# design 1

==> design_1/cell_density.png <==
Bar = 50 µm. The die is cut into 18 by 18 equal tiles; dark purple is low, yellow is high, 0 to 100% covered.
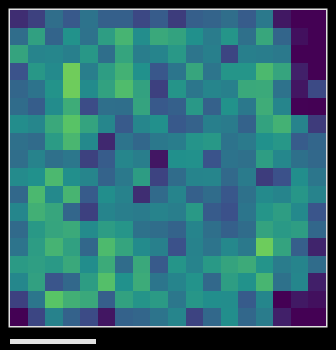

## src/rtl/freq_gen_pkg.sv

```systemverilog
// Shared types for the programmable square-wave generator.
// FREQ_GEN_BURST_EN adds a per-config burst length to the config record.
package freq_gen_pkg;

    localparam int DEFAULT_CNT_WIDTH = 32;

    typedef enum logic [1:0] {
        IDLE = 2'd0,
        HIGH = 2'd1,
        LOW  = 2'd2
    } state_t;

    // Fields are sized for the widest supported counter; narrower builds truncate.
    typedef struct packed {
        logic [DEFAULT_CNT_WIDTH-1:0] high;
        logic [DEFAULT_CNT_WIDTH-1:0] low;
`ifdef FREQ_GEN_BURST_EN
        logic [15:0]                  burst_len;
`endif
    } cfg_t;

endpackage

```

## src/rtl/freq_gen_phase_counter.sv

```systemverilog
// Loadable down-counter; tc flags the last cycle of the loaded phase.
module freq_gen_phase_counter
    import freq_gen_pkg::*;
#(
    parameter int CNT_WIDTH = DEFAULT_CNT_WIDTH
) (
    input  logic                 CLK,
    input  logic                 RST,
    input  logic                 load,
    input  logic [CNT_WIDTH-1:0] load_val,
    output logic                 tc
);

    logic [CNT_WIDTH-1:0] cnt_q;

    // Loaded with length-1, so a phase of N cycles ends when the count reaches zero.
    always_ff @(posedge CLK or posedge RST) begin
        if (RST) begin
            cnt_q <= '0;
        end else if (load) begin
            cnt_q <= load_val;
        end else if (cnt_q != '0) begin
            cnt_q <= cnt_q - CNT_WIDTH'(1);
        end
    end

    assign tc = (cnt_q == '0);

endmodule

```

## src/rtl/freq_generator.sv

```systemverilog
// Programmable square-wave source; new settings apply only on period boundaries.
// Optional FREQ_GEN_BURST_EN: BURST_LEN input limits each config to a finite burst.
module freq_generator
    import freq_gen_pkg::*;
#(
    parameter int CNT_WIDTH = DEFAULT_CNT_WIDTH
) (
    input  logic                 CLK,
    input  logic                 RST,
    input  logic                 EN,
    input  logic                 CFG_VALID,
    output logic                 CFG_READY,
    input  logic [CNT_WIDTH-1:0] CFG_HIGH,
    input  logic [CNT_WIDTH-1:0] CFG_LOW,
`ifdef FREQ_GEN_BURST_EN
    input  logic [15:0]          BURST_LEN,
`endif
    output logic                 FREQ_OUT,
    output logic                 BUSY,
    output logic                 PERIOD_DONE,
    output logic [CNT_WIDTH-1:0] PERIOD_COUNT
);

    state_t               state_q, state_d;
    cfg_t                 act_q, act_d, pend_q, cfg_in, new_cfg, start_cfg;
    logic                 pend_vld_q;
    logic                 freq_q, freq_d;
    logic [CNT_WIDTH-1:0] period_cnt_q;
    logic                 hs, avail, take, boundary, done, go_start, burst_over;
    logic                 load, tc;
    logic [CNT_WIDTH-1:0] load_val, act_lo, st_hi, st_lo, start_val;
    state_t               start_state;

    assign hs    = CFG_VALID && !pend_vld_q;
    assign avail = pend_vld_q || hs;

    always_comb begin
        cfg_in      = '0;
        cfg_in.high = DEFAULT_CNT_WIDTH'(CFG_HIGH);
        cfg_in.low  = DEFAULT_CNT_WIDTH'(CFG_LOW);
`ifdef FREQ_GEN_BURST_EN
        cfg_in.burst_len = BURST_LEN;
`endif
    end

    // A same-edge handshake bypasses the pending slot when the slot is empty.
    assign new_cfg   = pend_vld_q ? pend_q : cfg_in;
    assign start_cfg = avail ? new_cfg : act_q;

    assign act_lo = CNT_WIDTH'(act_q.low);
    assign st_hi  = CNT_WIDTH'(start_cfg.high);
    assign st_lo  = CNT_WIDTH'(start_cfg.low);

    // Zero-length phases are skipped; both zero means stop.
    always_comb begin
        if (st_hi != '0) begin
            start_state = HIGH;
            start_val   = st_hi - CNT_WIDTH'(1);
        end else if (st_lo != '0) begin
            start_state = LOW;
            start_val   = st_lo - CNT_WIDTH'(1);
        end else begin
            start_state = IDLE;
            start_val   = '0;
        end
    end

`ifdef FREQ_GEN_BURST_EN
    logic [15:0] burst_cnt_q;
    assign burst_over = (act_q.burst_len != 16'd0) &&
                        (burst_cnt_q == act_q.burst_len - 16'd1);
`else
    assign burst_over = 1'b0;
`endif

    always_comb begin
        state_d  = state_q;
        act_d    = act_q;
        freq_d   = freq_q;
        load     = 1'b0;
        load_val = '0;
        take     = 1'b0;
        boundary = 1'b0;
        go_start = 1'b0;

        case (state_q)
            IDLE: begin
                if (EN && avail) begin
                    take     = 1'b1;
                    go_start = 1'b1;
                end
            end
            HIGH: begin
                if (tc) begin
                    if (act_lo != '0) begin
                        state_d  = LOW;
                        freq_d   = 1'b0;
                        load     = 1'b1;
                        load_val = act_lo - CNT_WIDTH'(1);
                    end else begin
                        boundary = 1'b1;
                    end
                end
            end
            LOW: begin
                if (tc) boundary = 1'b1;
            end
            default: begin
                state_d = IDLE;
                freq_d  = 1'b0;
            end
        endcase

        if (boundary) begin
            if (!EN || (!avail && burst_over)) begin
                state_d = IDLE;
                freq_d  = 1'b0;
            end else begin
                take     = avail;
                go_start = 1'b1;
            end
        end

        if (go_start) begin
            state_d  = start_state;
            act_d    = start_cfg;
            freq_d   = (start_state == HIGH);
            load     = 1'b1;
            load_val = start_val;
        end
    end

    assign done = boundary;

    always_ff @(posedge CLK or posedge RST) begin
        if (RST) begin
            state_q      <= IDLE;
            act_q        <= '0;
            pend_q       <= '0;
            pend_vld_q   <= 1'b0;
            freq_q       <= 1'b0;
            period_cnt_q <= '0;
        end else begin
            state_q <= state_d;
            act_q   <= act_d;
            freq_q  <= freq_d;
            if (done) period_cnt_q <= period_cnt_q + CNT_WIDTH'(1);
            if (pend_vld_q && take) begin
                pend_vld_q <= 1'b0;
            end else if (hs && !take) begin
                pend_vld_q <= 1'b1;
                pend_q     <= cfg_in;
            end
        end
    end

`ifdef FREQ_GEN_BURST_EN
    always_ff @(posedge CLK or posedge RST) begin
        if (RST) begin
            burst_cnt_q <= 16'd0;
        end else if (take) begin
            burst_cnt_q <= 16'd0;
        end else if (boundary && EN) begin
            burst_cnt_q <= burst_cnt_q + 16'd1;
        end
    end
`endif

    freq_gen_phase_counter #(.CNT_WIDTH(CNT_WIDTH)) u_phase (
        .CLK      (CLK),
        .RST      (RST),
        .load     (load),
        .load_val (load_val),
        .tc       (tc)
    );

    assign FREQ_OUT     = freq_q;
    assign CFG_READY    = !pend_vld_q;
    assign BUSY         = (state_q != IDLE);
    assign PERIOD_DONE  = done;
    assign PERIOD_COUNT = period_cnt_q;

endmodule

```

## config.mk

```make
export PLATFORM = sky130hd
export DESIGN_NAME = freq_generator
export DESIGN_NICKNAME = d
export VERILOG_FILES = /design/src/rtl/freq_gen_pkg.sv /design/src/rtl/freq_gen_phase_counter.sv /design/src/rtl/freq_generator.sv
export SDC_FILE = /design/constraint.sdc
export NUM_CORES = 1
export LEC_CHECK = 0
export CAP_MARGIN = 30
export CELL_PAD_IN_SITES_DETAIL_PLACEMENT = 1
export CELL_PAD_IN_SITES_GLOBAL_PLACEMENT = 2
export CORE_MARGIN = 2
export CORE_UTILIZATION = 38
export DETAILED_ROUTE_END_ITERATION = 8
export PLACE_DENSITY_LB_ADDON = 0.12
export SETUP_SLACK_MARGIN = 0.02
export SYNTH_ARGS = -nofsm -noshare
export SYNTH_HDL_FRONTEND = slang
export SYNTH_HIERARCHICAL = 1
export SYNTH_SLANG_ARGS = --single-unit
```

## constraint.sdc

```tcl
create_clock -name CLK -period 6.3 [get_ports CLK]
set_clock_uncertainty 0.15 [all_clocks]
set_input_delay 0.945 -clock CLK [delete_from_list [all_inputs] [get_ports CLK]]
set_output_delay 0.945 -clock CLK [all_outputs]
set_load 0.005 [all_outputs]
```

# design 2

## src/rtl/voice_scheduler_if.sv

```systemverilog
// voice_scheduler_if: note-change command type and the note-in / voice-out bundle
// between MIDI decode, the voice scheduler and the per-voice pipelines.
interface voice_scheduler_if #(parameter int PIPELINE_COUNT = 4);
    typedef struct packed {
        logic       status;
        logic [6:0] note_number;
        logic [6:0] velocity;
    } note_change_t;

    note_change_t                      note;
    logic                              note_ready;
    logic                              panic;
    note_change_t [PIPELINE_COUNT-1:0] pipeline_notes;
    logic [PIPELINE_COUNT-1:0]         pipeline_notes_ready;
    logic [PIPELINE_COUNT-1:0]         voice_busy;

    modport master (
        output note, note_ready, panic,
        input  pipeline_notes, pipeline_notes_ready, voice_busy
    );
    modport slave (
        input  note, note_ready, panic,
        output pipeline_notes, pipeline_notes_ready, voice_busy
    );
endinterface

```

## src/rtl/voice_scheduler.sv

```systemverilog
// voice_scheduler: allocates note on/off commands across PIPELINE_COUNT voices with
// retrigger, free-first, LRU stealing, timed release and panic; status 1 = ON.
module voice_scheduler #(
    parameter int          PIPELINE_COUNT = 4,
    parameter logic [23:0] RELEASE_CYCLES = 24'd5_000_000
) (
    input logic              clock_50_000_000,
    input logic              reset_l,
    voice_scheduler_if.slave bus
);
    localparam int IW = $clog2(PIPELINE_COUNT);

    typedef enum logic [1:0] {FREE, HELD, RELEASING} voice_state_t;

    voice_state_t                     state      [PIPELINE_COUNT];
    voice_state_t                     state_n    [PIPELINE_COUNT];
    logic [6:0]                       note_num   [PIPELINE_COUNT];
    logic [6:0]                       note_num_n [PIPELINE_COUNT];
    logic [23:0]                      cnt        [PIPELINE_COUNT];
    logic [23:0]                      cnt_n      [PIPELINE_COUNT];
    logic [IW-1:0]                    rank       [PIPELINE_COUNT];
    logic [IW-1:0]                    rank_n     [PIPELINE_COUNT];
    logic [PIPELINE_COUNT-1:0][14:0]  cmd, cmd_n;
    logic [PIPELINE_COUNT-1:0]        strobe, strobe_n, busy, busy_n;

    logic          on_req, off_req;
    logic [6:0]    nn;
    logic          hit_found, free_found, rel_found, off_found;
    logic [IW-1:0] hit_idx, free_idx, rel_idx, held_idx, off_idx, alloc;
    logic [IW-1:0] rel_rank, held_rank;

    assign nn      = bus.note.note_number;
    assign on_req  = bus.note_ready && !bus.panic && bus.note.status && bus.note.velocity != 7'd0;
    assign off_req = bus.note_ready && !bus.panic && !on_req;

    assign bus.pipeline_notes       = cmd;
    assign bus.pipeline_notes_ready = strobe;
    assign bus.voice_busy           = busy;

    // Voice selection from registered state; the downward scan leaves the lowest index.
    always_comb begin
        hit_found  = 1'b0;
        hit_idx    = '0;
        free_found = 1'b0;
        free_idx   = '0;
        rel_found  = 1'b0;
        rel_idx    = '0;
        rel_rank   = '0;
        held_idx   = '0;
        held_rank  = '0;
        off_found  = 1'b0;
        off_idx    = '0;
        for (int i = PIPELINE_COUNT - 1; i >= 0; i--) begin
            if (state[i] != FREE && note_num[i] == nn) begin
                hit_found = 1'b1;
                hit_idx   = IW'(i);
            end
            if (state[i] == FREE) begin
                free_found = 1'b1;
                free_idx   = IW'(i);
            end
            if (state[i] == HELD && note_num[i] == nn) begin
                off_found = 1'b1;
                off_idx   = IW'(i);
            end
            if (state[i] == RELEASING && (!rel_found || rank[i] > rel_rank)) begin
                rel_found = 1'b1;
                rel_idx   = IW'(i);
                rel_rank  = rank[i];
            end
            if (state[i] == HELD && rank[i] >= held_rank) begin
                held_idx  = IW'(i);
                held_rank = rank[i];
            end
        end
        alloc = hit_found ? hit_idx : free_found ? free_idx : rel_found ? rel_idx : held_idx;
    end

    always_ff @(posedge clock_50_000_000 or negedge reset_l) begin
        if (!reset_l) begin
            for (int i = 0; i < PIPELINE_COUNT; i++) begin
                state[i]    <= FREE;
                note_num[i] <= '0;
                cnt[i]      <= '0;
                rank[i]     <= IW'(i);
            end
            cmd    <= '0;
            strobe <= '0;
            busy   <= '0;
        end else begin
            state    <= state_n;
            note_num <= note_num_n;
            cnt      <= cnt_n;
            rank     <= rank_n;
            cmd      <= cmd_n;
            strobe   <= strobe_n;
            busy     <= busy_n;
        end
    end

    // An allocation is applied after the release countdown so it overrides a same-cycle expiry.
    always_comb begin
        state_n    = state;
        note_num_n = note_num;
        cnt_n      = cnt;
        rank_n     = rank;
        for (int i = 0; i < PIPELINE_COUNT; i++) begin
            if (state[i] == RELEASING) begin
                if (cnt[i] == 24'd0) state_n[i] = FREE;
                else cnt_n[i] = cnt[i] - 24'd1;
            end
        end
        if (bus.panic) begin
            for (int i = 0; i < PIPELINE_COUNT; i++) begin
                state_n[i] = FREE;
                cnt_n[i]   = '0;
            end
        end else if (on_req) begin
            state_n[alloc]    = HELD;
            note_num_n[alloc] = nn;
            cnt_n[alloc]      = '0;
            for (int i = 0; i < PIPELINE_COUNT; i++)
                if (rank[i] < rank[alloc]) rank_n[i] = rank[i] + IW'(1);
            rank_n[alloc] = '0;
        end else if (off_req && off_found) begin
            state_n[off_idx] = RELEASING;
            cnt_n[off_idx]   = RELEASE_CYCLES - 24'd1;
        end
    end

    always_comb begin
        strobe_n = '0;
        cmd_n    = cmd;
        busy_n   = '0;
        for (int i = 0; i < PIPELINE_COUNT; i++) busy_n[i] = state_n[i] != FREE;
        if (bus.panic) begin
            for (int i = 0; i < PIPELINE_COUNT; i++) begin
                if (state[i] != FREE) begin
                    strobe_n[i] = 1'b1;
                    cmd_n[i]    = {1'b0, note_num[i], 7'd0};
                end
            end
        end else if (on_req) begin
            strobe_n[alloc] = 1'b1;
            cmd_n[alloc]    = bus.note;
        end else if (off_req && off_found) begin
            strobe_n[off_idx] = 1'b1;
            cmd_n[off_idx]    = {1'b0, nn, bus.note.velocity};
        end
    end
endmodule
```

## src/flat_wrapper.sv

```systemverilog
// flat-port wrapper written by rule: the top's interface ports become plain ports
module voice_scheduler_flat 
#(
    parameter int          PIPELINE_COUNT = 4,
    parameter logic [23:0] RELEASE_CYCLES = 24'd5_000_000
)
  (clock_50_000_000, reset_l, bus_note, bus_note_ready, bus_panic, bus_pipeline_notes, bus_pipeline_notes_ready, bus_voice_busy);
  voice_scheduler_if #(.PIPELINE_COUNT(PIPELINE_COUNT)) bus_i ();
  input logic clock_50_000_000;
  input logic reset_l;
  input wire logic [$bits(bus_i.note)-1:0] bus_note;
  input wire logic [$bits(bus_i.note_ready)-1:0] bus_note_ready;
  input wire logic [$bits(bus_i.panic)-1:0] bus_panic;
  output wire logic [$bits(bus_i.pipeline_notes)-1:0] bus_pipeline_notes;
  output wire logic [$bits(bus_i.pipeline_notes_ready)-1:0] bus_pipeline_notes_ready;
  output wire logic [$bits(bus_i.voice_busy)-1:0] bus_voice_busy;
  assign bus_i.note = bus_note;
  assign bus_i.note_ready = bus_note_ready;
  assign bus_i.panic = bus_panic;
  assign bus_pipeline_notes = bus_i.pipeline_notes;
  assign bus_pipeline_notes_ready = bus_i.pipeline_notes_ready;
  assign bus_voice_busy = bus_i.voice_busy;
  voice_scheduler #(.PIPELINE_COUNT(PIPELINE_COUNT), .RELEASE_CYCLES(RELEASE_CYCLES)) u_core (.clock_50_000_000(clock_50_000_000), .reset_l(reset_l), .bus(bus_i));
endmodule
```

## config.mk

```make
export PLATFORM = sky130hd
export DESIGN_NAME = voice_scheduler_flat
export DESIGN_NICKNAME = d
export VERILOG_FILES = /design/src/rtl/voice_scheduler_if.sv /design/src/rtl/voice_scheduler.sv /design/src/flat_wrapper.sv
export SDC_FILE = /design/constraint.sdc
export NUM_CORES = 1
export LEC_CHECK = 0
export CAP_MARGIN = 20
export CORE_MARGIN = 4
export CORE_UTILIZATION = 50
export CTS_CLUSTER_SIZE = 12
export DETAILED_ROUTE_END_ITERATION = 7
export GPL_TIMING_DRIVEN = 0
export PLACE_DENSITY = 0.72
export REMOVE_ABC_BUFFERS = 1
export SLEW_MARGIN = 20
export SYNTH_ARGS = -nofsm -noshare
export SYNTH_HDL_FRONTEND = slang
export SYNTH_SLANG_ARGS = --single-unit
export TNS_END_PERCENT = 10
```

## constraint.sdc

```tcl
create_clock -name clock_50_000_000 -period 8.2 [get_ports clock_50_000_000]
set_clock_uncertainty 0.05 [all_clocks]
set_input_delay 1.23 -clock clock_50_000_000 [delete_from_list [all_inputs] [get_ports clock_50_000_000]]
set_output_delay 1.23 -clock clock_50_000_000 [all_outputs]
set_load 0.02 [all_outputs]
```


==> notes/layouts.md <==
Pictures saved along the way, in no particular order.

Signal metal coverage by tile.
picture 1
The die is cut into 37 by 37 equal tiles; dark purple is low, yellow is high, scaled to the fullest tile. Values are wire area over tile area, all layers added.
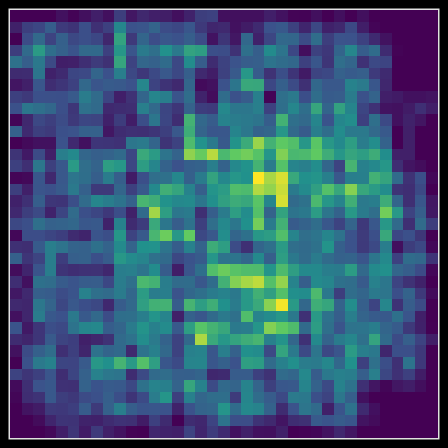
picture 2
The die is cut into 31 by 31 equal tiles; dark purple is low, yellow is high, scaled to the fullest tile. Values are wire area over tile area, all layers added.
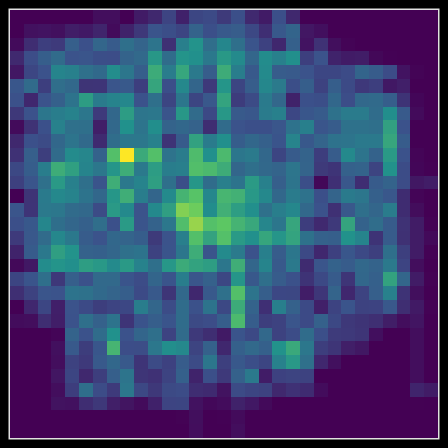
Picture 2 comes from design 2.
Picture 1 comes from design 1.

Key to picture 2:
densest ninth of the die: center
tiles over half the peak: 9.4%
fullest tile: 0.68
mean over tiles: 0.17

==> design_1/clocks.png <==
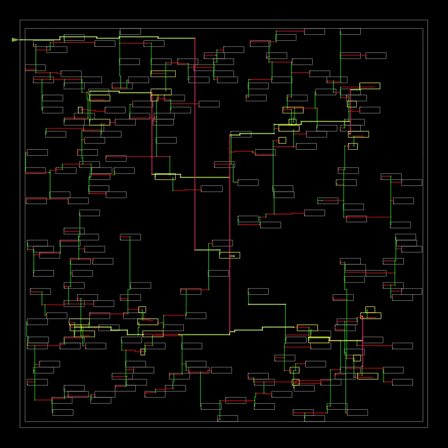
final sequential cell count: 196
Clock Buffer Count: 18
clock network power: 1120 µW

About design_1/cell_density.png:
nearly empty tiles: 3.7%
emptiest ninth of the die: upper right
tiles over 75% full: 0.90%
mean over tiles: 41%
fullest tile: 78%
Core Box Area: 31600 µm²
final core utilization: 0.451
fraction of the core area occupied by cells at floorplan: 0.386

==> run_results.csv, design 1 <==
group,metric,value,unit
logic_synthesis,synth_chip_area,12200,µm²
timing,fin_worst_hold_slack,0.319,ns
power_and_ir_drop,p_comb_frac,0.147,
job,stage_log_warnings,30,
drt,vias,9955,
cells_and_area,layout-drive-gt1-share,0.162,
setup_path,r2r_worst_path_depth,11,
power_and_ir_drop,seq_power_share,0.459,
hold_path,min_from,"PERIOD_COUNT[31]$_DFFE_PP0N_",
floorplanning,floorplan.rows,65,
global_route,grt_overflow,0,
hold_path,min-delay-path-class,"reg2reg",
setup_path,critPathArrivalTime,4.98,ns
power_and_ir_drop,powerDensity,200,nW/µm²
logic_synthesis,top_cell_type_s_share_of_synthesized_area,0.401,
cells_and_area,layout.cells.most_common,"sky130_fd_sc_hd__dfrtp_1",
power_and_ir_drop,switching_share,0.287,
timing,period_needed,4.78,ns
global_route,grt_pass1_wl,61.2,mm
logic_synthesis,post_synth_instance_area,12200,µm²
cells_and_area,antenna_cells,0,
timing,worst_pin_slew,0.969,ns
drt,detailroute.wirelength.met3,1.25,mm
global_route,grt_pass1_vias,10300,
floorplanning,fp.dieArea,33600,µm²
power_and_ir_drop,comb-power,420,µW
clock_tree,post_cts_resize_count,0,
clock_tree,clock_slew_at_the_register_clock_pins_of_the_worst_setup_and_hold_paths,0.07,ns
logic_synthesis,ys_ff,196,
setup_path,crit_path_end_kind,"register",
cells_and_area,seq-cell-share,0.344,
setup_path,critical_path.n_buffers_inverters,2,
setup_path,crit_slowest_cell,"sky130_fd_sc_hd__nand2_1",
setup_path,timing.critical_path.mode_cell,"sky130_fd_sc_hd__buf_4",
drt,initial_drt_pass_iterations,4,
drt,dr.max_layer_used,"met4",
placed_design,post-place-ws,1.12,ns
setup_path,cp-endpoint,"u_phase/cnt_q[1]$_DFFE_PP0P_",
timing,tns,0,ns
floorplanning,die_y,183,µm
clock_tree,cts.root.buffer_cell,"sky130_fd_sc_hd__clkbuf_16",
job,max_cap_violations,0,
floorplanning,n_tap_cell,402,
timing,fin_ws,1.52,ns
status,outcome,"finished, final reports clean",
timing,rsz_0062_raised_after_global_routing,"false",
drt,totalWireLength,38.4,mm
placed_design,placement.io_buffers,103,
clock_tree,numCtsBuffers,17,
setup_path,largest_delay_contributor_family_on_the_critical_path,"simple AND/OR/NAND/NOR gates",
logic_synthesis,asyncSetResetFlopFracSynth,1.00,
setup_path,critical_path.reg2reg.endpoint,"u_phase/cnt_q[1]$_DFFE_PP0P_",
-- design 1: kinds of logic after synthesis --
logic type,share of synthesized area
fa+ha+maj,0.0102
buf+inv,0.0352
xor+xnor,0.0917
compound gates,0.111
mux,0.158
simple gates,0.193
flops,0.401
-- design 1: registers in the layout (all words and copies together), names as in the netlist --
| register | count |
|---|---|
| pend_q | 64 |
| PERIOD_COUNT | 32 |
| act_lo | 32 |
| act_q | 32 |
| u_phase/cnt_q | 32 |
| state_q | 2 |
| FREQ_OUT | 1 |
| pend_vld_q | 1 |
==> design_2/cell_density.png <==
Bar = 50 µm. The die is cut into 15 by 15 equal tiles; dark purple is low, yellow is high, 0 to 100% covered.
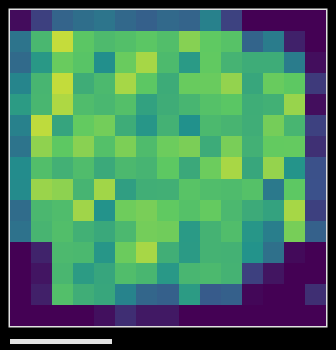
tiles over 75% full: 20%
nearly empty tiles: 11%
mean over tiles: 52%
emptiest ninth of the die: lower right
fullest tile: 91%
final core utilization: 0.600
fraction of the core area occupied by cells at floorplan: 0.509
Core Box Area: 21100 µm²

==> run_results.csv, design 2 <==
group,metric,value,unit
setup_path,worst_setup_path_startpoint,"u_core.state[1]$_DFF_PN0_",
cells_and_area,layout.cells.most_common,"sky130_fd_sc_hd__dfrtp_1",
cells_and_area,layout-drive-gt1-share,0.107,
cells_and_area,area.share.combinational,0.414,
timing,rsz_0062_raised_after_global_routing,"false",
clock_tree,cts_sinks,208,
cells_and_area,layout.nets,1165,
setup_path,r2r_slack,1.32,ns
global_route,grt_pass1_wl,42.2,mm
setup_path,critical_path.n_buffers_inverters,0,
logic_synthesis,synth_stat.cells,1047,
status,outcome,"finished, final reports clean",
timing,finalMaxSlewViolations,0,
setup_path,timing.critical_path.from_type,"register",
floorplanning,ios,87,
timing,final.period_utilization,0.839,
logic_synthesis,simple_gate_share,0.187,
global_route,antenna_found_initial,0,
drt,route.detailed.vias_per_inst,5.78,
design 2: power by group:
part	switching, µW	leakage, µW	internal (µW)
Combinational	266	0.00236	218
Sequential	77.6	0.00279	1110
Clock	412	0.000400	675
design 2: routing by layer:
metal | track usage | vias to the layer above | part of all wire
li1 | - | 3886 | -
met1 | 0.296 | 4024 | 0.45
met2 | 0.342 | 201 | 0.48
met3 | 0.0322 | 53 | 0.045
met4 | 0.0610 | 0 | 0.027
met5 | 0 | - | 0

# design 3

## src/rtl/conv1_mac_acc_if.sv

```systemverilog
// Conv1 MAC engine bus: streamer-side inputs (start, pixel, weights, bias) and
// the per-window results. The master drives the stream; the slave is the MAC.
interface conv1_mac_acc_if;
  logic                   start;
  logic signed [15:0]     pixel_in;
  logic        [3:1][15:0] weight_conv1;
  logic        [3:1][15:0] bias_conv1;
  logic        [3:1][15:0] conv_out;
  logic                   out_valid;
  logic        [15:0]     win_count;

  modport master (
    output start, pixel_in, weight_conv1, bias_conv1,
    input  conv_out, out_valid, win_count
  );

  modport slave (
    input  start, pixel_in, weight_conv1, bias_conv1,
    output conv_out, out_valid, win_count
  );
endinterface

```

## src/rtl/conv1_mac_acc.sv

```systemverilog
// Conv1 MAC: 25-tap x 3-channel Q8.8 multiply-accumulate, bias, shift, saturate.
// Optional macro CONV1_RELU_EN clamps negative saturated results to zero.
module conv1_mac_acc #(
  parameter int unsigned TAPS        = 25,
  parameter int unsigned FILL_CYCLES = 2,
  parameter int unsigned FRAC_BITS   = 8,
  parameter int unsigned ACC_W       = 40
) (
  input  logic             clk,
  input  logic             n_reset,
  conv1_mac_acc_if.slave   bus
);

  localparam int unsigned TAP_W  = $clog2(TAPS + 1);
  localparam int unsigned FILL_W = $clog2(FILL_CYCLES + 1);
  localparam int unsigned SUM_W  = ACC_W + 1;

  typedef enum logic [1:0] {S_IDLE, S_FILL, S_ACCUM} state_t;

  state_t                   r_state, w_state_nxt;
  logic [TAP_W-1:0]         r_tap;
  logic [FILL_W-1:0]        r_fill;
  logic signed [ACC_W-1:0]  r_acc [3:1];
  logic [3:1][15:0]         r_conv;
  logic                     r_valid;
  logic [15:0]              r_win;

  logic signed [31:0]       w_prod     [3:1];
  logic signed [ACC_W-1:0]  w_acc_nxt  [3:1];
  logic signed [SUM_W-1:0]  w_sum      [3:1];
  logic signed [SUM_W-1:0]  w_res      [3:1];
  logic [3:1][15:0]         w_sat;
  logic                     w_last;

  always_ff @(posedge clk or negedge n_reset) begin
    if (!n_reset) r_state <= S_IDLE;
    else          r_state <= w_state_nxt;
  end

  always_comb begin
    w_state_nxt = r_state;
    w_last      = 1'b0;
    if (!bus.start) begin
      w_state_nxt = S_IDLE;
    end else begin
      unique case (r_state)
        S_IDLE:  w_state_nxt = S_FILL;
        S_FILL:  if (r_fill == FILL_W'(FILL_CYCLES - 1)) w_state_nxt = S_ACCUM;
        S_ACCUM: w_last = (r_tap == TAP_W'(TAPS));
        default: w_state_nxt = S_IDLE;
      endcase
    end
  end

  // Every term is explicitly sign-extended to SUM_W so the final tap cannot wrap
  // before the shift/saturate stage.
  always_comb begin
    w_sat = '0;
    for (int unsigned c = 1; c <= 3; c++) begin
      w_prod[c]    = $signed(bus.pixel_in) * $signed(bus.weight_conv1[c]);
      w_acc_nxt[c] = r_acc[c] + {{(ACC_W-32){w_prod[c][31]}}, w_prod[c]};
      w_sum[c]     = {r_acc[c][ACC_W-1], r_acc[c]}
                   + {{(SUM_W-32){w_prod[c][31]}}, w_prod[c]}
                   + {{(SUM_W-16-FRAC_BITS){bus.bias_conv1[c][15]}},
                      bus.bias_conv1[c], {FRAC_BITS{1'b0}}};
      w_res[c]     = w_sum[c] >>> FRAC_BITS;
      if ((&w_res[c][SUM_W-1:15]) || !(|w_res[c][SUM_W-1:15]))
        w_sat[c] = w_res[c][15:0];
      else if (w_res[c][SUM_W-1])
        w_sat[c] = 16'h8000;
      else
        w_sat[c] = 16'h7FFF;
`ifdef CONV1_RELU_EN
      if (w_sat[c][15]) w_sat[c] = '0;
`else
      w_sat[c] = w_sat[c];
`endif
    end
  end

  always_ff @(posedge clk or negedge n_reset) begin
    if (!n_reset) begin
      r_tap   <= '0;
      r_fill  <= '0;
      r_conv  <= '0;
      r_valid <= 1'b0;
      r_win   <= '0;
      for (int unsigned c = 1; c <= 3; c++) r_acc[c] <= '0;
    end else if (!bus.start) begin
      r_tap   <= '0;
      r_fill  <= '0;
      r_conv  <= '0;
      r_valid <= 1'b0;
      r_win   <= '0;
      for (int unsigned c = 1; c <= 3; c++) r_acc[c] <= '0;
    end else begin
      r_valid <= 1'b0;
      unique case (r_state)
        S_IDLE: r_fill <= FILL_W'(1);
        S_FILL: begin
          r_fill <= r_fill + FILL_W'(1);
          if (w_state_nxt == S_ACCUM) r_tap <= TAP_W'(1);
        end
        S_ACCUM: begin
          if (w_last) begin
            r_conv  <= w_sat;
            r_valid <= 1'b1;
            r_win   <= r_win + 16'd1;
            r_tap   <= TAP_W'(1);
            for (int unsigned c = 1; c <= 3; c++) r_acc[c] <= '0;
          end else begin
            r_tap <= r_tap + TAP_W'(1);
            for (int unsigned c = 1; c <= 3; c++) r_acc[c] <= w_acc_nxt[c];
          end
        end
        default: ;
      endcase
    end
  end

  assign bus.conv_out  = r_conv;
  assign bus.out_valid = r_valid;
  assign bus.win_count = r_win;

endmodule
```

## src/flat_wrapper.sv

```systemverilog
// flat-port wrapper written by rule: the top's interface ports become plain ports
module conv1_mac_acc_flat 
#(
  parameter int unsigned TAPS        = 25,
  parameter int unsigned FILL_CYCLES = 2,
  parameter int unsigned FRAC_BITS   = 8,
  parameter int unsigned ACC_W       = 40
)
  (clk, n_reset, bus_start, bus_pixel_in, bus_weight_conv1, bus_bias_conv1, bus_conv_out, bus_out_valid, bus_win_count);
  conv1_mac_acc_if bus_i ();
  input  logic clk;
  input  logic n_reset;
  input wire logic [$bits(bus_i.start)-1:0] bus_start;
  input wire logic [$bits(bus_i.pixel_in)-1:0] bus_pixel_in;
  input wire logic [$bits(bus_i.weight_conv1)-1:0] bus_weight_conv1;
  input wire logic [$bits(bus_i.bias_conv1)-1:0] bus_bias_conv1;
  output wire logic [$bits(bus_i.conv_out)-1:0] bus_conv_out;
  output wire logic [$bits(bus_i.out_valid)-1:0] bus_out_valid;
  output wire logic [$bits(bus_i.win_count)-1:0] bus_win_count;
  assign bus_i.start = bus_start;
  assign bus_i.pixel_in = bus_pixel_in;
  assign bus_i.weight_conv1 = bus_weight_conv1;
  assign bus_i.bias_conv1 = bus_bias_conv1;
  assign bus_conv_out = bus_i.conv_out;
  assign bus_out_valid = bus_i.out_valid;
  assign bus_win_count = bus_i.win_count;
  conv1_mac_acc #(.TAPS(TAPS), .FILL_CYCLES(FILL_CYCLES), .FRAC_BITS(FRAC_BITS), .ACC_W(ACC_W)) u_core (.clk(clk), .n_reset(n_reset), .bus(bus_i));
endmodule
```

## config.mk

```make
export PLATFORM = sky130hd
export DESIGN_NAME = conv1_mac_acc_flat
export DESIGN_NICKNAME = d
export VERILOG_FILES = /design/src/rtl/conv1_mac_acc_if.sv /design/src/rtl/conv1_mac_acc.sv /design/src/flat_wrapper.sv
export SDC_FILE = /design/constraint.sdc
export NUM_CORES = 2
export LEC_CHECK = 0
export CORE_UTILIZATION = 40
export CTS_BUF_LIST = sky130_fd_sc_hd__clkbuf_2 sky130_fd_sc_hd__clkbuf_4 sky130_fd_sc_hd__clkbuf_8
export CTS_CLUSTER_SIZE = 20
export DETAILED_ROUTE_END_ITERATION = 7
export GPL_TIMING_DRIVEN = 0
export PLACE_DENSITY = 0.64
export SYNTH_ARGS = -nofsm -noshare
export SYNTH_HDL_FRONTEND = slang
export SYNTH_SLANG_ARGS = --single-unit
```

## constraint.sdc

```tcl
create_clock -name clk -period 4.6 [get_ports clk]
set_input_delay 0.69 -clock clk [delete_from_list [all_inputs] [get_ports clk]]
set_output_delay 0.69 -clock clk [all_outputs]
set_load 0.1 [all_outputs]
```

# design 4

File: src/rtl/uart_receiver.sv
// 8N1 UART receiver: two-flop RX synchronizer, mid-bit sampling FSM,
// one-cycle VALID / FRAME_ERR pulses and a held DATA register.
`timescale 1ns/1ps
module uart_receiver #(
  parameter int unsigned CLKS_PER_BIT = 868,
  parameter int unsigned HALF_BIT     = CLKS_PER_BIT / 2
) (
  input  logic       CLK,
  input  logic       RST,
  input  logic       RX,
  output logic [7:0] DATA,
  output logic       VALID,
  output logic       FRAME_ERR,
  output logic       BUSY
);

  localparam logic [15:0] BIT_LAST  = 16'(CLKS_PER_BIT - 1);
  localparam logic [15:0] HALF_LAST = 16'(HALF_BIT - 1);

  typedef enum logic [2:0] {
    S_IDLE,
    S_START,
    S_DATA,
    S_STOP,
    S_WAIT_HIGH
  } state_t;

  state_t      state_q;
  logic [15:0] cnt_q;
  logic [2:0]  idx_q;
  logic [7:0]  shift_q;
  logic [7:0]  data_q;
  logic        valid_q;
  logic        ferr_q;
  logic        rx_meta_q;
  logic        rxs_q;

  // Both flops reset high so a reset never looks like a start edge.
  always_ff @(posedge CLK) begin
    if (RST) begin
      rx_meta_q <= 1'b1;
      rxs_q     <= 1'b1;
    end else begin
      rx_meta_q <= RX;
      rxs_q     <= rx_meta_q;
    end
  end

  always_ff @(posedge CLK) begin
    if (RST) begin
      state_q <= S_IDLE;
      cnt_q   <= '0;
      idx_q   <= '0;
      shift_q <= '0;
      data_q  <= '0;
      valid_q <= 1'b0;
      ferr_q  <= 1'b0;
    end else begin
      valid_q <= 1'b0;
      ferr_q  <= 1'b0;
      case (state_q)
        S_IDLE: begin
          if (!rxs_q) begin
            state_q <= S_START;
            cnt_q   <= '0;
          end
        end
        S_START: begin
          // A start bit that is high again at its centre is a glitch.
          if (cnt_q == HALF_LAST) begin
            cnt_q <= '0;
            idx_q <= '0;
            state_q <= rxs_q ? S_IDLE : S_DATA;
          end else begin
            cnt_q <= cnt_q + 16'd1;
          end
        end
        S_DATA: begin
          if (cnt_q == BIT_LAST) begin
            shift_q[idx_q] <= rxs_q;
            cnt_q          <= '0;
            if (idx_q == 3'd7) begin
              state_q <= S_STOP;
            end else begin
              idx_q <= idx_q + 3'd1;
            end
          end else begin
            cnt_q <= cnt_q + 16'd1;
          end
        end
        S_STOP: begin
          // Leaving at the stop-bit centre leaves half a bit to catch the next start edge.
          if (cnt_q == BIT_LAST) begin
            cnt_q <= '0;
            if (rxs_q) begin
              data_q  <= shift_q;
              valid_q <= 1'b1;
              state_q <= S_IDLE;
            end else begin
              ferr_q  <= 1'b1;
              state_q <= S_WAIT_HIGH;
            end
          end else begin
            cnt_q <= cnt_q + 16'd1;
          end
        end
        S_WAIT_HIGH: begin
          if (rxs_q) begin
            state_q <= S_IDLE;
          end
        end
        default: begin
          state_q <= S_IDLE;
          cnt_q   <= '0;
        end
      endcase
    end
  end

  assign DATA      = data_q;
  assign VALID     = valid_q;
  assign FRAME_ERR = ferr_q;
  assign BUSY      = (state_q != S_IDLE);

endmodule
File: config.mk
export PLATFORM = sky130hd
export DESIGN_NAME = uart_receiver
export DESIGN_NICKNAME = d
export VERILOG_FILES = /design/src/rtl/uart_receiver.sv
export SDC_FILE = /design/constraint.sdc
export NUM_CORES = 1
export LEC_CHECK = 0
export ABC_CLOCK_PERIOD_IN_PS = 2500
export CELL_PAD_IN_SITES_DETAIL_PLACEMENT = 2
export CELL_PAD_IN_SITES_GLOBAL_PLACEMENT = 2
export CORE_MARGIN = 5
export CORE_UTILIZATION = 33
export CTS_CLUSTER_DIAMETER = 80
export CTS_CLUSTER_SIZE = 25
export DETAILED_ROUTE_END_ITERATION = 8
export PLACE_DENSITY_LB_ADDON = 0.1
export SYNTH_ARGS = -nofsm -noshare
export SYNTH_HDL_FRONTEND = slang
export SYNTH_SLANG_ARGS = --single-unit
export TNS_END_PERCENT = 1
File: constraint.sdc
create_clock -name CLK -period 2.5 [get_ports CLK]
set_input_delay 0.75 -clock CLK [delete_from_list [all_inputs] [get_ports CLK]]
set_output_delay 0.75 -clock CLK [all_outputs]
set_load 0.005 [all_outputs]
# design 5

===== config.mk =====
export PLATFORM = sky130hd
export DESIGN_NAME = tlb_ctrl
export DESIGN_NICKNAME = d
export VERILOG_FILES = /design/src/rtl/tlb_ctrl.sv
export SDC_FILE = /design/constraint.sdc
export NUM_CORES = 2
export LEC_CHECK = 0
export CORE_MARGIN = 2
export CORE_UTILIZATION = 35
export DETAILED_ROUTE_END_ITERATION = 12
export PLACE_DENSITY_LB_ADDON = 0.12
export RECOVER_POWER = 100
export SETUP_SLACK_MARGIN = 0.5
export SKIP_CTS_REPAIR_TIMING = 1
export SLEW_MARGIN = 20
export SYNTH_ARGS = -nofsm -noshare
export SYNTH_HDL_FRONTEND = slang
export SYNTH_SLANG_ARGS = --single-unit

===== constraint.sdc =====
create_clock -name clk -period 7.7 [get_ports clk]
set_input_delay 1.54 -clock clk [delete_from_list [all_inputs] [get_ports clk]]
set_output_delay 1.54 -clock clk [all_outputs]
set_load 0.03 [all_outputs]

===== src/rtl/tlb_ctrl.sv =====
// 4-way set-associative TLB controller: lookup, single-level page-table walk,
// round-robin refill with replay, global flush, and hit/miss statistics.
module tlb_ctrl #(
  parameter int unsigned NUM_WAYS       = 4,
  parameter int unsigned SET_INDEX_BITS = 4,
  parameter int unsigned NUM_SETS       = 2**SET_INDEX_BITS
) (
  input  logic        clk,
  input  logic        rst_n,
  input  logic        req_valid,
  output logic        req_ready,
  input  logic [31:0] req_vaddr,
  input  logic        req_access_type,
  output logic        resp_valid,
  input  logic        resp_ready,
  output logic [31:0] resp_paddr,
  output logic        resp_perm_fault,
  output logic        resp_page_fault,
  input  logic [31:0] ptbr,
  output logic        ptw_req_valid,
  input  logic        ptw_req_ready,
  output logic [31:0] ptw_req_addr,
  input  logic        ptw_resp_valid,
  input  logic [31:0] ptw_resp_data,
  input  logic        flush,
  output logic        busy,
  output logic [31:0] hit_count,
  output logic [31:0] miss_count
);

  localparam int unsigned WAY_BITS = $clog2(NUM_WAYS);
  localparam int unsigned VPN_W    = 20;
  localparam int unsigned PPN_W    = 20;

  typedef enum logic [2:0] {
    S_IDLE, S_LOOKUP, S_WALK_REQ, S_WALK_WAIT, S_REFILL, S_RESP
  } state_t;

  state_t                                   state;
  logic [31:0]                              vaddr_q;
  logic                                     acc_q;
  logic                                     flush_pending;
  logic [NUM_SETS-1:0][NUM_WAYS-1:0]        valid_q;
  logic [NUM_SETS-1:0][WAY_BITS-1:0]        rr_ptr;
  logic [PPN_W-1:0]                         pte_ppn_q;
  logic [1:0]                               pte_perms_q;

  logic [VPN_W-1:0] tag_q  [NUM_SETS][NUM_WAYS];
  logic [PPN_W-1:0] ppn_q  [NUM_SETS][NUM_WAYS];
  logic [1:0]       perm_q [NUM_SETS][NUM_WAYS];

  logic [VPN_W-1:0]          vpn;
  logic [SET_INDEX_BITS-1:0] set_idx;
  logic                      hit;
  logic [WAY_BITS-1:0]       hit_way;
  logic                      has_invalid;
  logic [WAY_BITS-1:0]       victim_way;
  logic [1:0]                hit_perms;
  logic                      perm_ok;
  logic                      unused_pte_bits;

  assign vpn             = vaddr_q[31:12];
  assign set_idx         = vaddr_q[12 +: SET_INDEX_BITS];
  assign hit_perms       = perm_q[set_idx][hit_way];
  assign perm_ok         = hit_perms[acc_q];
  assign unused_pte_bits = ^ptw_resp_data[11:3];

  assign req_ready = (state == S_IDLE) && !flush_pending && !flush;
  assign busy      = (state != S_IDLE) || flush_pending;

  // Tag compare; the lowest-index matching way wins.
  always_comb begin
    hit     = 1'b0;
    hit_way = '0;
    for (int w = 0; w < int'(NUM_WAYS); w++) begin
      if (!hit && valid_q[set_idx][w] && (tag_q[set_idx][w] == vpn)) begin
        hit     = 1'b1;
        hit_way = WAY_BITS'(w);
      end
    end
  end

  // Victim: lowest invalid way, else the set's round-robin pointer.
  always_comb begin
    has_invalid = 1'b0;
    victim_way  = rr_ptr[set_idx];
    for (int w = 0; w < int'(NUM_WAYS); w++) begin
      if (!has_invalid && !valid_q[set_idx][w]) begin
        has_invalid = 1'b1;
        victim_way  = WAY_BITS'(w);
      end
    end
  end

  always_ff @(posedge clk) begin
    if (state == S_REFILL) begin
      tag_q[set_idx][victim_way]  <= vpn;
      ppn_q[set_idx][victim_way]  <= pte_ppn_q;
      perm_q[set_idx][victim_way] <= pte_perms_q;
    end
  end

  always_ff @(posedge clk or negedge rst_n) begin
    if (!rst_n) begin
      state           <= S_IDLE;
      vaddr_q         <= '0;
      acc_q           <= 1'b0;
      flush_pending   <= 1'b0;
      valid_q         <= '0;
      rr_ptr          <= '0;
      pte_ppn_q       <= '0;
      pte_perms_q     <= '0;
      resp_valid      <= 1'b0;
      resp_paddr      <= '0;
      resp_perm_fault <= 1'b0;
      resp_page_fault <= 1'b0;
      ptw_req_valid   <= 1'b0;
      ptw_req_addr    <= '0;
      hit_count       <= '0;
      miss_count      <= '0;
    end else begin
      if (flush && (state != S_IDLE)) flush_pending <= 1'b1;
      case (state)
        S_IDLE: begin
          if (flush || flush_pending) begin
            valid_q       <= '0;
            rr_ptr        <= '0;
            flush_pending <= 1'b0;
          end else if (req_valid) begin
            vaddr_q <= req_vaddr;
            acc_q   <= req_access_type;
            state   <= S_LOOKUP;
          end
        end
        S_LOOKUP: begin
          if (hit) begin
            hit_count       <= hit_count + 32'd1;
            resp_valid      <= 1'b1;
            resp_paddr      <= perm_ok ? {ppn_q[set_idx][hit_way], vaddr_q[11:0]} : 32'd0;
            resp_perm_fault <= !perm_ok;
            resp_page_fault <= 1'b0;
            state           <= S_RESP;
          end else begin
            miss_count    <= miss_count + 32'd1;
            ptw_req_valid <= 1'b1;
            ptw_req_addr  <= ptbr + 32'({vpn, 2'b00});
            state         <= S_WALK_REQ;
          end
        end
        S_WALK_REQ: begin
          if (ptw_req_ready) begin
            ptw_req_valid <= 1'b0;
            state         <= S_WALK_WAIT;
          end
        end
        S_WALK_WAIT: begin
          if (ptw_resp_valid) begin
            if (ptw_resp_data[0]) begin
              pte_ppn_q   <= ptw_resp_data[31:12];
              pte_perms_q <= ptw_resp_data[2:1];
              state       <= S_REFILL;
            end else begin
              resp_valid      <= 1'b1;
              resp_paddr      <= '0;
              resp_perm_fault <= 1'b0;
              resp_page_fault <= 1'b1;
              state           <= S_RESP;
            end
          end
        end
        S_REFILL: begin
          valid_q[set_idx][victim_way] <= 1'b1;
          if (!has_invalid) rr_ptr[set_idx] <= rr_ptr[set_idx] + WAY_BITS'(1);
          state <= S_LOOKUP;
        end
        S_RESP: begin
          if (resp_ready) begin
            resp_valid      <= 1'b0;
            resp_paddr      <= '0;
            resp_perm_fault <= 1'b0;
            resp_page_fault <= 1'b0;
            state           <= S_IDLE;
          end
        end
        default: state <= S_IDLE;
      endcase
    end
  end

endmodule


==> design_3/cell_density.png <==
Bar = 100 µm. The die is cut into 36 by 36 equal tiles; dark purple is low, yellow is high, 0 to 100% covered.
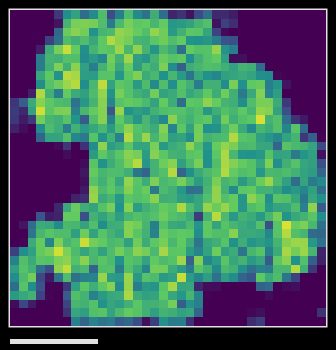
nearly empty tiles: 22%
tiles over 75% full: 15%
mean over tiles: 46%
emptiest ninth of the die: upper right
fullest tile: 95%
Core Box Area: 126000 µm²
final core utilization: 0.488
fraction of the core area occupied by cells at floorplan: 0.404

==> run_results.csv, design 3 <==
group,metric,value,unit
drt,drt_iter0_markers,2594,
timing,period_needed,9.59,ns
cells_and_area,layout-drive-gt1-share,0.164,
global_route,grt_overflow,0,
floorplanning,n_tap_cell,1650,
logic_synthesis,yosys_warnings,0,
drt,vias,40600,
logic_synthesis,synthesis.nets,7294,
setup_path,timing.critical_path.mode_cell,"sky130_fd_sc_hd__fa_1",
floorplanning,die_width,358,µm
drt,route.layer.met1.wl,63.2,mm
clock_tree,numCtsBuffers,17,
drt,drcViolationCount,6,
logic_synthesis,count_of_flip_flops_with_a_built_in_enable_after_synthesis,0,
logic_synthesis,top_logic_kind,"adder cells",
status,violations,"design-rule violations, negative setup slack",
setup_path,crit_slowest_cell,"sky130_fd_sc_hd__fa_1",
drt,met2_wirelength,74.3,mm
clock_tree,count_of_hold_fix_buffers_inserted_at_cts,0,
logic_synthesis,synth.mux.area_fraction,0.00160,
cells_and_area,count_of_inverters_not_on_the_clock_network_in_the_layout,1355,
global_route,groute.layer.met2.usage,0.407,
clock_tree,cts.root.buffer_cell,"sky130_fd_sc_hd__clkbuf_8",
drt,dr.max_layer_used,"met5",
logic_synthesis,synth.largest_area_cell,"sky130_fd_sc_hd__fa_1",
logic_synthesis,simple_gate_share,0.144,
status,outcome,"complete, but fails checks",
setup_path,critPathMaxStageDelay,0.54,ns
cells_and_area,dominant-cell-class,"multi-input combinational cells",
setup_path,r2r_slack,-0.39,ns
setup_path,worst_setup_path_startpoint,"bus_pixel_in[8]",
timing,setup_viol_count_final,145,
logic_synthesis,synth_area_per_cell,8.75,µm²
placed_design,placement.io_buffers,163,
timing,fin_ws,-4.99,ns
cells_and_area,final.signal_buffer_count,546,
cells_and_area,comb.multi_input.count,4065,
floorplanning,die_y,358,µm
==> design 3: through the flow <==
stage | setup WS (ns) | std cells | util | setup TNS [ns] | instance area [µm²]
2_1_floorplan | -5.01 | 5792 | - | -455.55 | 52600
3_3_place_gp | -7.75 | 7605 | 0.448 | -2045.61 | 56300
3_5_place_dp | -7.39 | 7608 | 0.448 | -720.60 | 56300
4_1_cts | -5.24 | 7722 | 0.467 | -464.99 | 58700
5_1_grt | -5.25 | 7848 | 0.488 | -491.60 | 61300
6_report | -4.99 | 7856 | 0.488 | -455.89 | 61300
==> design_4/metal_density.png <==
The die is cut into 18 by 18 equal tiles; dark purple is low, yellow is high, scaled to the fullest tile. Values are wire area over tile area, all layers added.
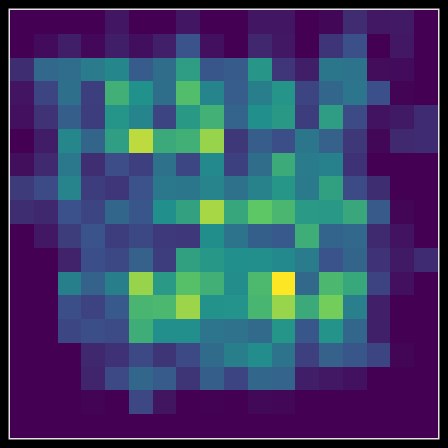
tiles over half the peak: 15%
nearly empty tiles: 27%
mean over tiles: 0.10
densest ninth of the die: center
fullest tile: 0.43
wire length per cell: 17.1 µm
total length of routed wires: 5.19 mm
overall fraction of global-route tracks in use: 0.142
total via count in the routed design: 1656

==> design_4/cell_density.png <==
Bar = 20 µm. The die is cut into 9 by 9 equal tiles; dark purple is low, yellow is high, 0 to 100% covered.
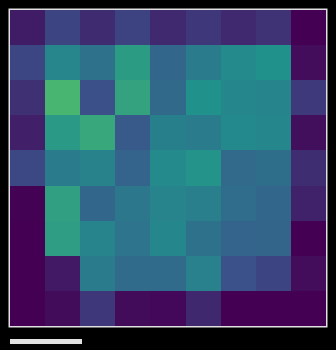
densest ninth of the die: center
emptiest ninth of the die: lower right
mean over tiles: 28%
fullest tile: 66%
nearly empty tiles: 11%
fraction of the core area occupied by cells at floorplan: 0.337
Core Box Area: 5890 µm²

==> run_results.csv, design 4 <==
group,metric,value,unit
status,outcome,"finished, final reports clean",
logic_synthesis,dominantRegCellSynth,"sky130_fd_sc_hd__dfxtp_1",
timing,tns,0,ns
logic_synthesis,post-synth-top-count-cell,"sky130_fd_sc_hd__dfxtp_1",
hold_path,min-delay-path-class,"reg2reg",
drt,initial_drt_pass_iterations,4,
floorplanning,n_tap_cell,75,
placed_design,post-dp-hpwl,3.81,mm
cells_and_area,dominant-cell-class,"multi-input combinational cells",
timing,fin_ws,0.191,ns
global_route,grt_overflow,0,
setup_path,timing.critical_path.from_type,"register",
setup_path,crit_path_end_kind,"output port",
cells_and_area,layout.nets,235,
logic_synthesis,yosys_warnings,0,
cells_and_area,count_of_inverters_not_on_the_clock_network_in_the_layout,4,
## design 4: state kept, by name (all words and copies together) (netlist names)
name / flops
cnt_q: 16
shift_q: 8
rxs_q: 1
idx_q: 3
DATA: 8
rx_meta_q: 1
state_q: 3
FRAME_ERR: 1
VALID: 1
## design 4: cell families (layout without fill, tap and decap cells)
logic type	Yosys count	in the layout	share of synthesized area
compound gates	26	26	0.102
mux	15	15	0.0756
xor+xnor	10	10	0.0441
flops	42	42	0.423
buf+inv	17	29	0.0378
fa+ha+maj	4	4	0.0252
simple gates	103	103	0.292
==> design_5/clocks.png <==
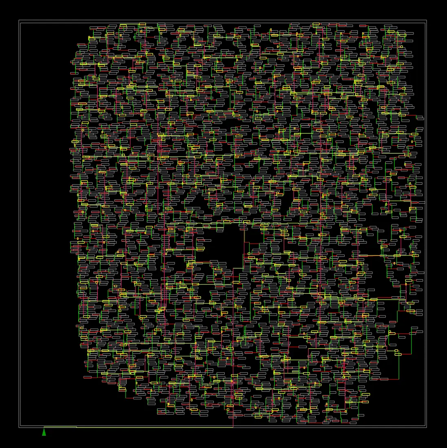
Clock Buffer Count: 419
clock insertion delay at the later pin of the skew report: 0.89 ns

==> run_results.csv, design 5 <==
group,metric,value,unit
hold_path,worstHoldEndpoint,"miss_count[31]$_DFFE_PN0P_",
cells_and_area,layout.cell_area.non_filler,136000,µm²
floorplanning,floorplan.rows,212,
timing,finalMaxSlewViolations,4256,
status,outcome,"complete, but fails checks",
clock_tree,cts-root-to-sink-buffers,4,
cells_and_area,final_cells,10900,
cells_and_area,seq-cell-share,0.647,
logic_synthesis,fa_ha_area_frac,0.00251,
timing,tns,0,ns
setup_path,timing.critical_path.from_type,"register",
cells_and_area,area.share.combinational,0.207,
setup_path,worst_setup_path_startpoint,"vaddr_q[13]$_DFFE_PN0P_",
cells_and_area,layout-drive-gt1-share,0.235,
timing,fin_worst_skew,0.0627,ns
job,max_cap_violations,100,
floorplanning,core_util_floorplan,0.352,
timing,fin_worst_hold_slack,0.459,ns
setup_path,cp.required,8.20,ns
status,violations,"max-capacitance violations, max-slew violations",
clock_tree,tritoncts,"done",
[design 5: metal layers]
metal	vias up	wire length (µm)	GRT usage
met5	-	23	0
met4	4	8440	0.0460
met3	486	18000	0.0259
met2	1826	164000	0.326
met1	32900	157000	0.291
li1	24800	-	-
[design 5: flip-flops by register name, indices dropped and copies added, names as in the netlist, 20 cells and up]
name / cells
ppn_q: 1280
tag_q: 1280
perm_q: 128
valid_q: 64
hit_count: 32
miss_count: 32
ptw_req_addr: 32
resp_paddr: 32
rr_ptr: 32
vaddr_q: 32
pte_ppn_q: 20

# design 6

==> design_6/wires.png <==
Two of the layers only.
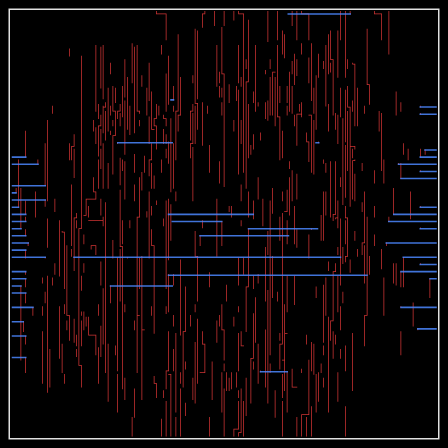

`src/rtl/fifo_byte_serializer.sv`:
```
// fifo_byte_serializer
//   Pops words from a show-ahead FIFO and emits each one as WORD_W/BYTE_W
//   bytes on a valid/ready byte stream. With out_ready held high, words
//   stream back to back: the next word is popped on the same cycle that the
//   last byte of the current word is accepted.
//
// Handshake (byte stream): a byte moves when out_valid && out_ready on a
// rising clk edge. While out_valid is high and out_ready is low, out_data,
// out_last and the internal position all hold. Once out_valid rises, it stays
// high until the last byte of the word is accepted; only reset can drop it
// mid-word. out_ready is don't-care while out_valid is low.
//
// FIFO side: fifo_r_en is a combinational one-cycle pop strobe. It is never
// raised while fifo_empty is high or while reset is high, and it is raised
// at most once per word.
//
// The FSM state is visible on busy (high exactly in SEND).

module fifo_byte_serializer #(
  parameter int WORD_W    = 40,
  parameter int BYTE_W    = 8,
  parameter int MSB_FIRST = 1,
  parameter int CNT_W     = 16
) (
  input  logic              clk,
  input  logic              reset,
  input  logic              fifo_empty,
  input  logic [WORD_W-1:0] fifo_data,
  output logic              fifo_r_en,
  output logic              out_valid,
  input  logic              out_ready,
  output logic [BYTE_W-1:0] out_data,
  output logic              out_last,
  output logic              busy,
  output logic [CNT_W-1:0]  words_sent
);

  localparam int NB    = WORD_W / BYTE_W;
  localparam int IDX_W = (NB > 1) ? $clog2(NB) : 1;
  localparam logic [IDX_W-1:0] LAST_IDX = IDX_W'(NB - 1);

  typedef enum logic {
    IDLE = 1'b0,
    SEND = 1'b1
  } state_t;

  state_t              state_q, state_d;
  logic [WORD_W-1:0]   shift_q, shift_d;
  logic [IDX_W-1:0]    byte_idx_q, byte_idx_d;
  logic                out_valid_q, out_valid_d;
  logic [BYTE_W-1:0]   out_data_q, out_data_d;
  logic                out_last_q, out_last_d;
  logic                busy_q, busy_d;
  logic [CNT_W-1:0]    words_sent_q, words_sent_d;

  logic                accept;
  logic                last_accept;
  logic                pop;

  // Byte presented first from a word (and from each shifted remainder).
  function automatic logic [BYTE_W-1:0] head_byte(input logic [WORD_W-1:0] w);
    if (MSB_FIRST != 0) begin
      return w[WORD_W-1 -: BYTE_W];
    end else begin
      return w[BYTE_W-1:0];
    end
  endfunction

  // Remainder of a word after its head byte has been sent.
  function automatic logic [WORD_W-1:0] drop_head(input logic [WORD_W-1:0] w);
    if (MSB_FIRST != 0) begin
      return w << BYTE_W;
    end else begin
      return w >> BYTE_W;
    end
  endfunction

  // Handshake decode and the pop decision shared by both states.
  always_comb begin
    accept      = (state_q == SEND) && out_ready;
    last_accept = accept && (byte_idx_q == LAST_IDX);
    pop         = !reset && !fifo_empty &&
                  ((state_q == IDLE) || last_accept);
  end

  assign fifo_r_en = pop;

  // Next-state and next-output computation for the IDLE/SEND machine.
  always_comb begin
    state_d      = state_q;
    shift_d      = shift_q;
    byte_idx_d   = byte_idx_q;
    out_data_d   = out_data_q;
    words_sent_d = words_sent_q;

    case (state_q)
      IDLE: begin
        if (pop) begin
          shift_d    = fifo_data;
          byte_idx_d = '0;
          out_data_d = head_byte(fifo_data);
          state_d    = SEND;
        end
      end

      SEND: begin
        if (accept) begin
          if (byte_idx_q != LAST_IDX) begin
            shift_d    = drop_head(shift_q);
            byte_idx_d = byte_idx_q + IDX_W'(1);
            out_data_d = head_byte(drop_head(shift_q));
          end else begin
            words_sent_d = words_sent_q + CNT_W'(1);
            if (pop) begin
              // Chain straight into the next word without a bubble.
              shift_d    = fifo_data;
              byte_idx_d = '0;
              out_data_d = head_byte(fifo_data);
            end else begin
              state_d = IDLE;
            end
          end
        end
      end

      default: begin
        state_d = IDLE;
      end
    endcase

    out_valid_d = (state_d == SEND);
    busy_d      = (state_d == SEND);
    out_last_d  = (state_d == SEND) && (byte_idx_d == LAST_IDX);
  end

  // State and registered outputs; reset discards any partially sent word.
  always_ff @(posedge clk or posedge reset) begin
    if (reset) begin
      state_q      <= IDLE;
      shift_q      <= '0;
      byte_idx_q   <= '0;
      out_valid_q  <= 1'b0;
      out_data_q   <= '0;
      out_last_q   <= 1'b0;
      busy_q       <= 1'b0;
      words_sent_q <= '0;
    end else begin
      state_q      <= state_d;
      shift_q      <= shift_d;
      byte_idx_q   <= byte_idx_d;
      out_valid_q  <= out_valid_d;
      out_data_q   <= out_data_d;
      out_last_q   <= out_last_d;
      busy_q       <= busy_d;
      words_sent_q <= words_sent_d;
    end
  end

  assign out_valid  = out_valid_q;
  assign out_data   = out_data_q;
  assign out_last   = out_last_q;
  assign busy       = busy_q;
  assign words_sent = words_sent_q;

endmodule
```
`config.mk`:
```
export PLATFORM = sky130hd
export DESIGN_NAME = fifo_byte_serializer
export DESIGN_NICKNAME = d
export VERILOG_FILES = /design/src/rtl/fifo_byte_serializer.sv
export SDC_FILE = /design/constraint.sdc
export NUM_CORES = 1
export LEC_CHECK = 0
export CAP_MARGIN = 30
export CORE_UTILIZATION = 43
export DETAILED_ROUTE_END_ITERATION = 7
export MAX_ROUTING_LAYER = met4
export PLACE_DENSITY = 0.78
export SYNTH_ARGS = -nofsm -noshare
export SYNTH_HDL_FRONTEND = slang
export SYNTH_SLANG_ARGS = --single-unit
```
`constraint.sdc`:
```
create_clock -name clk -period 1.9 [get_ports clk]
set_clock_uncertainty 0.1 [all_clocks]
set_input_delay 0.38 -clock clk [delete_from_list [all_inputs] [get_ports clk]]
set_output_delay 0.38 -clock clk [all_outputs]
set_load 0.01 [all_outputs]
```
# design 7

==> src/rtl/haar_stage_evaluator_if.sv <==
// Bundles the controller, parameter ROM and classifier connections of one
// Haar cascade stage evaluator.
interface haar_stage_evaluator_if #(
  parameter int DATA_WIDTH_8  = 8,
  parameter int DATA_WIDTH_12 = 12,
  parameter int DATA_WIDTH_16 = 16,
  parameter int ADDR_WIDTH    = 12
);
  logic                       i_start;
  logic [ADDR_WIDTH-1:0]      i_base_addr;
  logic [DATA_WIDTH_16-1:0]   i_stage_threshold;
  logic                       o_mem_rd_en;
  logic [ADDR_WIDTH-1:0]      o_mem_addr;
  logic [DATA_WIDTH_8-1:0]    i_mem_data;
  logic [18*DATA_WIDTH_8-1:0] o_feature_params;
  logic                       o_params_valid;
  logic [DATA_WIDTH_12-1:0]   i_haarvalue;
  logic                       o_busy;
  logic                       o_done;
  logic                       o_pass;
  logic [DATA_WIDTH_16-1:0]   o_stage_sum;
  logic [DATA_WIDTH_8-1:0]    o_feature_count;

  // Environment side: cascade controller, ROM and classifier.
  modport master (
    output i_start, i_base_addr, i_stage_threshold, i_mem_data, i_haarvalue,
    input  o_mem_rd_en, o_mem_addr, o_feature_params, o_params_valid,
           o_busy, o_done, o_pass, o_stage_sum, o_feature_count
  );

  modport slave (
    input  i_start, i_base_addr, i_stage_threshold, i_mem_data, i_haarvalue,
    output o_mem_rd_en, o_mem_addr, o_feature_params, o_params_valid,
           o_busy, o_done, o_pass, o_stage_sum, o_feature_count
  );
endinterface

==> src/rtl/haar_stage_evaluator.sv <==
// Evaluates one Haar cascade stage: fetches 18 parameter bytes per feature,
// accumulates classifier results and compares the sum to the stage threshold.
// Optional early exit once the sum reaches threshold: HAAR_STAGE_EARLY_EXIT_EN.
module haar_stage_evaluator #(
  parameter int DATA_WIDTH_8  = 8,
  parameter int DATA_WIDTH_12 = 12,
  parameter int DATA_WIDTH_16 = 16,
  parameter int NUM_FEATURES  = 16,
  parameter int ADDR_WIDTH    = 12
) (
  input logic clk,
  input logic reset_n,
  haar_stage_evaluator_if.slave bus
);

  typedef enum logic [2:0] {IDLE, FETCH, EVAL, DECIDE, DONE} state_t;

  state_t                            state;
  logic [4:0]                        byte_cnt;
  logic [DATA_WIDTH_8-1:0]           feat_idx;
  logic [DATA_WIDTH_16-1:0]          acc;
  logic [DATA_WIDTH_16-1:0]          thr;
  logic [17:0][DATA_WIDTH_8-1:0]     params;
  logic                              rd_en;
  logic [ADDR_WIDTH-1:0]             addr;
  logic                              params_valid;
  logic                              busy;
  logic                              done;
  logic                              pass;
  logic [DATA_WIDTH_16-1:0]          stage_sum;
  logic [DATA_WIDTH_8-1:0]           feature_count;

  logic [DATA_WIDTH_16-1:0]          acc_next;
  logic [DATA_WIDTH_8-1:0]           feat_next;
  logic                              stop_now;

  function automatic logic [DATA_WIDTH_16-1:0] sat_add(
    input logic [DATA_WIDTH_16-1:0] a,
    input logic [DATA_WIDTH_12-1:0] b
  );
    logic [DATA_WIDTH_16:0] s;
    s = {1'b0, a} + (DATA_WIDTH_16+1)'(b);
    return s[DATA_WIDTH_16] ? '1 : s[DATA_WIDTH_16-1:0];
  endfunction

  assign acc_next  = sat_add(acc, bus.i_haarvalue);
  assign feat_next = feat_idx + 1'b1;

`ifdef HAAR_STAGE_EARLY_EXIT_EN
  // Haar values are unsigned, so once the sum reaches threshold it stays there.
  assign stop_now = (feat_next == DATA_WIDTH_8'(NUM_FEATURES)) || (acc_next >= thr);
`else
  assign stop_now = (feat_next == DATA_WIDTH_8'(NUM_FEATURES));
`endif

  always_ff @(posedge clk or negedge reset_n) begin
    if (!reset_n) begin
      state         <= IDLE;
      byte_cnt      <= '0;
      feat_idx      <= '0;
      acc           <= '0;
      thr           <= '0;
      params        <= '0;
      rd_en         <= 1'b0;
      addr          <= '0;
      params_valid  <= 1'b0;
      busy          <= 1'b0;
      done          <= 1'b0;
      pass          <= 1'b0;
      stage_sum     <= '0;
      feature_count <= '0;
    end else begin
      case (state)
        IDLE: begin
          if (bus.i_start) begin
            addr          <= bus.i_base_addr;
            thr           <= bus.i_stage_threshold;
            acc           <= '0;
            feat_idx      <= '0;
            byte_cnt      <= '0;
            rd_en         <= 1'b1;
            busy          <= 1'b1;
            pass          <= 1'b0;
            stage_sum     <= '0;
            feature_count <= '0;
            state         <= FETCH;
          end
        end
        FETCH: begin
          // ROM data lags the read strobe by one cycle, so byte k lands in cycle k+1.
          if (byte_cnt != 5'd0) params[byte_cnt - 5'd1] <= bus.i_mem_data;
          if (byte_cnt <= 5'd17) addr <= addr + 1'b1;
          rd_en <= (byte_cnt < 5'd17);
          if (byte_cnt == 5'd18) begin
            byte_cnt     <= '0;
            params_valid <= 1'b1;
            state        <= EVAL;
          end else begin
            byte_cnt <= byte_cnt + 5'd1;
          end
        end
        EVAL: begin
          params_valid <= 1'b0;
          acc          <= acc_next;
          feat_idx     <= feat_next;
          if (stop_now) begin
            state <= DECIDE;
          end else begin
            rd_en <= 1'b1;
            state <= FETCH;
          end
        end
        DECIDE: begin
          pass          <= (acc >= thr);
          stage_sum     <= acc;
          feature_count <= feat_idx;
          done          <= 1'b1;
          state         <= DONE;
        end
        DONE: begin
          done  <= 1'b0;
          busy  <= 1'b0;
          state <= IDLE;
        end
        default: state <= IDLE;
      endcase
    end
  end

  assign bus.o_mem_rd_en      = rd_en;
  assign bus.o_mem_addr       = addr;
  assign bus.o_feature_params = params;
  assign bus.o_params_valid   = params_valid;
  assign bus.o_busy           = busy;
  assign bus.o_done           = done;
  assign bus.o_pass           = pass;
  assign bus.o_stage_sum      = stage_sum;
  assign bus.o_feature_count  = feature_count;

endmodule

==> src/flat_wrapper.sv <==
// flat-port wrapper written by rule: the top's interface ports become plain ports
module haar_stage_evaluator_flat 
#(
  parameter int DATA_WIDTH_8  = 8,
  parameter int DATA_WIDTH_12 = 12,
  parameter int DATA_WIDTH_16 = 16,
  parameter int NUM_FEATURES  = 16,
  parameter int ADDR_WIDTH    = 12
)
  (clk, reset_n, bus_i_start, bus_i_base_addr, bus_i_stage_threshold, bus_i_mem_data, bus_i_haarvalue, bus_o_mem_rd_en, bus_o_mem_addr, bus_o_feature_params, bus_o_params_valid, bus_o_busy, bus_o_done, bus_o_pass, bus_o_stage_sum, bus_o_feature_count);
  haar_stage_evaluator_if #(.DATA_WIDTH_8(DATA_WIDTH_8), .DATA_WIDTH_12(DATA_WIDTH_12), .DATA_WIDTH_16(DATA_WIDTH_16), .ADDR_WIDTH(ADDR_WIDTH)) bus_i ();
  input logic clk;
  input logic reset_n;
  input wire logic [$bits(bus_i.i_start)-1:0] bus_i_start;
  input wire logic [$bits(bus_i.i_base_addr)-1:0] bus_i_base_addr;
  input wire logic [$bits(bus_i.i_stage_threshold)-1:0] bus_i_stage_threshold;
  input wire logic [$bits(bus_i.i_mem_data)-1:0] bus_i_mem_data;
  input wire logic [$bits(bus_i.i_haarvalue)-1:0] bus_i_haarvalue;
  output wire logic [$bits(bus_i.o_mem_rd_en)-1:0] bus_o_mem_rd_en;
  output wire logic [$bits(bus_i.o_mem_addr)-1:0] bus_o_mem_addr;
  output wire logic [$bits(bus_i.o_feature_params)-1:0] bus_o_feature_params;
  output wire logic [$bits(bus_i.o_params_valid)-1:0] bus_o_params_valid;
  output wire logic [$bits(bus_i.o_busy)-1:0] bus_o_busy;
  output wire logic [$bits(bus_i.o_done)-1:0] bus_o_done;
  output wire logic [$bits(bus_i.o_pass)-1:0] bus_o_pass;
  output wire logic [$bits(bus_i.o_stage_sum)-1:0] bus_o_stage_sum;
  output wire logic [$bits(bus_i.o_feature_count)-1:0] bus_o_feature_count;
  assign bus_i.i_start = bus_i_start;
  assign bus_i.i_base_addr = bus_i_base_addr;
  assign bus_i.i_stage_threshold = bus_i_stage_threshold;
  assign bus_i.i_mem_data = bus_i_mem_data;
  assign bus_i.i_haarvalue = bus_i_haarvalue;
  assign bus_o_mem_rd_en = bus_i.o_mem_rd_en;
  assign bus_o_mem_addr = bus_i.o_mem_addr;
  assign bus_o_feature_params = bus_i.o_feature_params;
  assign bus_o_params_valid = bus_i.o_params_valid;
  assign bus_o_busy = bus_i.o_busy;
  assign bus_o_done = bus_i.o_done;
  assign bus_o_pass = bus_i.o_pass;
  assign bus_o_stage_sum = bus_i.o_stage_sum;
  assign bus_o_feature_count = bus_i.o_feature_count;
  haar_stage_evaluator #(.DATA_WIDTH_8(DATA_WIDTH_8), .DATA_WIDTH_12(DATA_WIDTH_12), .DATA_WIDTH_16(DATA_WIDTH_16), .NUM_FEATURES(NUM_FEATURES), .ADDR_WIDTH(ADDR_WIDTH)) u_core (.clk(clk), .reset_n(reset_n), .bus(bus_i));
endmodule
==> config.mk <==
export PLATFORM = sky130hd
export DESIGN_NAME = haar_stage_evaluator_flat
export DESIGN_NICKNAME = d
export VERILOG_FILES = /design/src/rtl/haar_stage_evaluator_if.sv /design/src/rtl/haar_stage_evaluator.sv /design/src/flat_wrapper.sv
export SDC_FILE = /design/constraint.sdc
export NUM_CORES = 1
export LEC_CHECK = 0
export CAP_MARGIN = 40
export CORE_UTILIZATION = 53
export CTS_BUF_LIST = sky130_fd_sc_hd__clkbuf_4 sky130_fd_sc_hd__clkbuf_8
export CTS_CLUSTER_DIAMETER = 40
export CTS_CLUSTER_SIZE = 24
export DETAILED_ROUTE_END_ITERATION = 10
export GPL_TIMING_DRIVEN = 0
export PLACE_DENSITY = 0.83
export REMOVE_ABC_BUFFERS = 1
export SYNTH_ARGS = -nofsm -noshare
export SYNTH_HDL_FRONTEND = slang
export SYNTH_SLANG_ARGS = --single-unit
export TNS_END_PERCENT = 1
==> constraint.sdc <==
create_clock -name clk -period 2.6 [get_ports clk]
set_input_delay 0.26 -clock clk [delete_from_list [all_inputs] [get_ports clk]]
set_output_delay 0.26 -clock clk [all_outputs]
set_load 0.01 [all_outputs]
# design 8

File: src/rtl/mem_arb_pkg.sv
// Shared definitions for the two-requester memory port arbiter.
//   arb_state_e      : arbiter FSM state (IDLE, WAIT)
//   ARB_ID_IF/ARB_ID_D : requester identifiers (fetch = 0, data = 1)
//   MEM_LATENCY_MAX  : largest supported RAM read latency
//   LAT_CNT_W        : width of the read-latency down-counter
package mem_arb_pkg;

    typedef enum logic {
        IDLE = 1'b0,
        WAIT = 1'b1
    } arb_state_e;

    localparam logic ARB_ID_IF = 1'b0;
    localparam logic ARB_ID_D  = 1'b1;

    localparam int MEM_LATENCY_MAX = 3;
    localparam int LAT_CNT_W       = $clog2(MEM_LATENCY_MAX + 1);

endpackage

File: src/rtl/mem_arb_pick.sv
// Winner select for the two requesters of mem_port_arbiter.
// Purely combinational; the caller decides which requester is favoured on a
// tie (fixed data-over-fetch, or the one not granted last).
// Ports:
//   if_elig_i   : fetch requester is eligible this cycle
//   d_elig_i    : data requester is eligible this cycle
//   prefer_if_i : on a tie, fetch wins (else data wins)
//   if_win_o    : fetch selected
//   d_win_o     : data selected
module mem_arb_pick (
    input  logic if_elig_i,
    input  logic d_elig_i,
    input  logic prefer_if_i,
    output logic if_win_o,
    output logic d_win_o
);

    always_comb begin
        if_win_o = 1'b0;
        d_win_o  = 1'b0;
        if (if_elig_i && d_elig_i) begin
            if (prefer_if_i) begin
                if_win_o = 1'b1;
            end else begin
                d_win_o = 1'b1;
            end
        end else begin
            if_win_o = if_elig_i;
            d_win_o  = d_elig_i;
        end
    end

endmodule

File: src/rtl/mem_port_arbiter.sv
// Arbitrates a fetch port and a data port onto one shared RAM port.
// One read may be outstanding; a new grant is possible in IDLE or in the
// cycle that returns read data, so reads can stream at one per cycle when
// MEM_LATENCY = 1. Writes complete in their grant cycle.
// Configuration macro: MEM_ARB_RR_EN -- when defined, ties go to the
// requester not granted last; otherwise data always beats fetch.
// Parameters: ADDR_W, DATA_W, MEM_LATENCY (1..3).
// Ports:
//   clk, resetn                       : clock, synchronous active-low reset
//   if_req, if_addr                   : fetch read request
//   if_gnt, if_rvalid, if_rdata, if_stall : fetch responses
//   d_req, d_we, d_be, d_addr, d_wdata    : data request
//   d_gnt, d_rvalid, d_rdata, d_stall     : data responses
//   mem_en, mem_we, mem_addr, mem_wdata   : shared RAM port (mem_we = byte enables)
//   mem_rdata                         : RAM read data, MEM_LATENCY after enable
//   busy                              : a read is outstanding
module mem_port_arbiter
    import mem_arb_pkg::*;
#(
    parameter int ADDR_W      = 32,
    parameter int DATA_W      = 32,
    parameter int MEM_LATENCY = 1
) (
    input  logic                clk,
    input  logic                resetn,
    input  logic                if_req,
    input  logic [ADDR_W-1:0]   if_addr,
    output logic                if_gnt,
    output logic                if_rvalid,
    output logic [DATA_W-1:0]   if_rdata,
    output logic                if_stall,
    input  logic                d_req,
    input  logic                d_we,
    input  logic [DATA_W/8-1:0] d_be,
    input  logic [ADDR_W-1:0]   d_addr,
    input  logic [DATA_W-1:0]   d_wdata,
    output logic                d_gnt,
    output logic                d_rvalid,
    output logic [DATA_W-1:0]   d_rdata,
    output logic                d_stall,
    output logic                mem_en,
    output logic [DATA_W/8-1:0] mem_we,
    output logic [ADDR_W-1:0]   mem_addr,
    output logic [DATA_W-1:0]   mem_wdata,
    input  logic [DATA_W-1:0]   mem_rdata,
    output logic                busy
);

    if (MEM_LATENCY < 1 || MEM_LATENCY > MEM_LATENCY_MAX) begin : g_bad_latency
        $error("mem_port_arbiter: MEM_LATENCY must be within 1..%0d", MEM_LATENCY_MAX);
    end

    localparam logic [LAT_CNT_W-1:0] LAT_LOAD = LAT_CNT_W'(MEM_LATENCY);
    localparam logic [LAT_CNT_W-1:0] CNT_ONE  = LAT_CNT_W'(1);

    arb_state_e           state_q, state_d;
    logic [LAT_CNT_W-1:0] cnt_q, cnt_d;
    logic                 owner_q, owner_d;

    logic in_wait;
    logic rvalid_now;
    logic grant_window;
    logic if_elig, d_elig;
    logic if_win, d_win;
    logic gnt_if, gnt_d;
    logic prefer_if;

    // The counter reaches 1 in the cycle the RAM data is valid; all
    // responses are forced low while reset is held.
    assign in_wait      = (state_q == WAIT);
    assign rvalid_now   = resetn && in_wait && (cnt_q == CNT_ONE);
    assign grant_window = !in_wait || rvalid_now;

    // The owner of the outstanding read cannot be granted again until a
    // later cycle, even in its own rvalid cycle.
    assign if_elig = if_req && !(in_wait && owner_q == ARB_ID_IF);
    assign d_elig  = d_req  && !(in_wait && owner_q == ARB_ID_D);

`ifdef MEM_ARB_RR_EN
    logic last_q, last_d;

    assign prefer_if = (last_q == ARB_ID_D);

    always_comb begin
        last_d = last_q;
        if (gnt_d) begin
            last_d = ARB_ID_D;
        end else if (gnt_if) begin
            last_d = ARB_ID_IF;
        end
    end

    always_ff @(posedge clk) begin
        if (!resetn) begin
            last_q <= ARB_ID_IF;
        end else begin
            last_q <= last_d;
        end
    end
`else
    assign prefer_if = 1'b0;
`endif

    mem_arb_pick u_pick (
        .if_elig_i   (if_elig),
        .d_elig_i    (d_elig),
        .prefer_if_i (prefer_if),
        .if_win_o    (if_win),
        .d_win_o     (d_win)
    );

    assign gnt_if = resetn && grant_window && if_win;
    assign gnt_d  = resetn && grant_window && d_win;

    always_comb begin
        state_d = state_q;
        cnt_d   = cnt_q;
        owner_d = owner_q;
        if (state_q == WAIT) begin
            cnt_d = cnt_q - 1'b1;
            if (rvalid_now) begin
                state_d = IDLE;
                cnt_d   = '0;
            end
        end
        // A read grant (re)enters WAIT; a write leaves the state alone,
        // which is IDLE or the IDLE-bound rvalid cycle.
        if (gnt_if || (gnt_d && !d_we)) begin
            state_d = WAIT;
            cnt_d   = LAT_LOAD;
            owner_d = gnt_d ? ARB_ID_D : ARB_ID_IF;
        end
    end

    always_ff @(posedge clk) begin
        if (!resetn) begin
            state_q <= IDLE;
            cnt_q   <= '0;
            owner_q <= ARB_ID_IF;
        end else begin
            state_q <= state_d;
            cnt_q   <= cnt_d;
            owner_q <= owner_d;
        end
    end

    always_comb begin
        if_gnt    = gnt_if;
        d_gnt     = gnt_d;
        mem_en    = gnt_if || gnt_d;
        mem_we    = (gnt_d && d_we) ? d_be : '0;
        mem_addr  = gnt_d ? d_addr : (gnt_if ? if_addr : '0);
        mem_wdata = gnt_d ? d_wdata : '0;

        if_rvalid = rvalid_now && (owner_q == ARB_ID_IF);
        d_rvalid  = rvalid_now && (owner_q == ARB_ID_D);
        if_rdata  = if_rvalid ? mem_rdata : '0;
        d_rdata   = d_rvalid  ? mem_rdata : '0;

        // Fetch is always a read; data is done on rvalid or on a write grant.
        if_stall  = resetn && if_req && !if_rvalid;
        d_stall   = resetn && d_req && !(d_rvalid || (gnt_d && d_we));

        busy      = resetn && in_wait;
    end

endmodule

File: config.mk
export PLATFORM = sky130hd
export DESIGN_NAME = mem_port_arbiter
export DESIGN_NICKNAME = d
export VERILOG_FILES = /design/src/rtl/mem_arb_pkg.sv /design/src/rtl/mem_arb_pick.sv /design/src/rtl/mem_port_arbiter.sv
export SDC_FILE = /design/constraint.sdc
export NUM_CORES = 1
export LEC_CHECK = 0
export CAP_MARGIN = 5
export CORE_AREA = 5 5 103 105
export DETAILED_ROUTE_END_ITERATION = 6
export DIE_AREA = 0 0 108 110
export PLACE_DENSITY = 0.65
export SYNTH_ARGS = -nofsm -noshare
export SYNTH_HDL_FRONTEND = slang
export SYNTH_SLANG_ARGS = --single-unit
File: constraint.sdc
create_clock -name clk -period 2.57 [get_ports clk]
set_input_delay 0.3855 -clock clk [delete_from_list [all_inputs] [get_ports clk]]
set_output_delay 0.3855 -clock clk [all_outputs]
set_load 0.02 [all_outputs]
# design 9

$ cat src/rtl/btn_deb_multi_ce.sv
// Multi-channel push-button conditioner: 2-FF synchronizer, tick-based debounce,
// and a per-channel IDLE/HELD/REPEAT machine producing press/release/long/repeat pulses.
module btn_deb_multi_ce #(
    parameter int N_CH      = 4,
    parameter int CE_HZ     = 1000,
    parameter int STABLE_MS = 5,
    parameter int LONG_MS   = 1000,
    parameter int REPEAT_MS = 200,
    parameter int REPEAT_EN = 1
) (
    input  logic            clk,
    input  logic            rst,
    input  logic            sample_ce,
    input  logic [N_CH-1:0] btn_n,
    output logic [N_CH-1:0] pressed,
    output logic [N_CH-1:0] press_pulse,
    output logic [N_CH-1:0] release_pulse,
    output logic [N_CH-1:0] long_pulse,
    output logic [N_CH-1:0] repeat_pulse,
    output logic            any_pressed
);

    localparam int STABLE_T = STABLE_MS * CE_HZ / 1000;
    localparam int LONG_T   = LONG_MS * CE_HZ / 1000;
    localparam int REPEAT_T = REPEAT_MS * CE_HZ / 1000;
    localparam int HOLD_MAX = (LONG_T > REPEAT_T) ? LONG_T : REPEAT_T;
    localparam int SW       = $clog2(STABLE_T) + 1;
    localparam int HW       = $clog2(HOLD_MAX) + 1;

    if (N_CH < 1 || N_CH > 32 || STABLE_T < 1 || LONG_T < 1 || REPEAT_T < 1
        || LONG_T <= STABLE_T) begin : g_param_check
        $error("btn_deb_multi_ce: illegal channel count or tick parameters");
    end

    typedef enum logic [1:0] {
        IDLE   = 2'd0,
        HELD   = 2'd1,
        REPEAT = 2'd2
    } state_t;

    for (genvar i = 0; i < N_CH; i++) begin : g_ch
        logic          sync1, sync2, lvl;
        logic          pressed_q, pressed_d;
        logic [SW-1:0] stab_q, stab_d;
        logic          rise, fall;
        state_t        state_q, state_d;
        logic [HW-1:0] hold_q, hold_d;
        logic          pp_q, pp_d, rp_q, rp_d, lp_q, lp_d, rpt_q, rpt_d;

        // Synchronizer runs every clk; resets to the released level.
        always_ff @(posedge clk) begin
            if (rst) begin
                sync1 <= 1'b1;
                sync2 <= 1'b1;
            end else begin
                sync1 <= btn_n[i];
                sync2 <= sync1;
            end
        end

        assign lvl = ~sync2;

        always_comb begin
            pressed_d = pressed_q;
            stab_d    = stab_q;
            rise      = 1'b0;
            fall      = 1'b0;
            if (sample_ce) begin
                if (lvl != pressed_q) begin
                    if (stab_q == SW'(STABLE_T - 1)) begin
                        pressed_d = lvl;
                        stab_d    = '0;
                        rise      = lvl;
                        fall      = ~lvl;
                    end else begin
                        stab_d = stab_q + SW'(1);
                    end
                end else begin
                    stab_d = '0;
                end
            end
        end

        // Release is checked first in HELD/REPEAT so it pre-empts a repeat due on the same tick.
        always_comb begin
            state_d = state_q;
            hold_d  = hold_q;
            pp_d    = 1'b0;
            rp_d    = 1'b0;
            lp_d    = 1'b0;
            rpt_d   = 1'b0;
            if (sample_ce) begin
                pp_d = rise;
                rp_d = fall;
                case (state_q)
                    IDLE: begin
                        if (rise) begin
                            state_d = HELD;
                            hold_d  = '0;
                        end
                    end
                    HELD: begin
                        if (fall) begin
                            state_d = IDLE;
                            hold_d  = '0;
                        end else if (hold_q == HW'(LONG_T - 1)) begin
                            state_d = REPEAT;
                            hold_d  = '0;
                            lp_d    = 1'b1;
                        end else begin
                            hold_d = hold_q + HW'(1);
                        end
                    end
                    REPEAT: begin
                        if (fall) begin
                            state_d = IDLE;
                            hold_d  = '0;
                        end else if (REPEAT_EN != 0) begin
                            if (hold_q == HW'(REPEAT_T - 1)) begin
                                hold_d = '0;
                                rpt_d  = 1'b1;
                            end else begin
                                hold_d = hold_q + HW'(1);
                            end
                        end else if (hold_q < HW'(REPEAT_T)) begin
                            hold_d = hold_q + HW'(1);
                        end
                    end
                    default: begin
                        state_d = IDLE;
                        hold_d  = '0;
                    end
                endcase
            end
        end

        always_ff @(posedge clk) begin
            if (rst) begin
                pressed_q <= 1'b0;
                stab_q    <= '0;
                state_q   <= IDLE;
                hold_q    <= '0;
                pp_q      <= 1'b0;
                rp_q      <= 1'b0;
                lp_q      <= 1'b0;
                rpt_q     <= 1'b0;
            end else begin
                pressed_q <= pressed_d;
                stab_q    <= stab_d;
                state_q   <= state_d;
                hold_q    <= hold_d;
                pp_q      <= pp_d;
                rp_q      <= rp_d;
                lp_q      <= lp_d;
                rpt_q     <= rpt_d;
            end
        end

        assign pressed[i]       = pressed_q;
        assign press_pulse[i]   = pp_q;
        assign release_pulse[i] = rp_q;
        assign long_pulse[i]    = lp_q;
        assign repeat_pulse[i]  = rpt_q;
    end

    assign any_pressed = |pressed;

endmodule

$ cat config.mk
export PLATFORM = sky130hd
export DESIGN_NAME = btn_deb_multi_ce
export DESIGN_NICKNAME = d
export VERILOG_FILES = /design/src/rtl/btn_deb_multi_ce.sv
export SDC_FILE = /design/constraint.sdc
export NUM_CORES = 1
export LEC_CHECK = 0
export CORE_ASPECT_RATIO = 1.25
export CORE_UTILIZATION = 60
export CTS_BUF_LIST = sky130_fd_sc_hd__clkbuf_4 sky130_fd_sc_hd__clkbuf_8 sky130_fd_sc_hd__clkbuf_16
export CTS_CLUSTER_SIZE = 24
export DETAILED_ROUTE_END_ITERATION = 8
export GPL_ROUTABILITY_DRIVEN = 0
export PLACE_DENSITY = 0.91
export SETUP_SLACK_MARGIN = 0.15
export SLEW_MARGIN = 25
export SYNTH_ARGS = -nofsm -noshare
export SYNTH_HDL_FRONTEND = slang
export SYNTH_SLANG_ARGS = --single-unit
$ cat constraint.sdc
create_clock -name clk -period 2.3 [get_ports clk]
set_input_delay 0.575 -clock clk [delete_from_list [all_inputs] [get_ports clk]]
set_output_delay 0.575 -clock clk [all_outputs]
set_load 0.005 [all_outputs]
==> design_7/metal_density.png <==
The die is cut into 29 by 29 equal tiles; dark purple is low, yellow is high, scaled to the fullest tile. Values are wire area over tile area, all layers added.
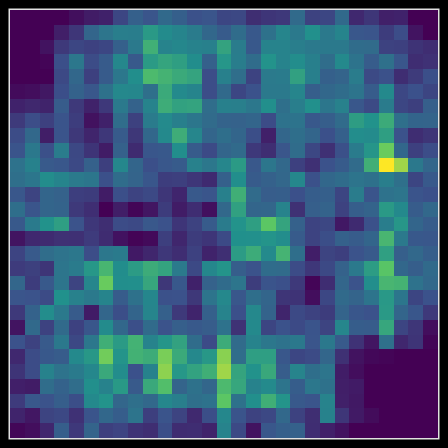
nearly empty tiles: 6.3%
fullest tile: 0.68
emptiest ninth of the die: lower right
tiles over half the peak: 11%
mean over tiles: 0.21
overall fraction of global-route tracks in use: 0.260
total length of routed wires: 26.7 mm

==> run_results.csv, design 7 <==
group,metric,value,unit
power_and_ir_drop,net-switching-power,2380,µW
clock_tree,clkLatencyLatePin,0.54,ns
global_route,grt_pass1_vias,7754,
timing,setup_viol_count_final,0,
status,outcome,"finished, final reports clean",
placed_design,placement.io_buffers,235,
power_and_ir_drop,total_leakage_power,0.00633,µW
setup_path,critPathMaxStageDelay,0.44,ns
drt,drt_iter0_markers,412,
logic_synthesis,netlist_instances,858,
placed_design,post-place-ws,-0.295,ns
logic_synthesis,synthDistinctLibCells,70,
timing,period_needed,2.53,ns
placed_design,gp_congestion,0.941,
power_and_ir_drop,p_comb_frac,0.159,
[design 7: cell type report]
| type | count | area (µm²) |
|---|---|---|
| fill | 1316 | 5410 |
| multi-input combinational | 566 | 4730 |
| timing repair buffer | 251 | 2540 |
| sequential | 233 | 5830 |
| clock inverter | 16 | 195 |
| tap | 265 | 332 |
| clock buffer | 44 | 587 |
| inverter | 27 | 101 |
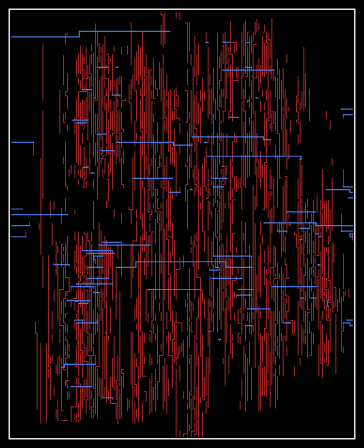
(design_9/wires.png)
Two of the layers only.
legend:
  blue:
    layer: metal 3
    wire_length: 442 µm
  red:
    layer: metal 2
    wire_length: 6180 µm
wire length per cell: 16.1 µm
total via count in the routed design: 4520
overall fraction of global-route tracks in use: 0.278

==> run_results.csv, design 9 <==
group,metric,value,unit
logic_synthesis,synth_seq_share,0.379,
clock_tree,cts_sinks,96,
power_and_ir_drop,powerDensity,538,nW/µm²
logic_synthesis,simple_gate_share,0.286,
hold_path,min_from,"g_ch[2].sync1$_SDFF_PP1_",
clock_tree,tritoncts,"done",
job,max_cap_violations,0,
logic_synthesis,synthesis.nets,620,
job,stage_log_warnings,38,
setup_path,crit_slowest_cell,"sky130_fd_sc_hd__clkdlybuf4s50_1",
floorplanning,core_util_floorplan,0.616,
power_and_ir_drop,internal_power,2490,µW
setup_path,cp.required,2.56,ns
logic_synthesis,synth_chip_area,5080,µm²
setup_path,critPathArrivalTime,2.35,ns
logic_synthesis,top_cells_by_area,"sky130_fd_sc_hd__dfxtp_1 38%, sky130_fd_sc_hd__ha_1 5.9%, sky130_fd_sc_hd__nor2_1 4.1%",
drt,drt_iter0_markers,249,
cells_and_area,sequential_cell_area,1920,µm²
floorplanning,die_width,84.3,µm
timing,slew_headroom,0.611,
status,outcome,"complete, but fails checks",
drt,drcViolationCount,6,
setup_path,r2r_slack,0.22,ns
cells_and_area,top_registers,"g_ch.hold_q x44, g_ch.stab_q x16, g_ch.state_q x8",
global_route,grt_pass1_wl,19.9,mm
power_and_ir_drop,peak_supply_drop,0.263,mV
clock_tree,cts-root-to-sink-buffers,2,
power_and_ir_drop,net-switching-power,660,µW
clock_tree,numCtsBuffers,9,
logic_synthesis,synthDistinctLibCells,63,
floorplanning,n_tap_cell,97,
timing,tns,0,ns
logic_synthesis,top_cell_type_s_share_of_synthesized_area,0.379,
hold_path,hold_critical_path_depth,1,
status,violations,"design-rule violations",
floorplanning,floorplan.rows,37,
cells_and_area,seq_cell_count,96,
cells_and_area,layout.area.comb,2860,µm²
setup_path,critical_path_cell_count,8,
==> design 9: routing by layer <==
metal | routed length (µm) | GRT usage | vias up
met5 | 0 | 0 | -
met4 | 312 | 0.148 | 0
met3 | 442 | 0.0474 | 36
met2 | 6180 | 0.499 | 130
met1 | 4850 | 0.312 | 2174
li1 | - | - | 2180
==> design 9: power groups by stage <==
stage | sequential, µW | combinational, µW | clock [µW]
6_report | 1680 | 117 | 1360
5_1_grt | 1680 | 126 | 1450
4_1_cts | 1680 | 115 | 1370
3_5_place_dp | 1720 | 114 | 0
3_3_place_gp | 1720 | 110 | 0
2_1_floorplan | 1710 | 68.4 | 0
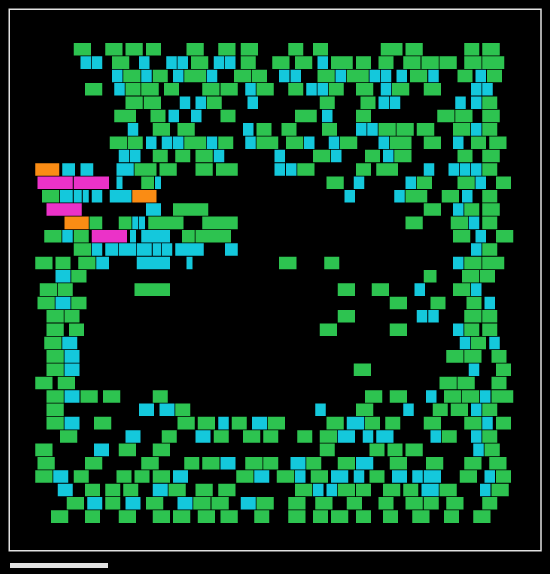
(design_8/placement_by_type.png)
Bar = 20 µm.
legend:
  orange:
    class: clock drivers
    cells: 3
    share_of_their_area: 1.0%
  magenta:
    class: flops
    cells: 4
    share_of_their_area: 2.0%
  green:
    class: other buffers and delay cells
    cells: 285
    share_of_their_area: 69%
  cyan:
    class: combinational and other logic
    cells: 160
    share_of_their_area: 28%
number of standard-cell rows in the floorplan: 36
Final Cell Area: 4220 µm²
fraction of standard cell area that is sequential: 0.0190
final core utilization: 0.442
Core Box Area: 9550 µm²

==> run_results.csv, design 8 <==
group,metric,value,unit
setup_path,critPathMaxStageDelay,0.61,ns
clock_tree,cts_max_level,1,
power_and_ir_drop,total_power,750,µW
setup_path,worst_setup_path_startpoint,"resetn",
drt,detailroute.wirelength.met3,839,µm
clock_tree,tritoncts,"done",
cells_and_area,antenna_cells,0,
clock_tree,post-cts-setup-buffer-count,0,
placed_design,post-dp-hpwl,8.49,mm
logic_synthesis,post-synth-top-count-cell,"sky130_fd_sc_hd__and2_1",
setup_path,critPathArrivalTime,2.12,ns
drt,totalWireLength,9.77,mm
global_route,grt_busiest_layer,"met2",
hold_path,hold_critical_path_depth,2,
setup_path,crit_path_end_kind,"output port",
status,outcome,"finished, final reports clean",
cells_and_area,final_layout_top_logic_cells,"158 x sky130_fd_sc_hd__clkdlybuf4s50_1, 101 x sky130_fd_sc_hd__dlygate4sd2_1, 97 x sky130_fd_sc_hd__and2_1",
clock_tree,clkLatencyLatePin,0.22,ns
power_and_ir_drop,peak_supply_drop,0.293,mV
logic_synthesis,synth_stat.cells,181,
setup_path,crit_slowest_cell,"sky130_fd_sc_hd__clkdlybuf4s50_1",
placed_design,post-place-ws,-0.103,ns
logic_synthesis,synth_seq_share,0.0607,
setup_path,timing.critical_path.mode_cell,"sky130_fd_sc_hd__clkdlybuf4s50_1",
setup_path,critical_path_cell_count,5,
clock_tree,numCtsBuffers,3,
timing,period_needed,2.51,ns
clock_tree,post_cts_resize_count,101,
[design 8: area by class of cell]
type	instances	area (µm²)
Timing Repair Buffer	285	2800
Multi-Input combinational cell	158	1120
Tap cell	133	166
Sequential cell	4	80.1
Clock buffer	3	41.3
Fill cell	987	5330
Inverter	2	7.51
[design 8: power breakdown]
group / switching [µW] / leakage (µW) / internal (µW)
Sequential: 7.19 / 0.0000329 / 67.9
Clock: 33.6 / 0.0000216 / 99.9
Combinational: 219 / 0.00230 / 322
Total: 260 / 0.00236 / 490
==> design_6/cell_density.png <==
Bar = 20 µm. The die is cut into 8 by 8 equal tiles; dark purple is low, yellow is high, 0 to 100% covered.
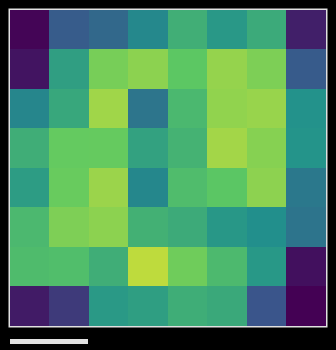
tiles over 75% full: 28%
nearly empty tiles: 3.1%
fullest tile: 90%
mean over tiles: 57%
Core Box Area: 5990 µm²
final core utilization: 0.647
fraction of the core area occupied by cells at floorplan: 0.452

## Picture notes: design_6/wires.png
legend:
  blue:
    layer: metal 3
    wire_length: 333 µm
  red:
    layer: metal 2
    wire_length: 2800 µm
overall fraction of global-route tracks in use: 0.205
wire length per cell: 13.7 µm

==> run_results.csv, design 6 <==
group,metric,value,unit
cells_and_area,layout.cells.most_common,"sky130_fd_sc_hd__clkdlybuf4s50_1",
status,outcome,"finished, final reports clean",
power_and_ir_drop,largestPowerGroup,"registers",
power_and_ir_drop,switching_share,0.331,
clock_tree,post-cts-setup-buffer-count,0,
cells_and_area,layout.cell_area.non_filler,3870,µm²
timing,worst_pin_slew,0.520,ns
logic_synthesis,synth_area_per_cell,10.3,µm²
hold_path,min-delay-path-class,"in2async",
cells_and_area,final_layout_top_logic_cells,"68 x sky130_fd_sc_hd__clkdlybuf4s50_1, 59 x sky130_fd_sc_hd__dfrtp_1, 44 x sky130_fd_sc_hd__nand2_1",
logic_synthesis,post_synth_instance_area,2710,µm²
floorplanning,die_y,81.3,µm
cells_and_area,dominant-cell-class,"flip-flops and latches",
clock_tree,clkLatencyLatePin,0.33,ns
cells_and_area,buffer_area_frac,0.236,
setup_path,worst-setup-path-type,"reg2out",
placed_design,placement.cell_area,3640,µm²
clock_tree,clock_slew_at_the_register_clock_pins_of_the_worst_setup_and_hold_paths,0.07,ns
cells_and_area,top_register,"shift_q",
setup_path,timing.critical_path.from_type,"register",
setup_path,crit_path_cell_chain,"inv_2, ha_4, and3_4, o21ai_4, inv_2, buf_6",
job,max_cap_violations,0,
clock_tree,numCtsBuffers,9,
logic_synthesis,synthesis.nets,309,
power_and_ir_drop,total_leakage_power,0.00177,µW
logic_synthesis,top_cells_by_area,"sky130_fd_sc_hd__dfrtp_1 56%, sky130_fd_sc_hd__nand2_1 6.1%, sky130_fd_sc_hd__nor2_1 5.4%",
global_route,grt_start_max_net_pins,25,
logic_synthesis,netlist_instances,262,
timing,finalMaxSlewViolations,0,
timing,final.period_utilization,0.998,
logic_synthesis,synth_seq_share,0.564,
timing,period_needed,1.90,ns
job,stage_log_warnings,29,
setup_path,critical_path.reg2reg.endpoint,"shift_q[13]$_DFFE_PP0P_",
clock_tree,post_cts_resize_count,13,
drt,drcViolationCount,0,
power_and_ir_drop,powerDensity,1260,nW/µm²
cells_and_area,final.signal_buffer_count,93,
clock_tree,cts_sinks,61,
cells_and_area,synthToLayoutAreaGrowth,43.1,%
placed_design,post-place-ws,-0.374,ns
cells_and_area,seq-cell-share,0.395,
setup_path,largest_delay_contributor_family_on_the_critical_path,"flip-flops",
power_and_ir_drop,clockPowerShare,0.223,
clock_tree,cts.root.buffer_cell,"sky130_fd_sc_hd__clkbuf_8",
logic_synthesis,synth.largest_area_cell,"sky130_fd_sc_hd__dfrtp_1",
-- design 6: logic make-up (layout without fill, tap and decap cells) --
| group | after synthesis | after routing | share of synthesized area |
|---|---|---|---|
| AND-OR/OR-AND | 56 | 56 | 0.152 |
| XOR/XNOR | 15 | 15 | 0.0485 |
| adder cells (fa/ha/maj) | 3 | 3 | 0.0139 |
| buffers and inverters | 18 | 114 | 0.0337 |
| flip-flops | 61 | 61 | 0.564 |
| AND/OR/NAND/NOR | 109 | 109 | 0.188 |

# design 10

--- config.mk ---
export PLATFORM = sky130hd
export DESIGN_NAME = exp16_share_arb
export DESIGN_NICKNAME = d
export VERILOG_FILES = /design/src/rtl/exp16_arb_pkg.sv /design/src/rtl/exp16_arb_tag_fifo.sv /design/src/rtl/exp16_share_arb.sv
export SDC_FILE = /design/constraint.sdc
export NUM_CORES = 1
export LEC_CHECK = 0
export ABC_AREA = 1
export CORE_AREA = 2 2 98 100
export DETAILED_ROUTE_END_ITERATION = 12
export DIE_AREA = 0 0 100 102
export MAX_ROUTING_LAYER = met4
export PLACE_DENSITY = 0.85
export REMOVE_ABC_BUFFERS = 1
export SETUP_SLACK_MARGIN = 0.15
export SLEW_MARGIN = 20
export SYNTH_ARGS = -nofsm -noshare
export SYNTH_HDL_FRONTEND = slang
export SYNTH_HIERARCHICAL = 1
export SYNTH_SLANG_ARGS = --single-unit
export TNS_END_PERCENT = 1
--- constraint.sdc ---
create_clock -name clk -period 6.8 [get_ports clk]
set_input_delay 1.36 -clock clk [delete_from_list [all_inputs] [get_ports clk]]
set_output_delay 1.36 -clock clk [all_outputs]
set_load 0.03 [all_outputs]
--- src/rtl/exp16_arb_pkg.sv ---
// Shared definitions for the exp16 share arbiter.
//   H_ZERO / H_ONE : FP16 constants
//   tag_w()        : width of a requester tag for a given requester count
//   rr_first()     : round-robin first-set search (up to RR_MAX requesters)
package exp16_arb_pkg;

    localparam logic [15:0] H_ZERO = 16'h0000;
    localparam logic [15:0] H_ONE  = 16'h3C00;

    localparam int unsigned RR_MAX = 8;

    typedef struct packed {
        logic       found;
        logic [2:0] idx;
    } rr_pick_t;

    function automatic int unsigned tag_w(input int unsigned n);
        return (n < 2) ? 1 : $clog2(n);
    endfunction

    // First set bit of valid at or after ptr, wrapping within n entries.
    function automatic rr_pick_t rr_first(input logic [RR_MAX-1:0] valid,
                                          input logic [2:0]        ptr,
                                          input int unsigned       n);
        rr_pick_t    pick;
        int unsigned cand;
        pick = '0;
        for (int unsigned k = 0; k < RR_MAX; k++) begin
            cand = 32'(ptr) + k;
            if (cand >= n) cand = cand - n;
            if (k < n && !pick.found && valid[cand[2:0]]) begin
                pick.found = 1'b1;
                pick.idx   = cand[2:0];
            end
        end
        return pick;
    endfunction

endpackage

--- src/rtl/exp16_arb_tag_fifo.sv ---
// In-order tag FIFO recording which requester owns each in-flight operand.
// Ports:
//   clk, rstn         clock, async active-low reset
//   push, push_data   write a tag (ignored when full)
//   pop, pop_data     read head tag (pop ignored when empty); pop_data is the head
//   count/full/empty  occupancy; push and pop may occur in the same cycle
module exp16_arb_tag_fifo #(
    parameter int unsigned W     = 2,
    parameter int unsigned DEPTH = 16
) (
    input  logic                     clk,
    input  logic                     rstn,
    input  logic                     push,
    input  logic [W-1:0]             push_data,
    input  logic                     pop,
    output logic [W-1:0]             pop_data,
    output logic [$clog2(DEPTH):0]   count,
    output logic                     full,
    output logic                     empty
);
    localparam int unsigned AW = $clog2(DEPTH);

    logic [W-1:0]  mem [DEPTH];
    logic [AW-1:0] wr_ptr;
    logic [AW-1:0] rd_ptr;
    logic          push_ok;
    logic          pop_ok;

    always_comb begin
        full     = (count == (AW+1)'(DEPTH));
        empty    = (count == '0);
        pop_data = mem[rd_ptr];
        push_ok  = push && !full;
        pop_ok   = pop && !empty;
    end

    always_ff @(posedge clk) begin
        if (push_ok) mem[wr_ptr] <= push_data;
    end

    always_ff @(posedge clk or negedge rstn) begin
        if (!rstn) begin
            wr_ptr <= '0;
            rd_ptr <= '0;
            count  <= '0;
        end else begin
            if (push_ok) wr_ptr <= wr_ptr + AW'(1);
            if (pop_ok)  rd_ptr <= rd_ptr + AW'(1);
            case ({push_ok, pop_ok})
                2'b10:   count <= count + (AW+1)'(1);
                2'b01:   count <= count - (AW+1)'(1);
                default: ;
            endcase
        end
    end

endmodule

--- src/rtl/exp16_share_arb.sv ---
// Shares one pipelined FP16 e^x unit between N_REQ requesters.
// Round-robin issue of one operand per cycle; an in-order tag FIFO routes
// each result back to the requester that issued it.
// Ports:
//   clk, rstn                      clock, async active-low reset
//   en_i                           arbitration enable (in-flight results still drain)
//   req_valid_i/req_x_i/req_ready_o requester operand handshake (one-hot grant)
//   exp_valid_o/exp_x_o            operand to exp unit (registered)
//   exp_valid_i/exp_y_i            result from exp unit
//   rsp_valid_o/rsp_y_o            one-hot result strobe and shared result (registered)
//   inflight_o/busy_o              operands issued but not yet returned
//   err_o                          sticky: result seen with no tag outstanding
// Optional feature macro EXP16_ARB_STATS_EN adds stat_clr_i / stat_grant_o
// (per-requester saturating 32-bit grant counters).
module exp16_share_arb
    import exp16_arb_pkg::*;
#(
    parameter int unsigned N_REQ        = 4,
    parameter int unsigned DW           = 16,
    parameter int unsigned MAX_INFLIGHT = 16
) (
    input  logic                            clk,
    input  logic                            rstn,
    input  logic                            en_i,
    input  logic [N_REQ-1:0]                req_valid_i,
    input  logic [N_REQ*DW-1:0]             req_x_i,
    output logic [N_REQ-1:0]                req_ready_o,
    output logic                            exp_valid_o,
    output logic [DW-1:0]                   exp_x_o,
    input  logic                            exp_valid_i,
    input  logic [DW-1:0]                   exp_y_i,
    output logic [N_REQ-1:0]                rsp_valid_o,
    output logic [DW-1:0]                   rsp_y_o,
    output logic [$clog2(MAX_INFLIGHT):0]   inflight_o,
    output logic                            busy_o,
    output logic                            err_o
`ifdef EXP16_ARB_STATS_EN
   ,input  logic                            stat_clr_i,
    output logic [N_REQ*32-1:0]             stat_grant_o
`endif
);
    localparam int unsigned TW = tag_w(N_REQ);

    logic [RR_MAX-1:0]           valid_ext;
    logic [2:0]                  rr_ptr;
    rr_pick_t                    pick;
    logic                        grant;
    logic [DW-1:0]               sel_x;
    logic                        fifo_full;
    logic                        fifo_empty;
    logic                        pop;
    logic [TW-1:0]               pop_tag;
    logic [N_REQ-1:0]            rsp_next;
    logic [$clog2(MAX_INFLIGHT):0] fifo_count;

    always_comb begin
        valid_ext              = '0;
        valid_ext[N_REQ-1:0]   = req_valid_i;
        pick                   = rr_first(valid_ext, rr_ptr, N_REQ);
        // rstn gating keeps the combinational grant at 0 while reset is held.
        grant                  = rstn && en_i && pick.found && !fifo_full;
        req_ready_o            = '0;
        sel_x                  = '0;
        for (int unsigned i = 0; i < N_REQ; i++) begin
            if (pick.idx == 3'(i)) begin
                req_ready_o[i] = grant;
                sel_x          = req_x_i[i*DW +: DW];
            end
        end
        pop      = exp_valid_i && !fifo_empty;
        rsp_next = '0;
        for (int unsigned i = 0; i < N_REQ; i++) begin
            rsp_next[i] = pop && (pop_tag == TW'(i));
        end
        inflight_o = fifo_count;
        busy_o     = (fifo_count != '0);
    end

    exp16_arb_tag_fifo #(
        .W     (TW),
        .DEPTH (MAX_INFLIGHT)
    ) u_tag_fifo (
        .clk       (clk),
        .rstn      (rstn),
        .push      (grant),
        .push_data (pick.idx[TW-1:0]),
        .pop       (pop),
        .pop_data  (pop_tag),
        .count     (fifo_count),
        .full      (fifo_full),
        .empty     (fifo_empty)
    );

    always_ff @(posedge clk or negedge rstn) begin
        if (!rstn) begin
            rr_ptr      <= '0;
            exp_valid_o <= 1'b0;
            exp_x_o     <= DW'(H_ZERO);
            rsp_valid_o <= '0;
            rsp_y_o     <= DW'(H_ZERO);
            err_o       <= 1'b0;
        end else begin
            exp_valid_o <= grant;
            if (grant) begin
                exp_x_o <= sel_x;
                rr_ptr  <= (pick.idx == 3'(N_REQ-1)) ? 3'd0 : pick.idx + 3'd1;
            end
            rsp_valid_o <= rsp_next;
            if (pop) rsp_y_o <= exp_y_i;
            if (exp_valid_i && fifo_empty) err_o <= 1'b1;
        end
    end

`ifdef EXP16_ARB_STATS_EN
    logic [31:0] grant_cnt [N_REQ];

    always_ff @(posedge clk or negedge rstn) begin
        if (!rstn) begin
            for (int unsigned i = 0; i < N_REQ; i++) grant_cnt[i] <= '0;
        end else begin
            for (int unsigned i = 0; i < N_REQ; i++) begin
                if (stat_clr_i)
                    grant_cnt[i] <= '0;
                else if (req_ready_o[i] && grant_cnt[i] != '1)
                    grant_cnt[i] <= grant_cnt[i] + 32'd1;
            end
        end
    end

    always_comb begin
        stat_grant_o = '0;
        for (int unsigned i = 0; i < N_REQ; i++) stat_grant_o[i*32 +: 32] = grant_cnt[i];
    end
`endif

endmodule
# design 11

**config.mk**
```make
export PLATFORM = sky130hd
export DESIGN_NAME = vending_controller_flat
export DESIGN_NICKNAME = d
export VERILOG_FILES = /design/src/rtl/vending_controller_if.sv /design/src/rtl/vending_controller.sv /design/src/flat_wrapper.sv
export SDC_FILE = /design/constraint.sdc
export NUM_CORES = 1
export LEC_CHECK = 0
export ABC_AREA = 0
export CAP_MARGIN = 20
export CORE_UTILIZATION = 59
export CTS_BUF_LIST = sky130_fd_sc_hd__clkbuf_4 sky130_fd_sc_hd__clkbuf_8
export DETAILED_ROUTE_END_ITERATION = 10
export GPL_ROUTABILITY_DRIVEN = 0
export PLACE_DENSITY = 0.83
export SLEW_MARGIN = 20
export SYNTH_ARGS = -nofsm -noshare
export SYNTH_HDL_FRONTEND = slang
export SYNTH_SLANG_ARGS = --single-unit
```
**constraint.sdc**
```tcl
create_clock -name clk -period 10.9 [get_ports clk]
set_clock_uncertainty 0.15 [all_clocks]
set_input_delay 1.635 -clock clk [delete_from_list [all_inputs] [get_ports clk]]
set_output_delay 1.635 -clock clk [all_outputs]
set_load 0.1 [all_outputs]
```
**src/rtl/vending_controller_if.sv**
```systemverilog
// Customer-side bundle for vending_controller: coin/refund/buy/restock inputs, dispense and status outputs.
// Inputs are level-sampled each clock with no backpressure; busy high means buy/refund/coins are being ignored.
interface vending_controller_if #(
    parameter int NUM_ITEMS = 4,
    parameter int CREDIT_W  = 8,
    parameter int SEL_W     = $clog2(NUM_ITEMS)
);
    logic                 nickel;
    logic                 dime;
    logic                 quarter;
    logic                 refund;
    logic                 buy;
    logic [SEL_W-1:0]     item_sel;
    logic                 restock;
    logic                 vend;
    logic                 nickel_out;
    logic                 dime_out;
    logic                 quarter_out;
    logic                 deny;
    logic                 coin_reject;
    logic                 busy;
    logic [CREDIT_W-1:0]  credit;
    logic [NUM_ITEMS-1:0] sold_out;
    logic [1:0]           dbg_state;

    modport master (
        output nickel, dime, quarter, refund, buy, item_sel, restock,
        input  vend, nickel_out, dime_out, quarter_out, deny, coin_reject, busy, credit, sold_out,
        input  dbg_state
    );

    modport slave (
        input  nickel, dime, quarter, refund, buy, item_sel, restock,
        output vend, nickel_out, dime_out, quarter_out, deny, coin_reject, busy, credit, sold_out,
        output dbg_state
    );
endinterface

```
**src/rtl/vending_controller.sv**
```systemverilog
// Vending controller: coin credit, priced item purchase, greedy change return (IDLE/VEND/CHANGE).
// Define VEND_STOCK_TRACKING_EN to build per-item stock counters, restock and sold_out flags.
module vending_controller #(
    parameter int NUM_ITEMS  = 4,
    parameter int PRICE_BASE = 50,
    parameter int PRICE_STEP = 25,
    parameter int MAX_CREDIT = 150,
    parameter int CREDIT_W   = 8,
    parameter int INIT_STOCK = 3
) (
    input  logic                clk,
    input  logic                reset,
    vending_controller_if.slave bus
);
    localparam int SEL_W = $clog2(NUM_ITEMS);
    localparam int SUM_W = CREDIT_W + 2;

    typedef enum logic [1:0] {
        IDLE   = 2'd0,
        VEND   = 2'd1,
        CHANGE = 2'd2
    } state_t;

    state_t              r_state;
    logic [CREDIT_W-1:0] r_credit;
    logic [SEL_W-1:0]    r_item;
    logic                r_vend;
    logic                r_deny;
    logic                r_coin_reject;
    logic                r_busy;
    logic [2:0]          r_coins;  // {quarter, dime, nickel} change pulses

    logic [SUM_W-1:0]    w_coin_val;
    logic [SUM_W-1:0]    w_sum;
    logic [SUM_W-1:0]    w_price;
    logic [SUM_W-1:0]    w_idle_credit;
    logic                w_coin_ok;
    logic                w_sel_ok;
    logic                w_item_avail;
    logic                w_buy_ok;
    logic [CREDIT_W-1:0] w_change_left;

    function automatic logic [2:0] coin_for(input logic [CREDIT_W-1:0] c);
        if (c >= CREDIT_W'(25))      return 3'b100;
        else if (c >= CREDIT_W'(10)) return 3'b010;
        else if (c >= CREDIT_W'(5))  return 3'b001;
        else                         return 3'b000;
    endfunction

    function automatic logic [CREDIT_W-1:0] coin_value(input logic [2:0] p);
        return (p[2] ? CREDIT_W'(25) : '0) + (p[1] ? CREDIT_W'(10) : '0) + (p[0] ? CREDIT_W'(5) : '0);
    endfunction

    // Buy is judged on the credit held before this cycle's coins; accepted coins still land.
    always_comb begin
        w_coin_val = (bus.nickel  ? SUM_W'(5)  : '0)
                   + (bus.dime    ? SUM_W'(10) : '0)
                   + (bus.quarter ? SUM_W'(25) : '0);
        w_sum      = SUM_W'(r_credit) + w_coin_val;
        w_coin_ok  = (w_sum <= SUM_W'(MAX_CREDIT));
        w_sel_ok   = ({{(32-SEL_W){1'b0}}, bus.item_sel} < 32'(NUM_ITEMS));
        w_price    = SUM_W'(PRICE_BASE) + SUM_W'(PRICE_STEP) * SUM_W'(bus.item_sel);
        w_buy_ok   = bus.buy && !bus.refund && w_sel_ok && w_item_avail
                   && (SUM_W'(r_credit) >= w_price);
        w_idle_credit = SUM_W'(r_credit);
        if (w_buy_ok) begin
            w_idle_credit = w_idle_credit - w_price;
        end
        if (w_coin_ok) begin
            w_idle_credit = w_idle_credit + w_coin_val;
        end
        w_change_left = r_credit - coin_value(coin_for(r_credit));
    end

    always_ff @(posedge clk) begin
        if (reset) begin
            r_state       <= IDLE;
            r_credit      <= '0;
            r_item        <= '0;
            r_vend        <= 1'b0;
            r_deny        <= 1'b0;
            r_coin_reject <= 1'b0;
            r_busy        <= 1'b0;
            r_coins       <= 3'b000;
        end else begin
            r_vend        <= 1'b0;
            r_deny        <= 1'b0;
            r_coin_reject <= 1'b0;
            r_coins       <= 3'b000;
            case (r_state)
                IDLE: begin
                    r_credit      <= CREDIT_W'(w_idle_credit);
                    r_coin_reject <= !w_coin_ok;
                    if (bus.refund) begin
                        if (w_idle_credit != '0) begin
                            r_state <= CHANGE;
                            r_busy  <= 1'b1;
                            r_coins <= coin_for(CREDIT_W'(w_idle_credit));
                        end
                    end else if (w_buy_ok) begin
                        r_state <= VEND;
                        r_busy  <= 1'b1;
                        r_vend  <= 1'b1;
                        r_item  <= bus.item_sel;
                    end else if (bus.buy) begin
                        r_deny <= 1'b1;
                    end
                end
                VEND: begin
                    if (r_credit != '0) begin
                        r_state <= CHANGE;
                        r_coins <= coin_for(r_credit);
                    end else begin
                        r_state <= IDLE;
                        r_busy  <= 1'b0;
                    end
                end
                CHANGE: begin
                    // The coin shown this cycle is paid out now; queue the next one or finish.
                    r_credit <= w_change_left;
                    if (w_change_left == '0) begin
                        r_state <= IDLE;
                        r_busy  <= 1'b0;
                    end else begin
                        r_coins <= coin_for(w_change_left);
                    end
                end
                default: begin
                    r_state <= IDLE;
                    r_busy  <= 1'b0;
                end
            endcase
        end
    end

`ifdef VEND_STOCK_TRACKING_EN
    logic [7:0]           r_stock [NUM_ITEMS];
    logic [NUM_ITEMS-1:0] r_sold_out;

    always_ff @(posedge clk) begin
        if (reset || (r_state == IDLE && bus.restock)) begin
            for (int i = 0; i < NUM_ITEMS; i++) begin
                r_stock[i] <= 8'(INIT_STOCK);
            end
            r_sold_out <= '0;
        end else if (r_state == VEND) begin
            r_stock[r_item]    <= r_stock[r_item] - 8'd1;
            r_sold_out[r_item] <= (r_stock[r_item] == 8'd1);
        end
    end

    assign w_item_avail = w_sel_ok && !r_sold_out[bus.item_sel];
    assign bus.sold_out = r_sold_out;
`else
    logic             w_unused_restock;
    logic [SEL_W-1:0] w_unused_item;

    assign w_unused_restock = bus.restock;
    assign w_unused_item    = r_item;
    assign w_item_avail     = 1'b1;
    assign bus.sold_out     = '0;
`endif

    assign bus.vend        = r_vend;
    assign bus.quarter_out = r_coins[2];
    assign bus.dime_out    = r_coins[1];
    assign bus.nickel_out  = r_coins[0];
    assign bus.deny        = r_deny;
    assign bus.coin_reject = r_coin_reject;
    assign bus.busy        = r_busy;
    assign bus.credit      = r_credit;
    assign bus.dbg_state   = r_state;
endmodule

```
**src/flat_wrapper.sv**
```systemverilog
// flat-port wrapper written by rule: the top's interface ports become plain ports
module vending_controller_flat 
#(
    parameter int NUM_ITEMS  = 4,
    parameter int PRICE_BASE = 50,
    parameter int PRICE_STEP = 25,
    parameter int MAX_CREDIT = 150,
    parameter int CREDIT_W   = 8,
    parameter int INIT_STOCK = 3
)
  (clk, reset, bus_nickel, bus_dime, bus_quarter, bus_refund, bus_buy, bus_item_sel, bus_restock, bus_vend, bus_nickel_out, bus_dime_out, bus_quarter_out, bus_deny, bus_coin_reject, bus_busy, bus_credit, bus_sold_out, bus_dbg_state);
  vending_controller_if #(.NUM_ITEMS(NUM_ITEMS), .CREDIT_W(CREDIT_W)) bus_i ();
  input  logic clk;
  input  logic reset;
  input wire logic [$bits(bus_i.nickel)-1:0] bus_nickel;
  input wire logic [$bits(bus_i.dime)-1:0] bus_dime;
  input wire logic [$bits(bus_i.quarter)-1:0] bus_quarter;
  input wire logic [$bits(bus_i.refund)-1:0] bus_refund;
  input wire logic [$bits(bus_i.buy)-1:0] bus_buy;
  input wire logic [$bits(bus_i.item_sel)-1:0] bus_item_sel;
  input wire logic [$bits(bus_i.restock)-1:0] bus_restock;
  output wire logic [$bits(bus_i.vend)-1:0] bus_vend;
  output wire logic [$bits(bus_i.nickel_out)-1:0] bus_nickel_out;
  output wire logic [$bits(bus_i.dime_out)-1:0] bus_dime_out;
  output wire logic [$bits(bus_i.quarter_out)-1:0] bus_quarter_out;
  output wire logic [$bits(bus_i.deny)-1:0] bus_deny;
  output wire logic [$bits(bus_i.coin_reject)-1:0] bus_coin_reject;
  output wire logic [$bits(bus_i.busy)-1:0] bus_busy;
  output wire logic [$bits(bus_i.credit)-1:0] bus_credit;
  output wire logic [$bits(bus_i.sold_out)-1:0] bus_sold_out;
  output wire logic [$bits(bus_i.dbg_state)-1:0] bus_dbg_state;
  assign bus_i.nickel = bus_nickel;
  assign bus_i.dime = bus_dime;
  assign bus_i.quarter = bus_quarter;
  assign bus_i.refund = bus_refund;
  assign bus_i.buy = bus_buy;
  assign bus_i.item_sel = bus_item_sel;
  assign bus_i.restock = bus_restock;
  assign bus_vend = bus_i.vend;
  assign bus_nickel_out = bus_i.nickel_out;
  assign bus_dime_out = bus_i.dime_out;
  assign bus_quarter_out = bus_i.quarter_out;
  assign bus_deny = bus_i.deny;
  assign bus_coin_reject = bus_i.coin_reject;
  assign bus_busy = bus_i.busy;
  assign bus_credit = bus_i.credit;
  assign bus_sold_out = bus_i.sold_out;
  assign bus_dbg_state = bus_i.dbg_state;
  vending_controller #(.NUM_ITEMS(NUM_ITEMS), .PRICE_BASE(PRICE_BASE), .PRICE_STEP(PRICE_STEP), .MAX_CREDIT(MAX_CREDIT), .CREDIT_W(CREDIT_W), .INIT_STOCK(INIT_STOCK)) u_core (.clk(clk), .reset(reset), .bus(bus_i));
endmodule
```
==> design_10/flops_by_reg.png <==
Bar = 20 µm.
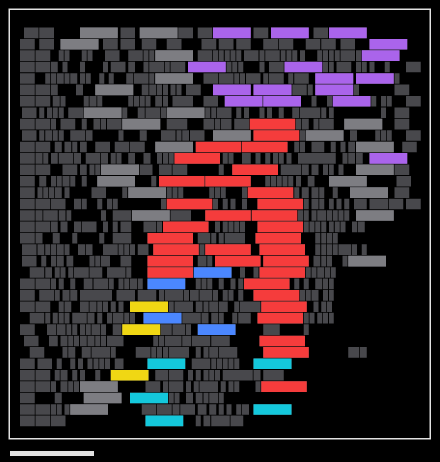
legend:
  cyan:
    signal: u_tag_fifo/count
    sequential_cells: 5
  red:
    signal: u_tag_fifo/mem
    sequential_cells: 32
  yellow:
    signal: rr_ptr
    sequential_cells: 3
  purple:
    signal: rsp_y_o
    sequential_cells: 16
  blue:
    signal: u_tag_fifo/wr_ptr
    sequential_cells: 4
not colored: 26
fraction of standard cell area that is sequential: 0.369

==> run_results.csv, design 10 <==
group,metric,value,unit
status,outcome,"finished, final reports clean",
cells_and_area,fillers,697,
cells_and_area,final_layout_top_logic_cells,"249 x sky130_fd_sc_hd__nand2_1, 134 x sky130_fd_sc_hd__clkdlybuf4s50_1, 54 x sky130_fd_sc_hd__dfrtp_1",
timing,final.period_utilization,0.856,
setup_path,worst-setup-path-type,"in2out",
global_route,grt_overflow,0,
logic_synthesis,post_synth_most_frequent_cells,"249 x sky130_fd_sc_hd__nand2_1, 54 x sky130_fd_sc_hd__dfrtp_1, 42 x sky130_fd_sc_hd__nor2_1",
cells_and_area,largest_register_ff_count,32,
cells_and_area,final.signal_buffer_count,141,
floorplanning,core,9110,µm²
setup_path,r2r_worst_path_depth,20,
global_route,grt_pass1_wl,18.9,mm
floorplanning,floorplan.rows,35,
cells_and_area,antenna_cells,0,
timing,finalMaxSlewViolations,0,
timing,fin_worst_skew,0.0182,ns
logic_synthesis,synth.mux.area_fraction,0,
clock_tree,cts-root-to-sink-buffers,2,
drt,drcViolationCount,0,
cells_and_area,clock_tree_area_fraction,0.0318,
cells_and_area,top_registers,"u_tag_fifo/mem x32, exp_x_o x16, rsp_y_o x16",
logic_synthesis,xor_share,0.0150,
logic_synthesis,simple_gate_share,0.309,
setup_path,critPathArrivalTime,4.46,ns
setup_path,timing.critical_path.from_type,"primary input",
setup_path,critical_path.reg2reg.endpoint,"exp_x_o[14]$_DFFE_PN0N_",
hold_path,worstHoldEndpoint,"rsp_y_o[7]$_DFFE_PN0P_",
cells_and_area,dominant-cell-class,"flip-flops and latches",
timing,period_needed,5.82,ns
cells_and_area,nClkBuffers,10,
job,max_cap_violations,0,
-- design 10: per-layer routing --
layer | part of all wire | up-vias | global-route usage
li1 | - | 2109 | -
met1 | 0.40 | 1932 | 0.281
met2 | 0.51 | 185 | 0.411
met3 | 0.062 | 23 | 0.0520
met4 | 0.027 | 0 | 0.100
met5 | 0 | - | -
-- design 10: worst max-delay path, delay by kind of cell --
kind	cells	cell delay [ns]
adders and majority gates	1	0.17
buffers and inverters	5	1.87
and+or+nand+nor	6	0.86
AOI/OAI and AO/OA	2	0.20
==> design_11/flops_by_reg.png <==
Bar = 20 µm.
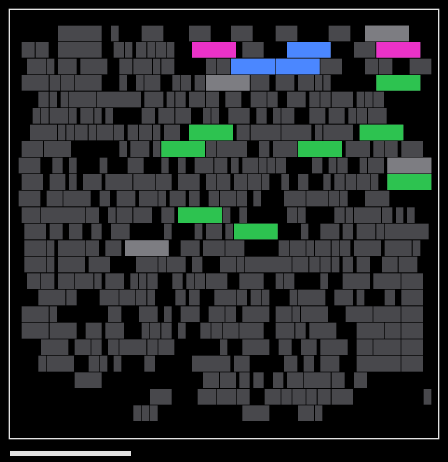
legend:
  magenta:
    signal: u_core.bus.dbg_state
    sequential_cells: 2
  green:
    signal: u_core.bus.credit
    sequential_cells: 8
  blue:
    signal: u_core.r_coins
    sequential_cells: 3
final core utilization: 0.685
fraction of standard cell area that is sequential: 0.112
sequential cell area: 340 µm²

==> run_results.csv, design 11 <==
group,metric,value,unit
drt,drcViolationCount,7,
setup_path,largest_delay_contributor_family_on_the_critical_path,"AND-OR/OR-AND gates",
cells_and_area,synthToLayoutAreaGrowth,9.95,%
cells_and_area,layout.cells.most_common,"sky130_fd_sc_hd__ha_1",
drt,vias,2712,
placed_design,post-dp-hpwl,5.47,mm
logic_synthesis,count_of_flip_flops_with_a_built_in_enable_after_synthesis,0,
setup_path,crit_path_end_kind,"register",
floorplanning,die_width,70.5,µm
timing,final.period_utilization,0.619,
drt,initial_drt_pass_iterations,7,
cells_and_area,area.share.combinational,0.724,
setup_path,crit_path_max_fanout,26,
status,violations,"design-rule violations",
drt,drtAntennaViolNets,0,
status,outcome,"complete, but fails checks",
[design 11: layer usage]
| layer | wire length [µm] | global-route usage |
|---|---|---|
| met4 | 82 | 0.0658 |
| met2 | 3240 | 0.497 |
| met5 | 0 | 0 |
| met1 | 3130 | 0.404 |
| met3 | 519 | 0.0462 |


==> screenshots <==
Clock routing.
shot_01.png
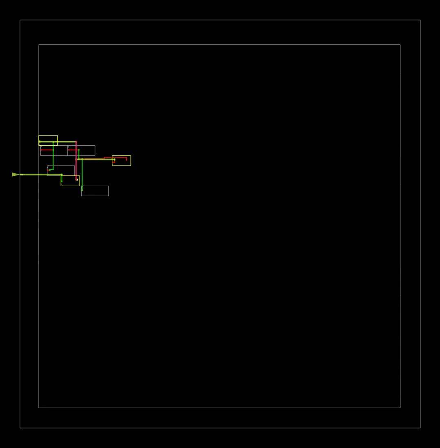
shot_02.png
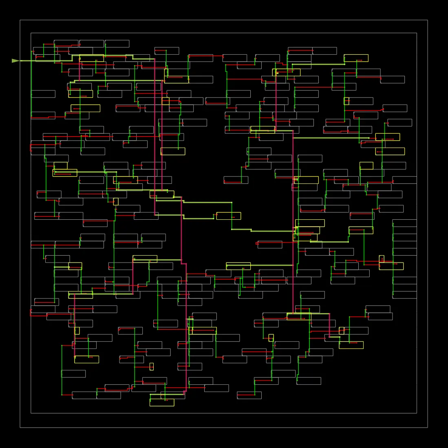
shot_03.png
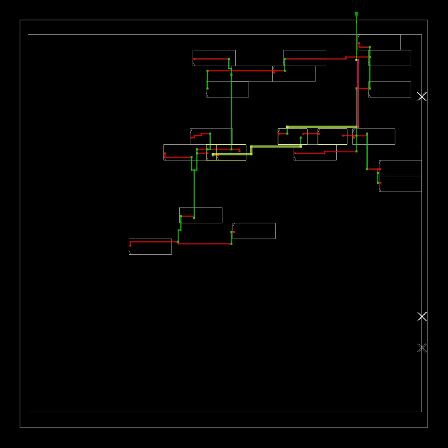
shot_04.png
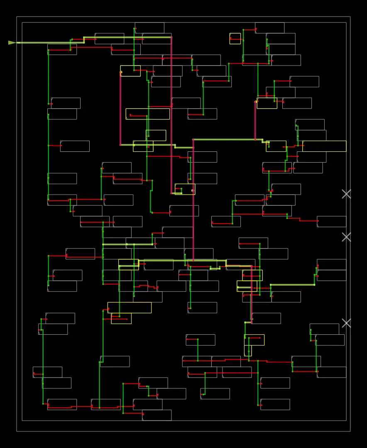
shot_05.png
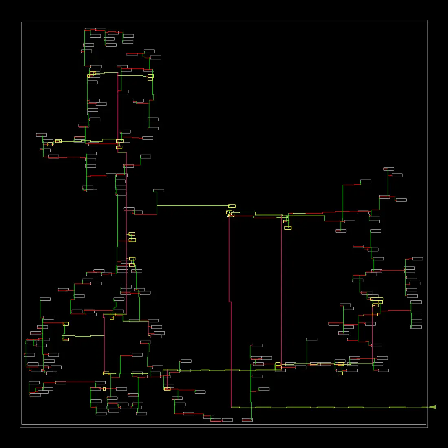
shot_06.png
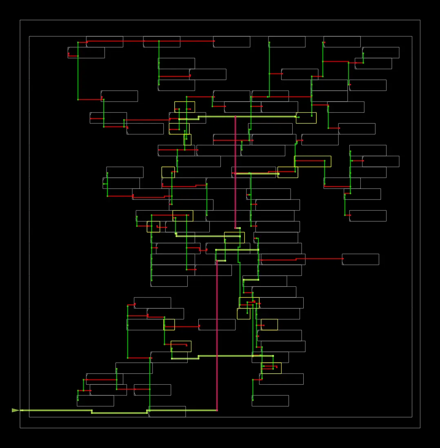
design 3: shot_05.png
design 10: shot_06.png
design 8: shot_01.png
design 9: shot_04.png
design 11: shot_03.png
design 2: shot_02.png


==> gallery <==
Signal metal coverage by tile.
Plate I
The die is cut into 20 by 20 equal tiles; dark purple is low, yellow is high, scaled to the fullest tile. Values are wire area over tile area, all layers added.
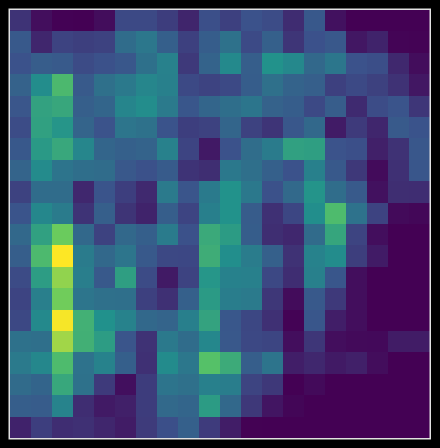
Plate II
The die is cut into 36 by 36 equal tiles; dark purple is low, yellow is high, scaled to the fullest tile. Values are wire area over tile area, all layers added.
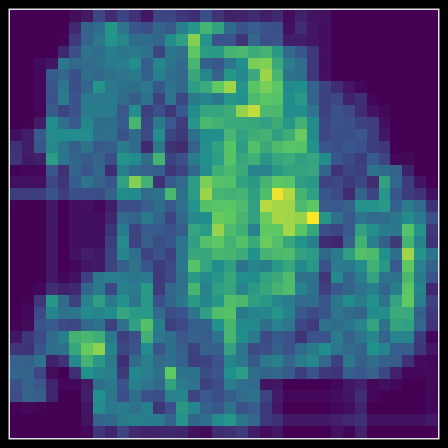
Plate III
The die is cut into 22 by 22 equal tiles; dark purple is low, yellow is high, scaled to the fullest tile. Values are wire area over tile area, all layers added.
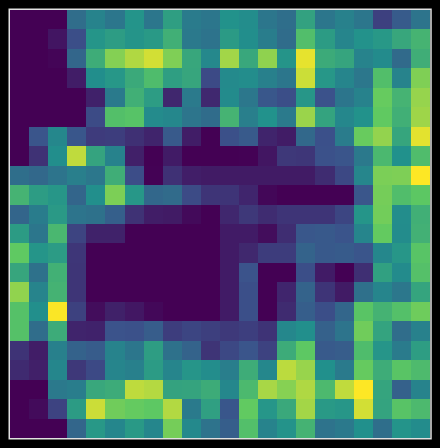
Plate IV
The die is cut into 17 by 21 equal tiles; dark purple is low, yellow is high, scaled to the fullest tile. Values are wire area over tile area, all layers added.
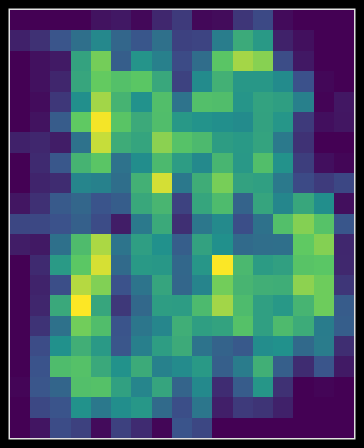
Plate V
The die is cut into 16 by 16 equal tiles; dark purple is low, yellow is high, scaled to the fullest tile. Values are wire area over tile area, all layers added.
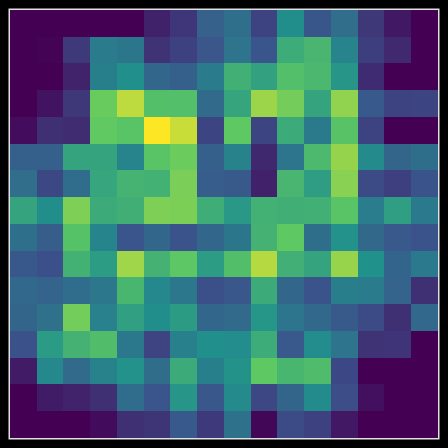
Plate VI
The die is cut into 29 by 29 equal tiles; dark purple is low, yellow is high, scaled to the fullest tile. Values are wire area over tile area, all layers added.
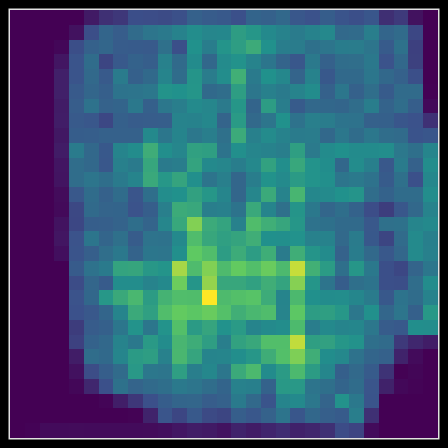
Plate V is design 6.
Plate IV is design 9.
Plate III is design 8.
Plate II is design 3.
Plate VI is design 5.
Plate I is design 10.

Key to Plate V:
tiles over half the peak: 32%
mean over tiles: 0.14
fullest tile: 0.38
nearly empty tiles: 12%
emptiest ninth of the die: lower right

Power and IR drop assume default switching activity.
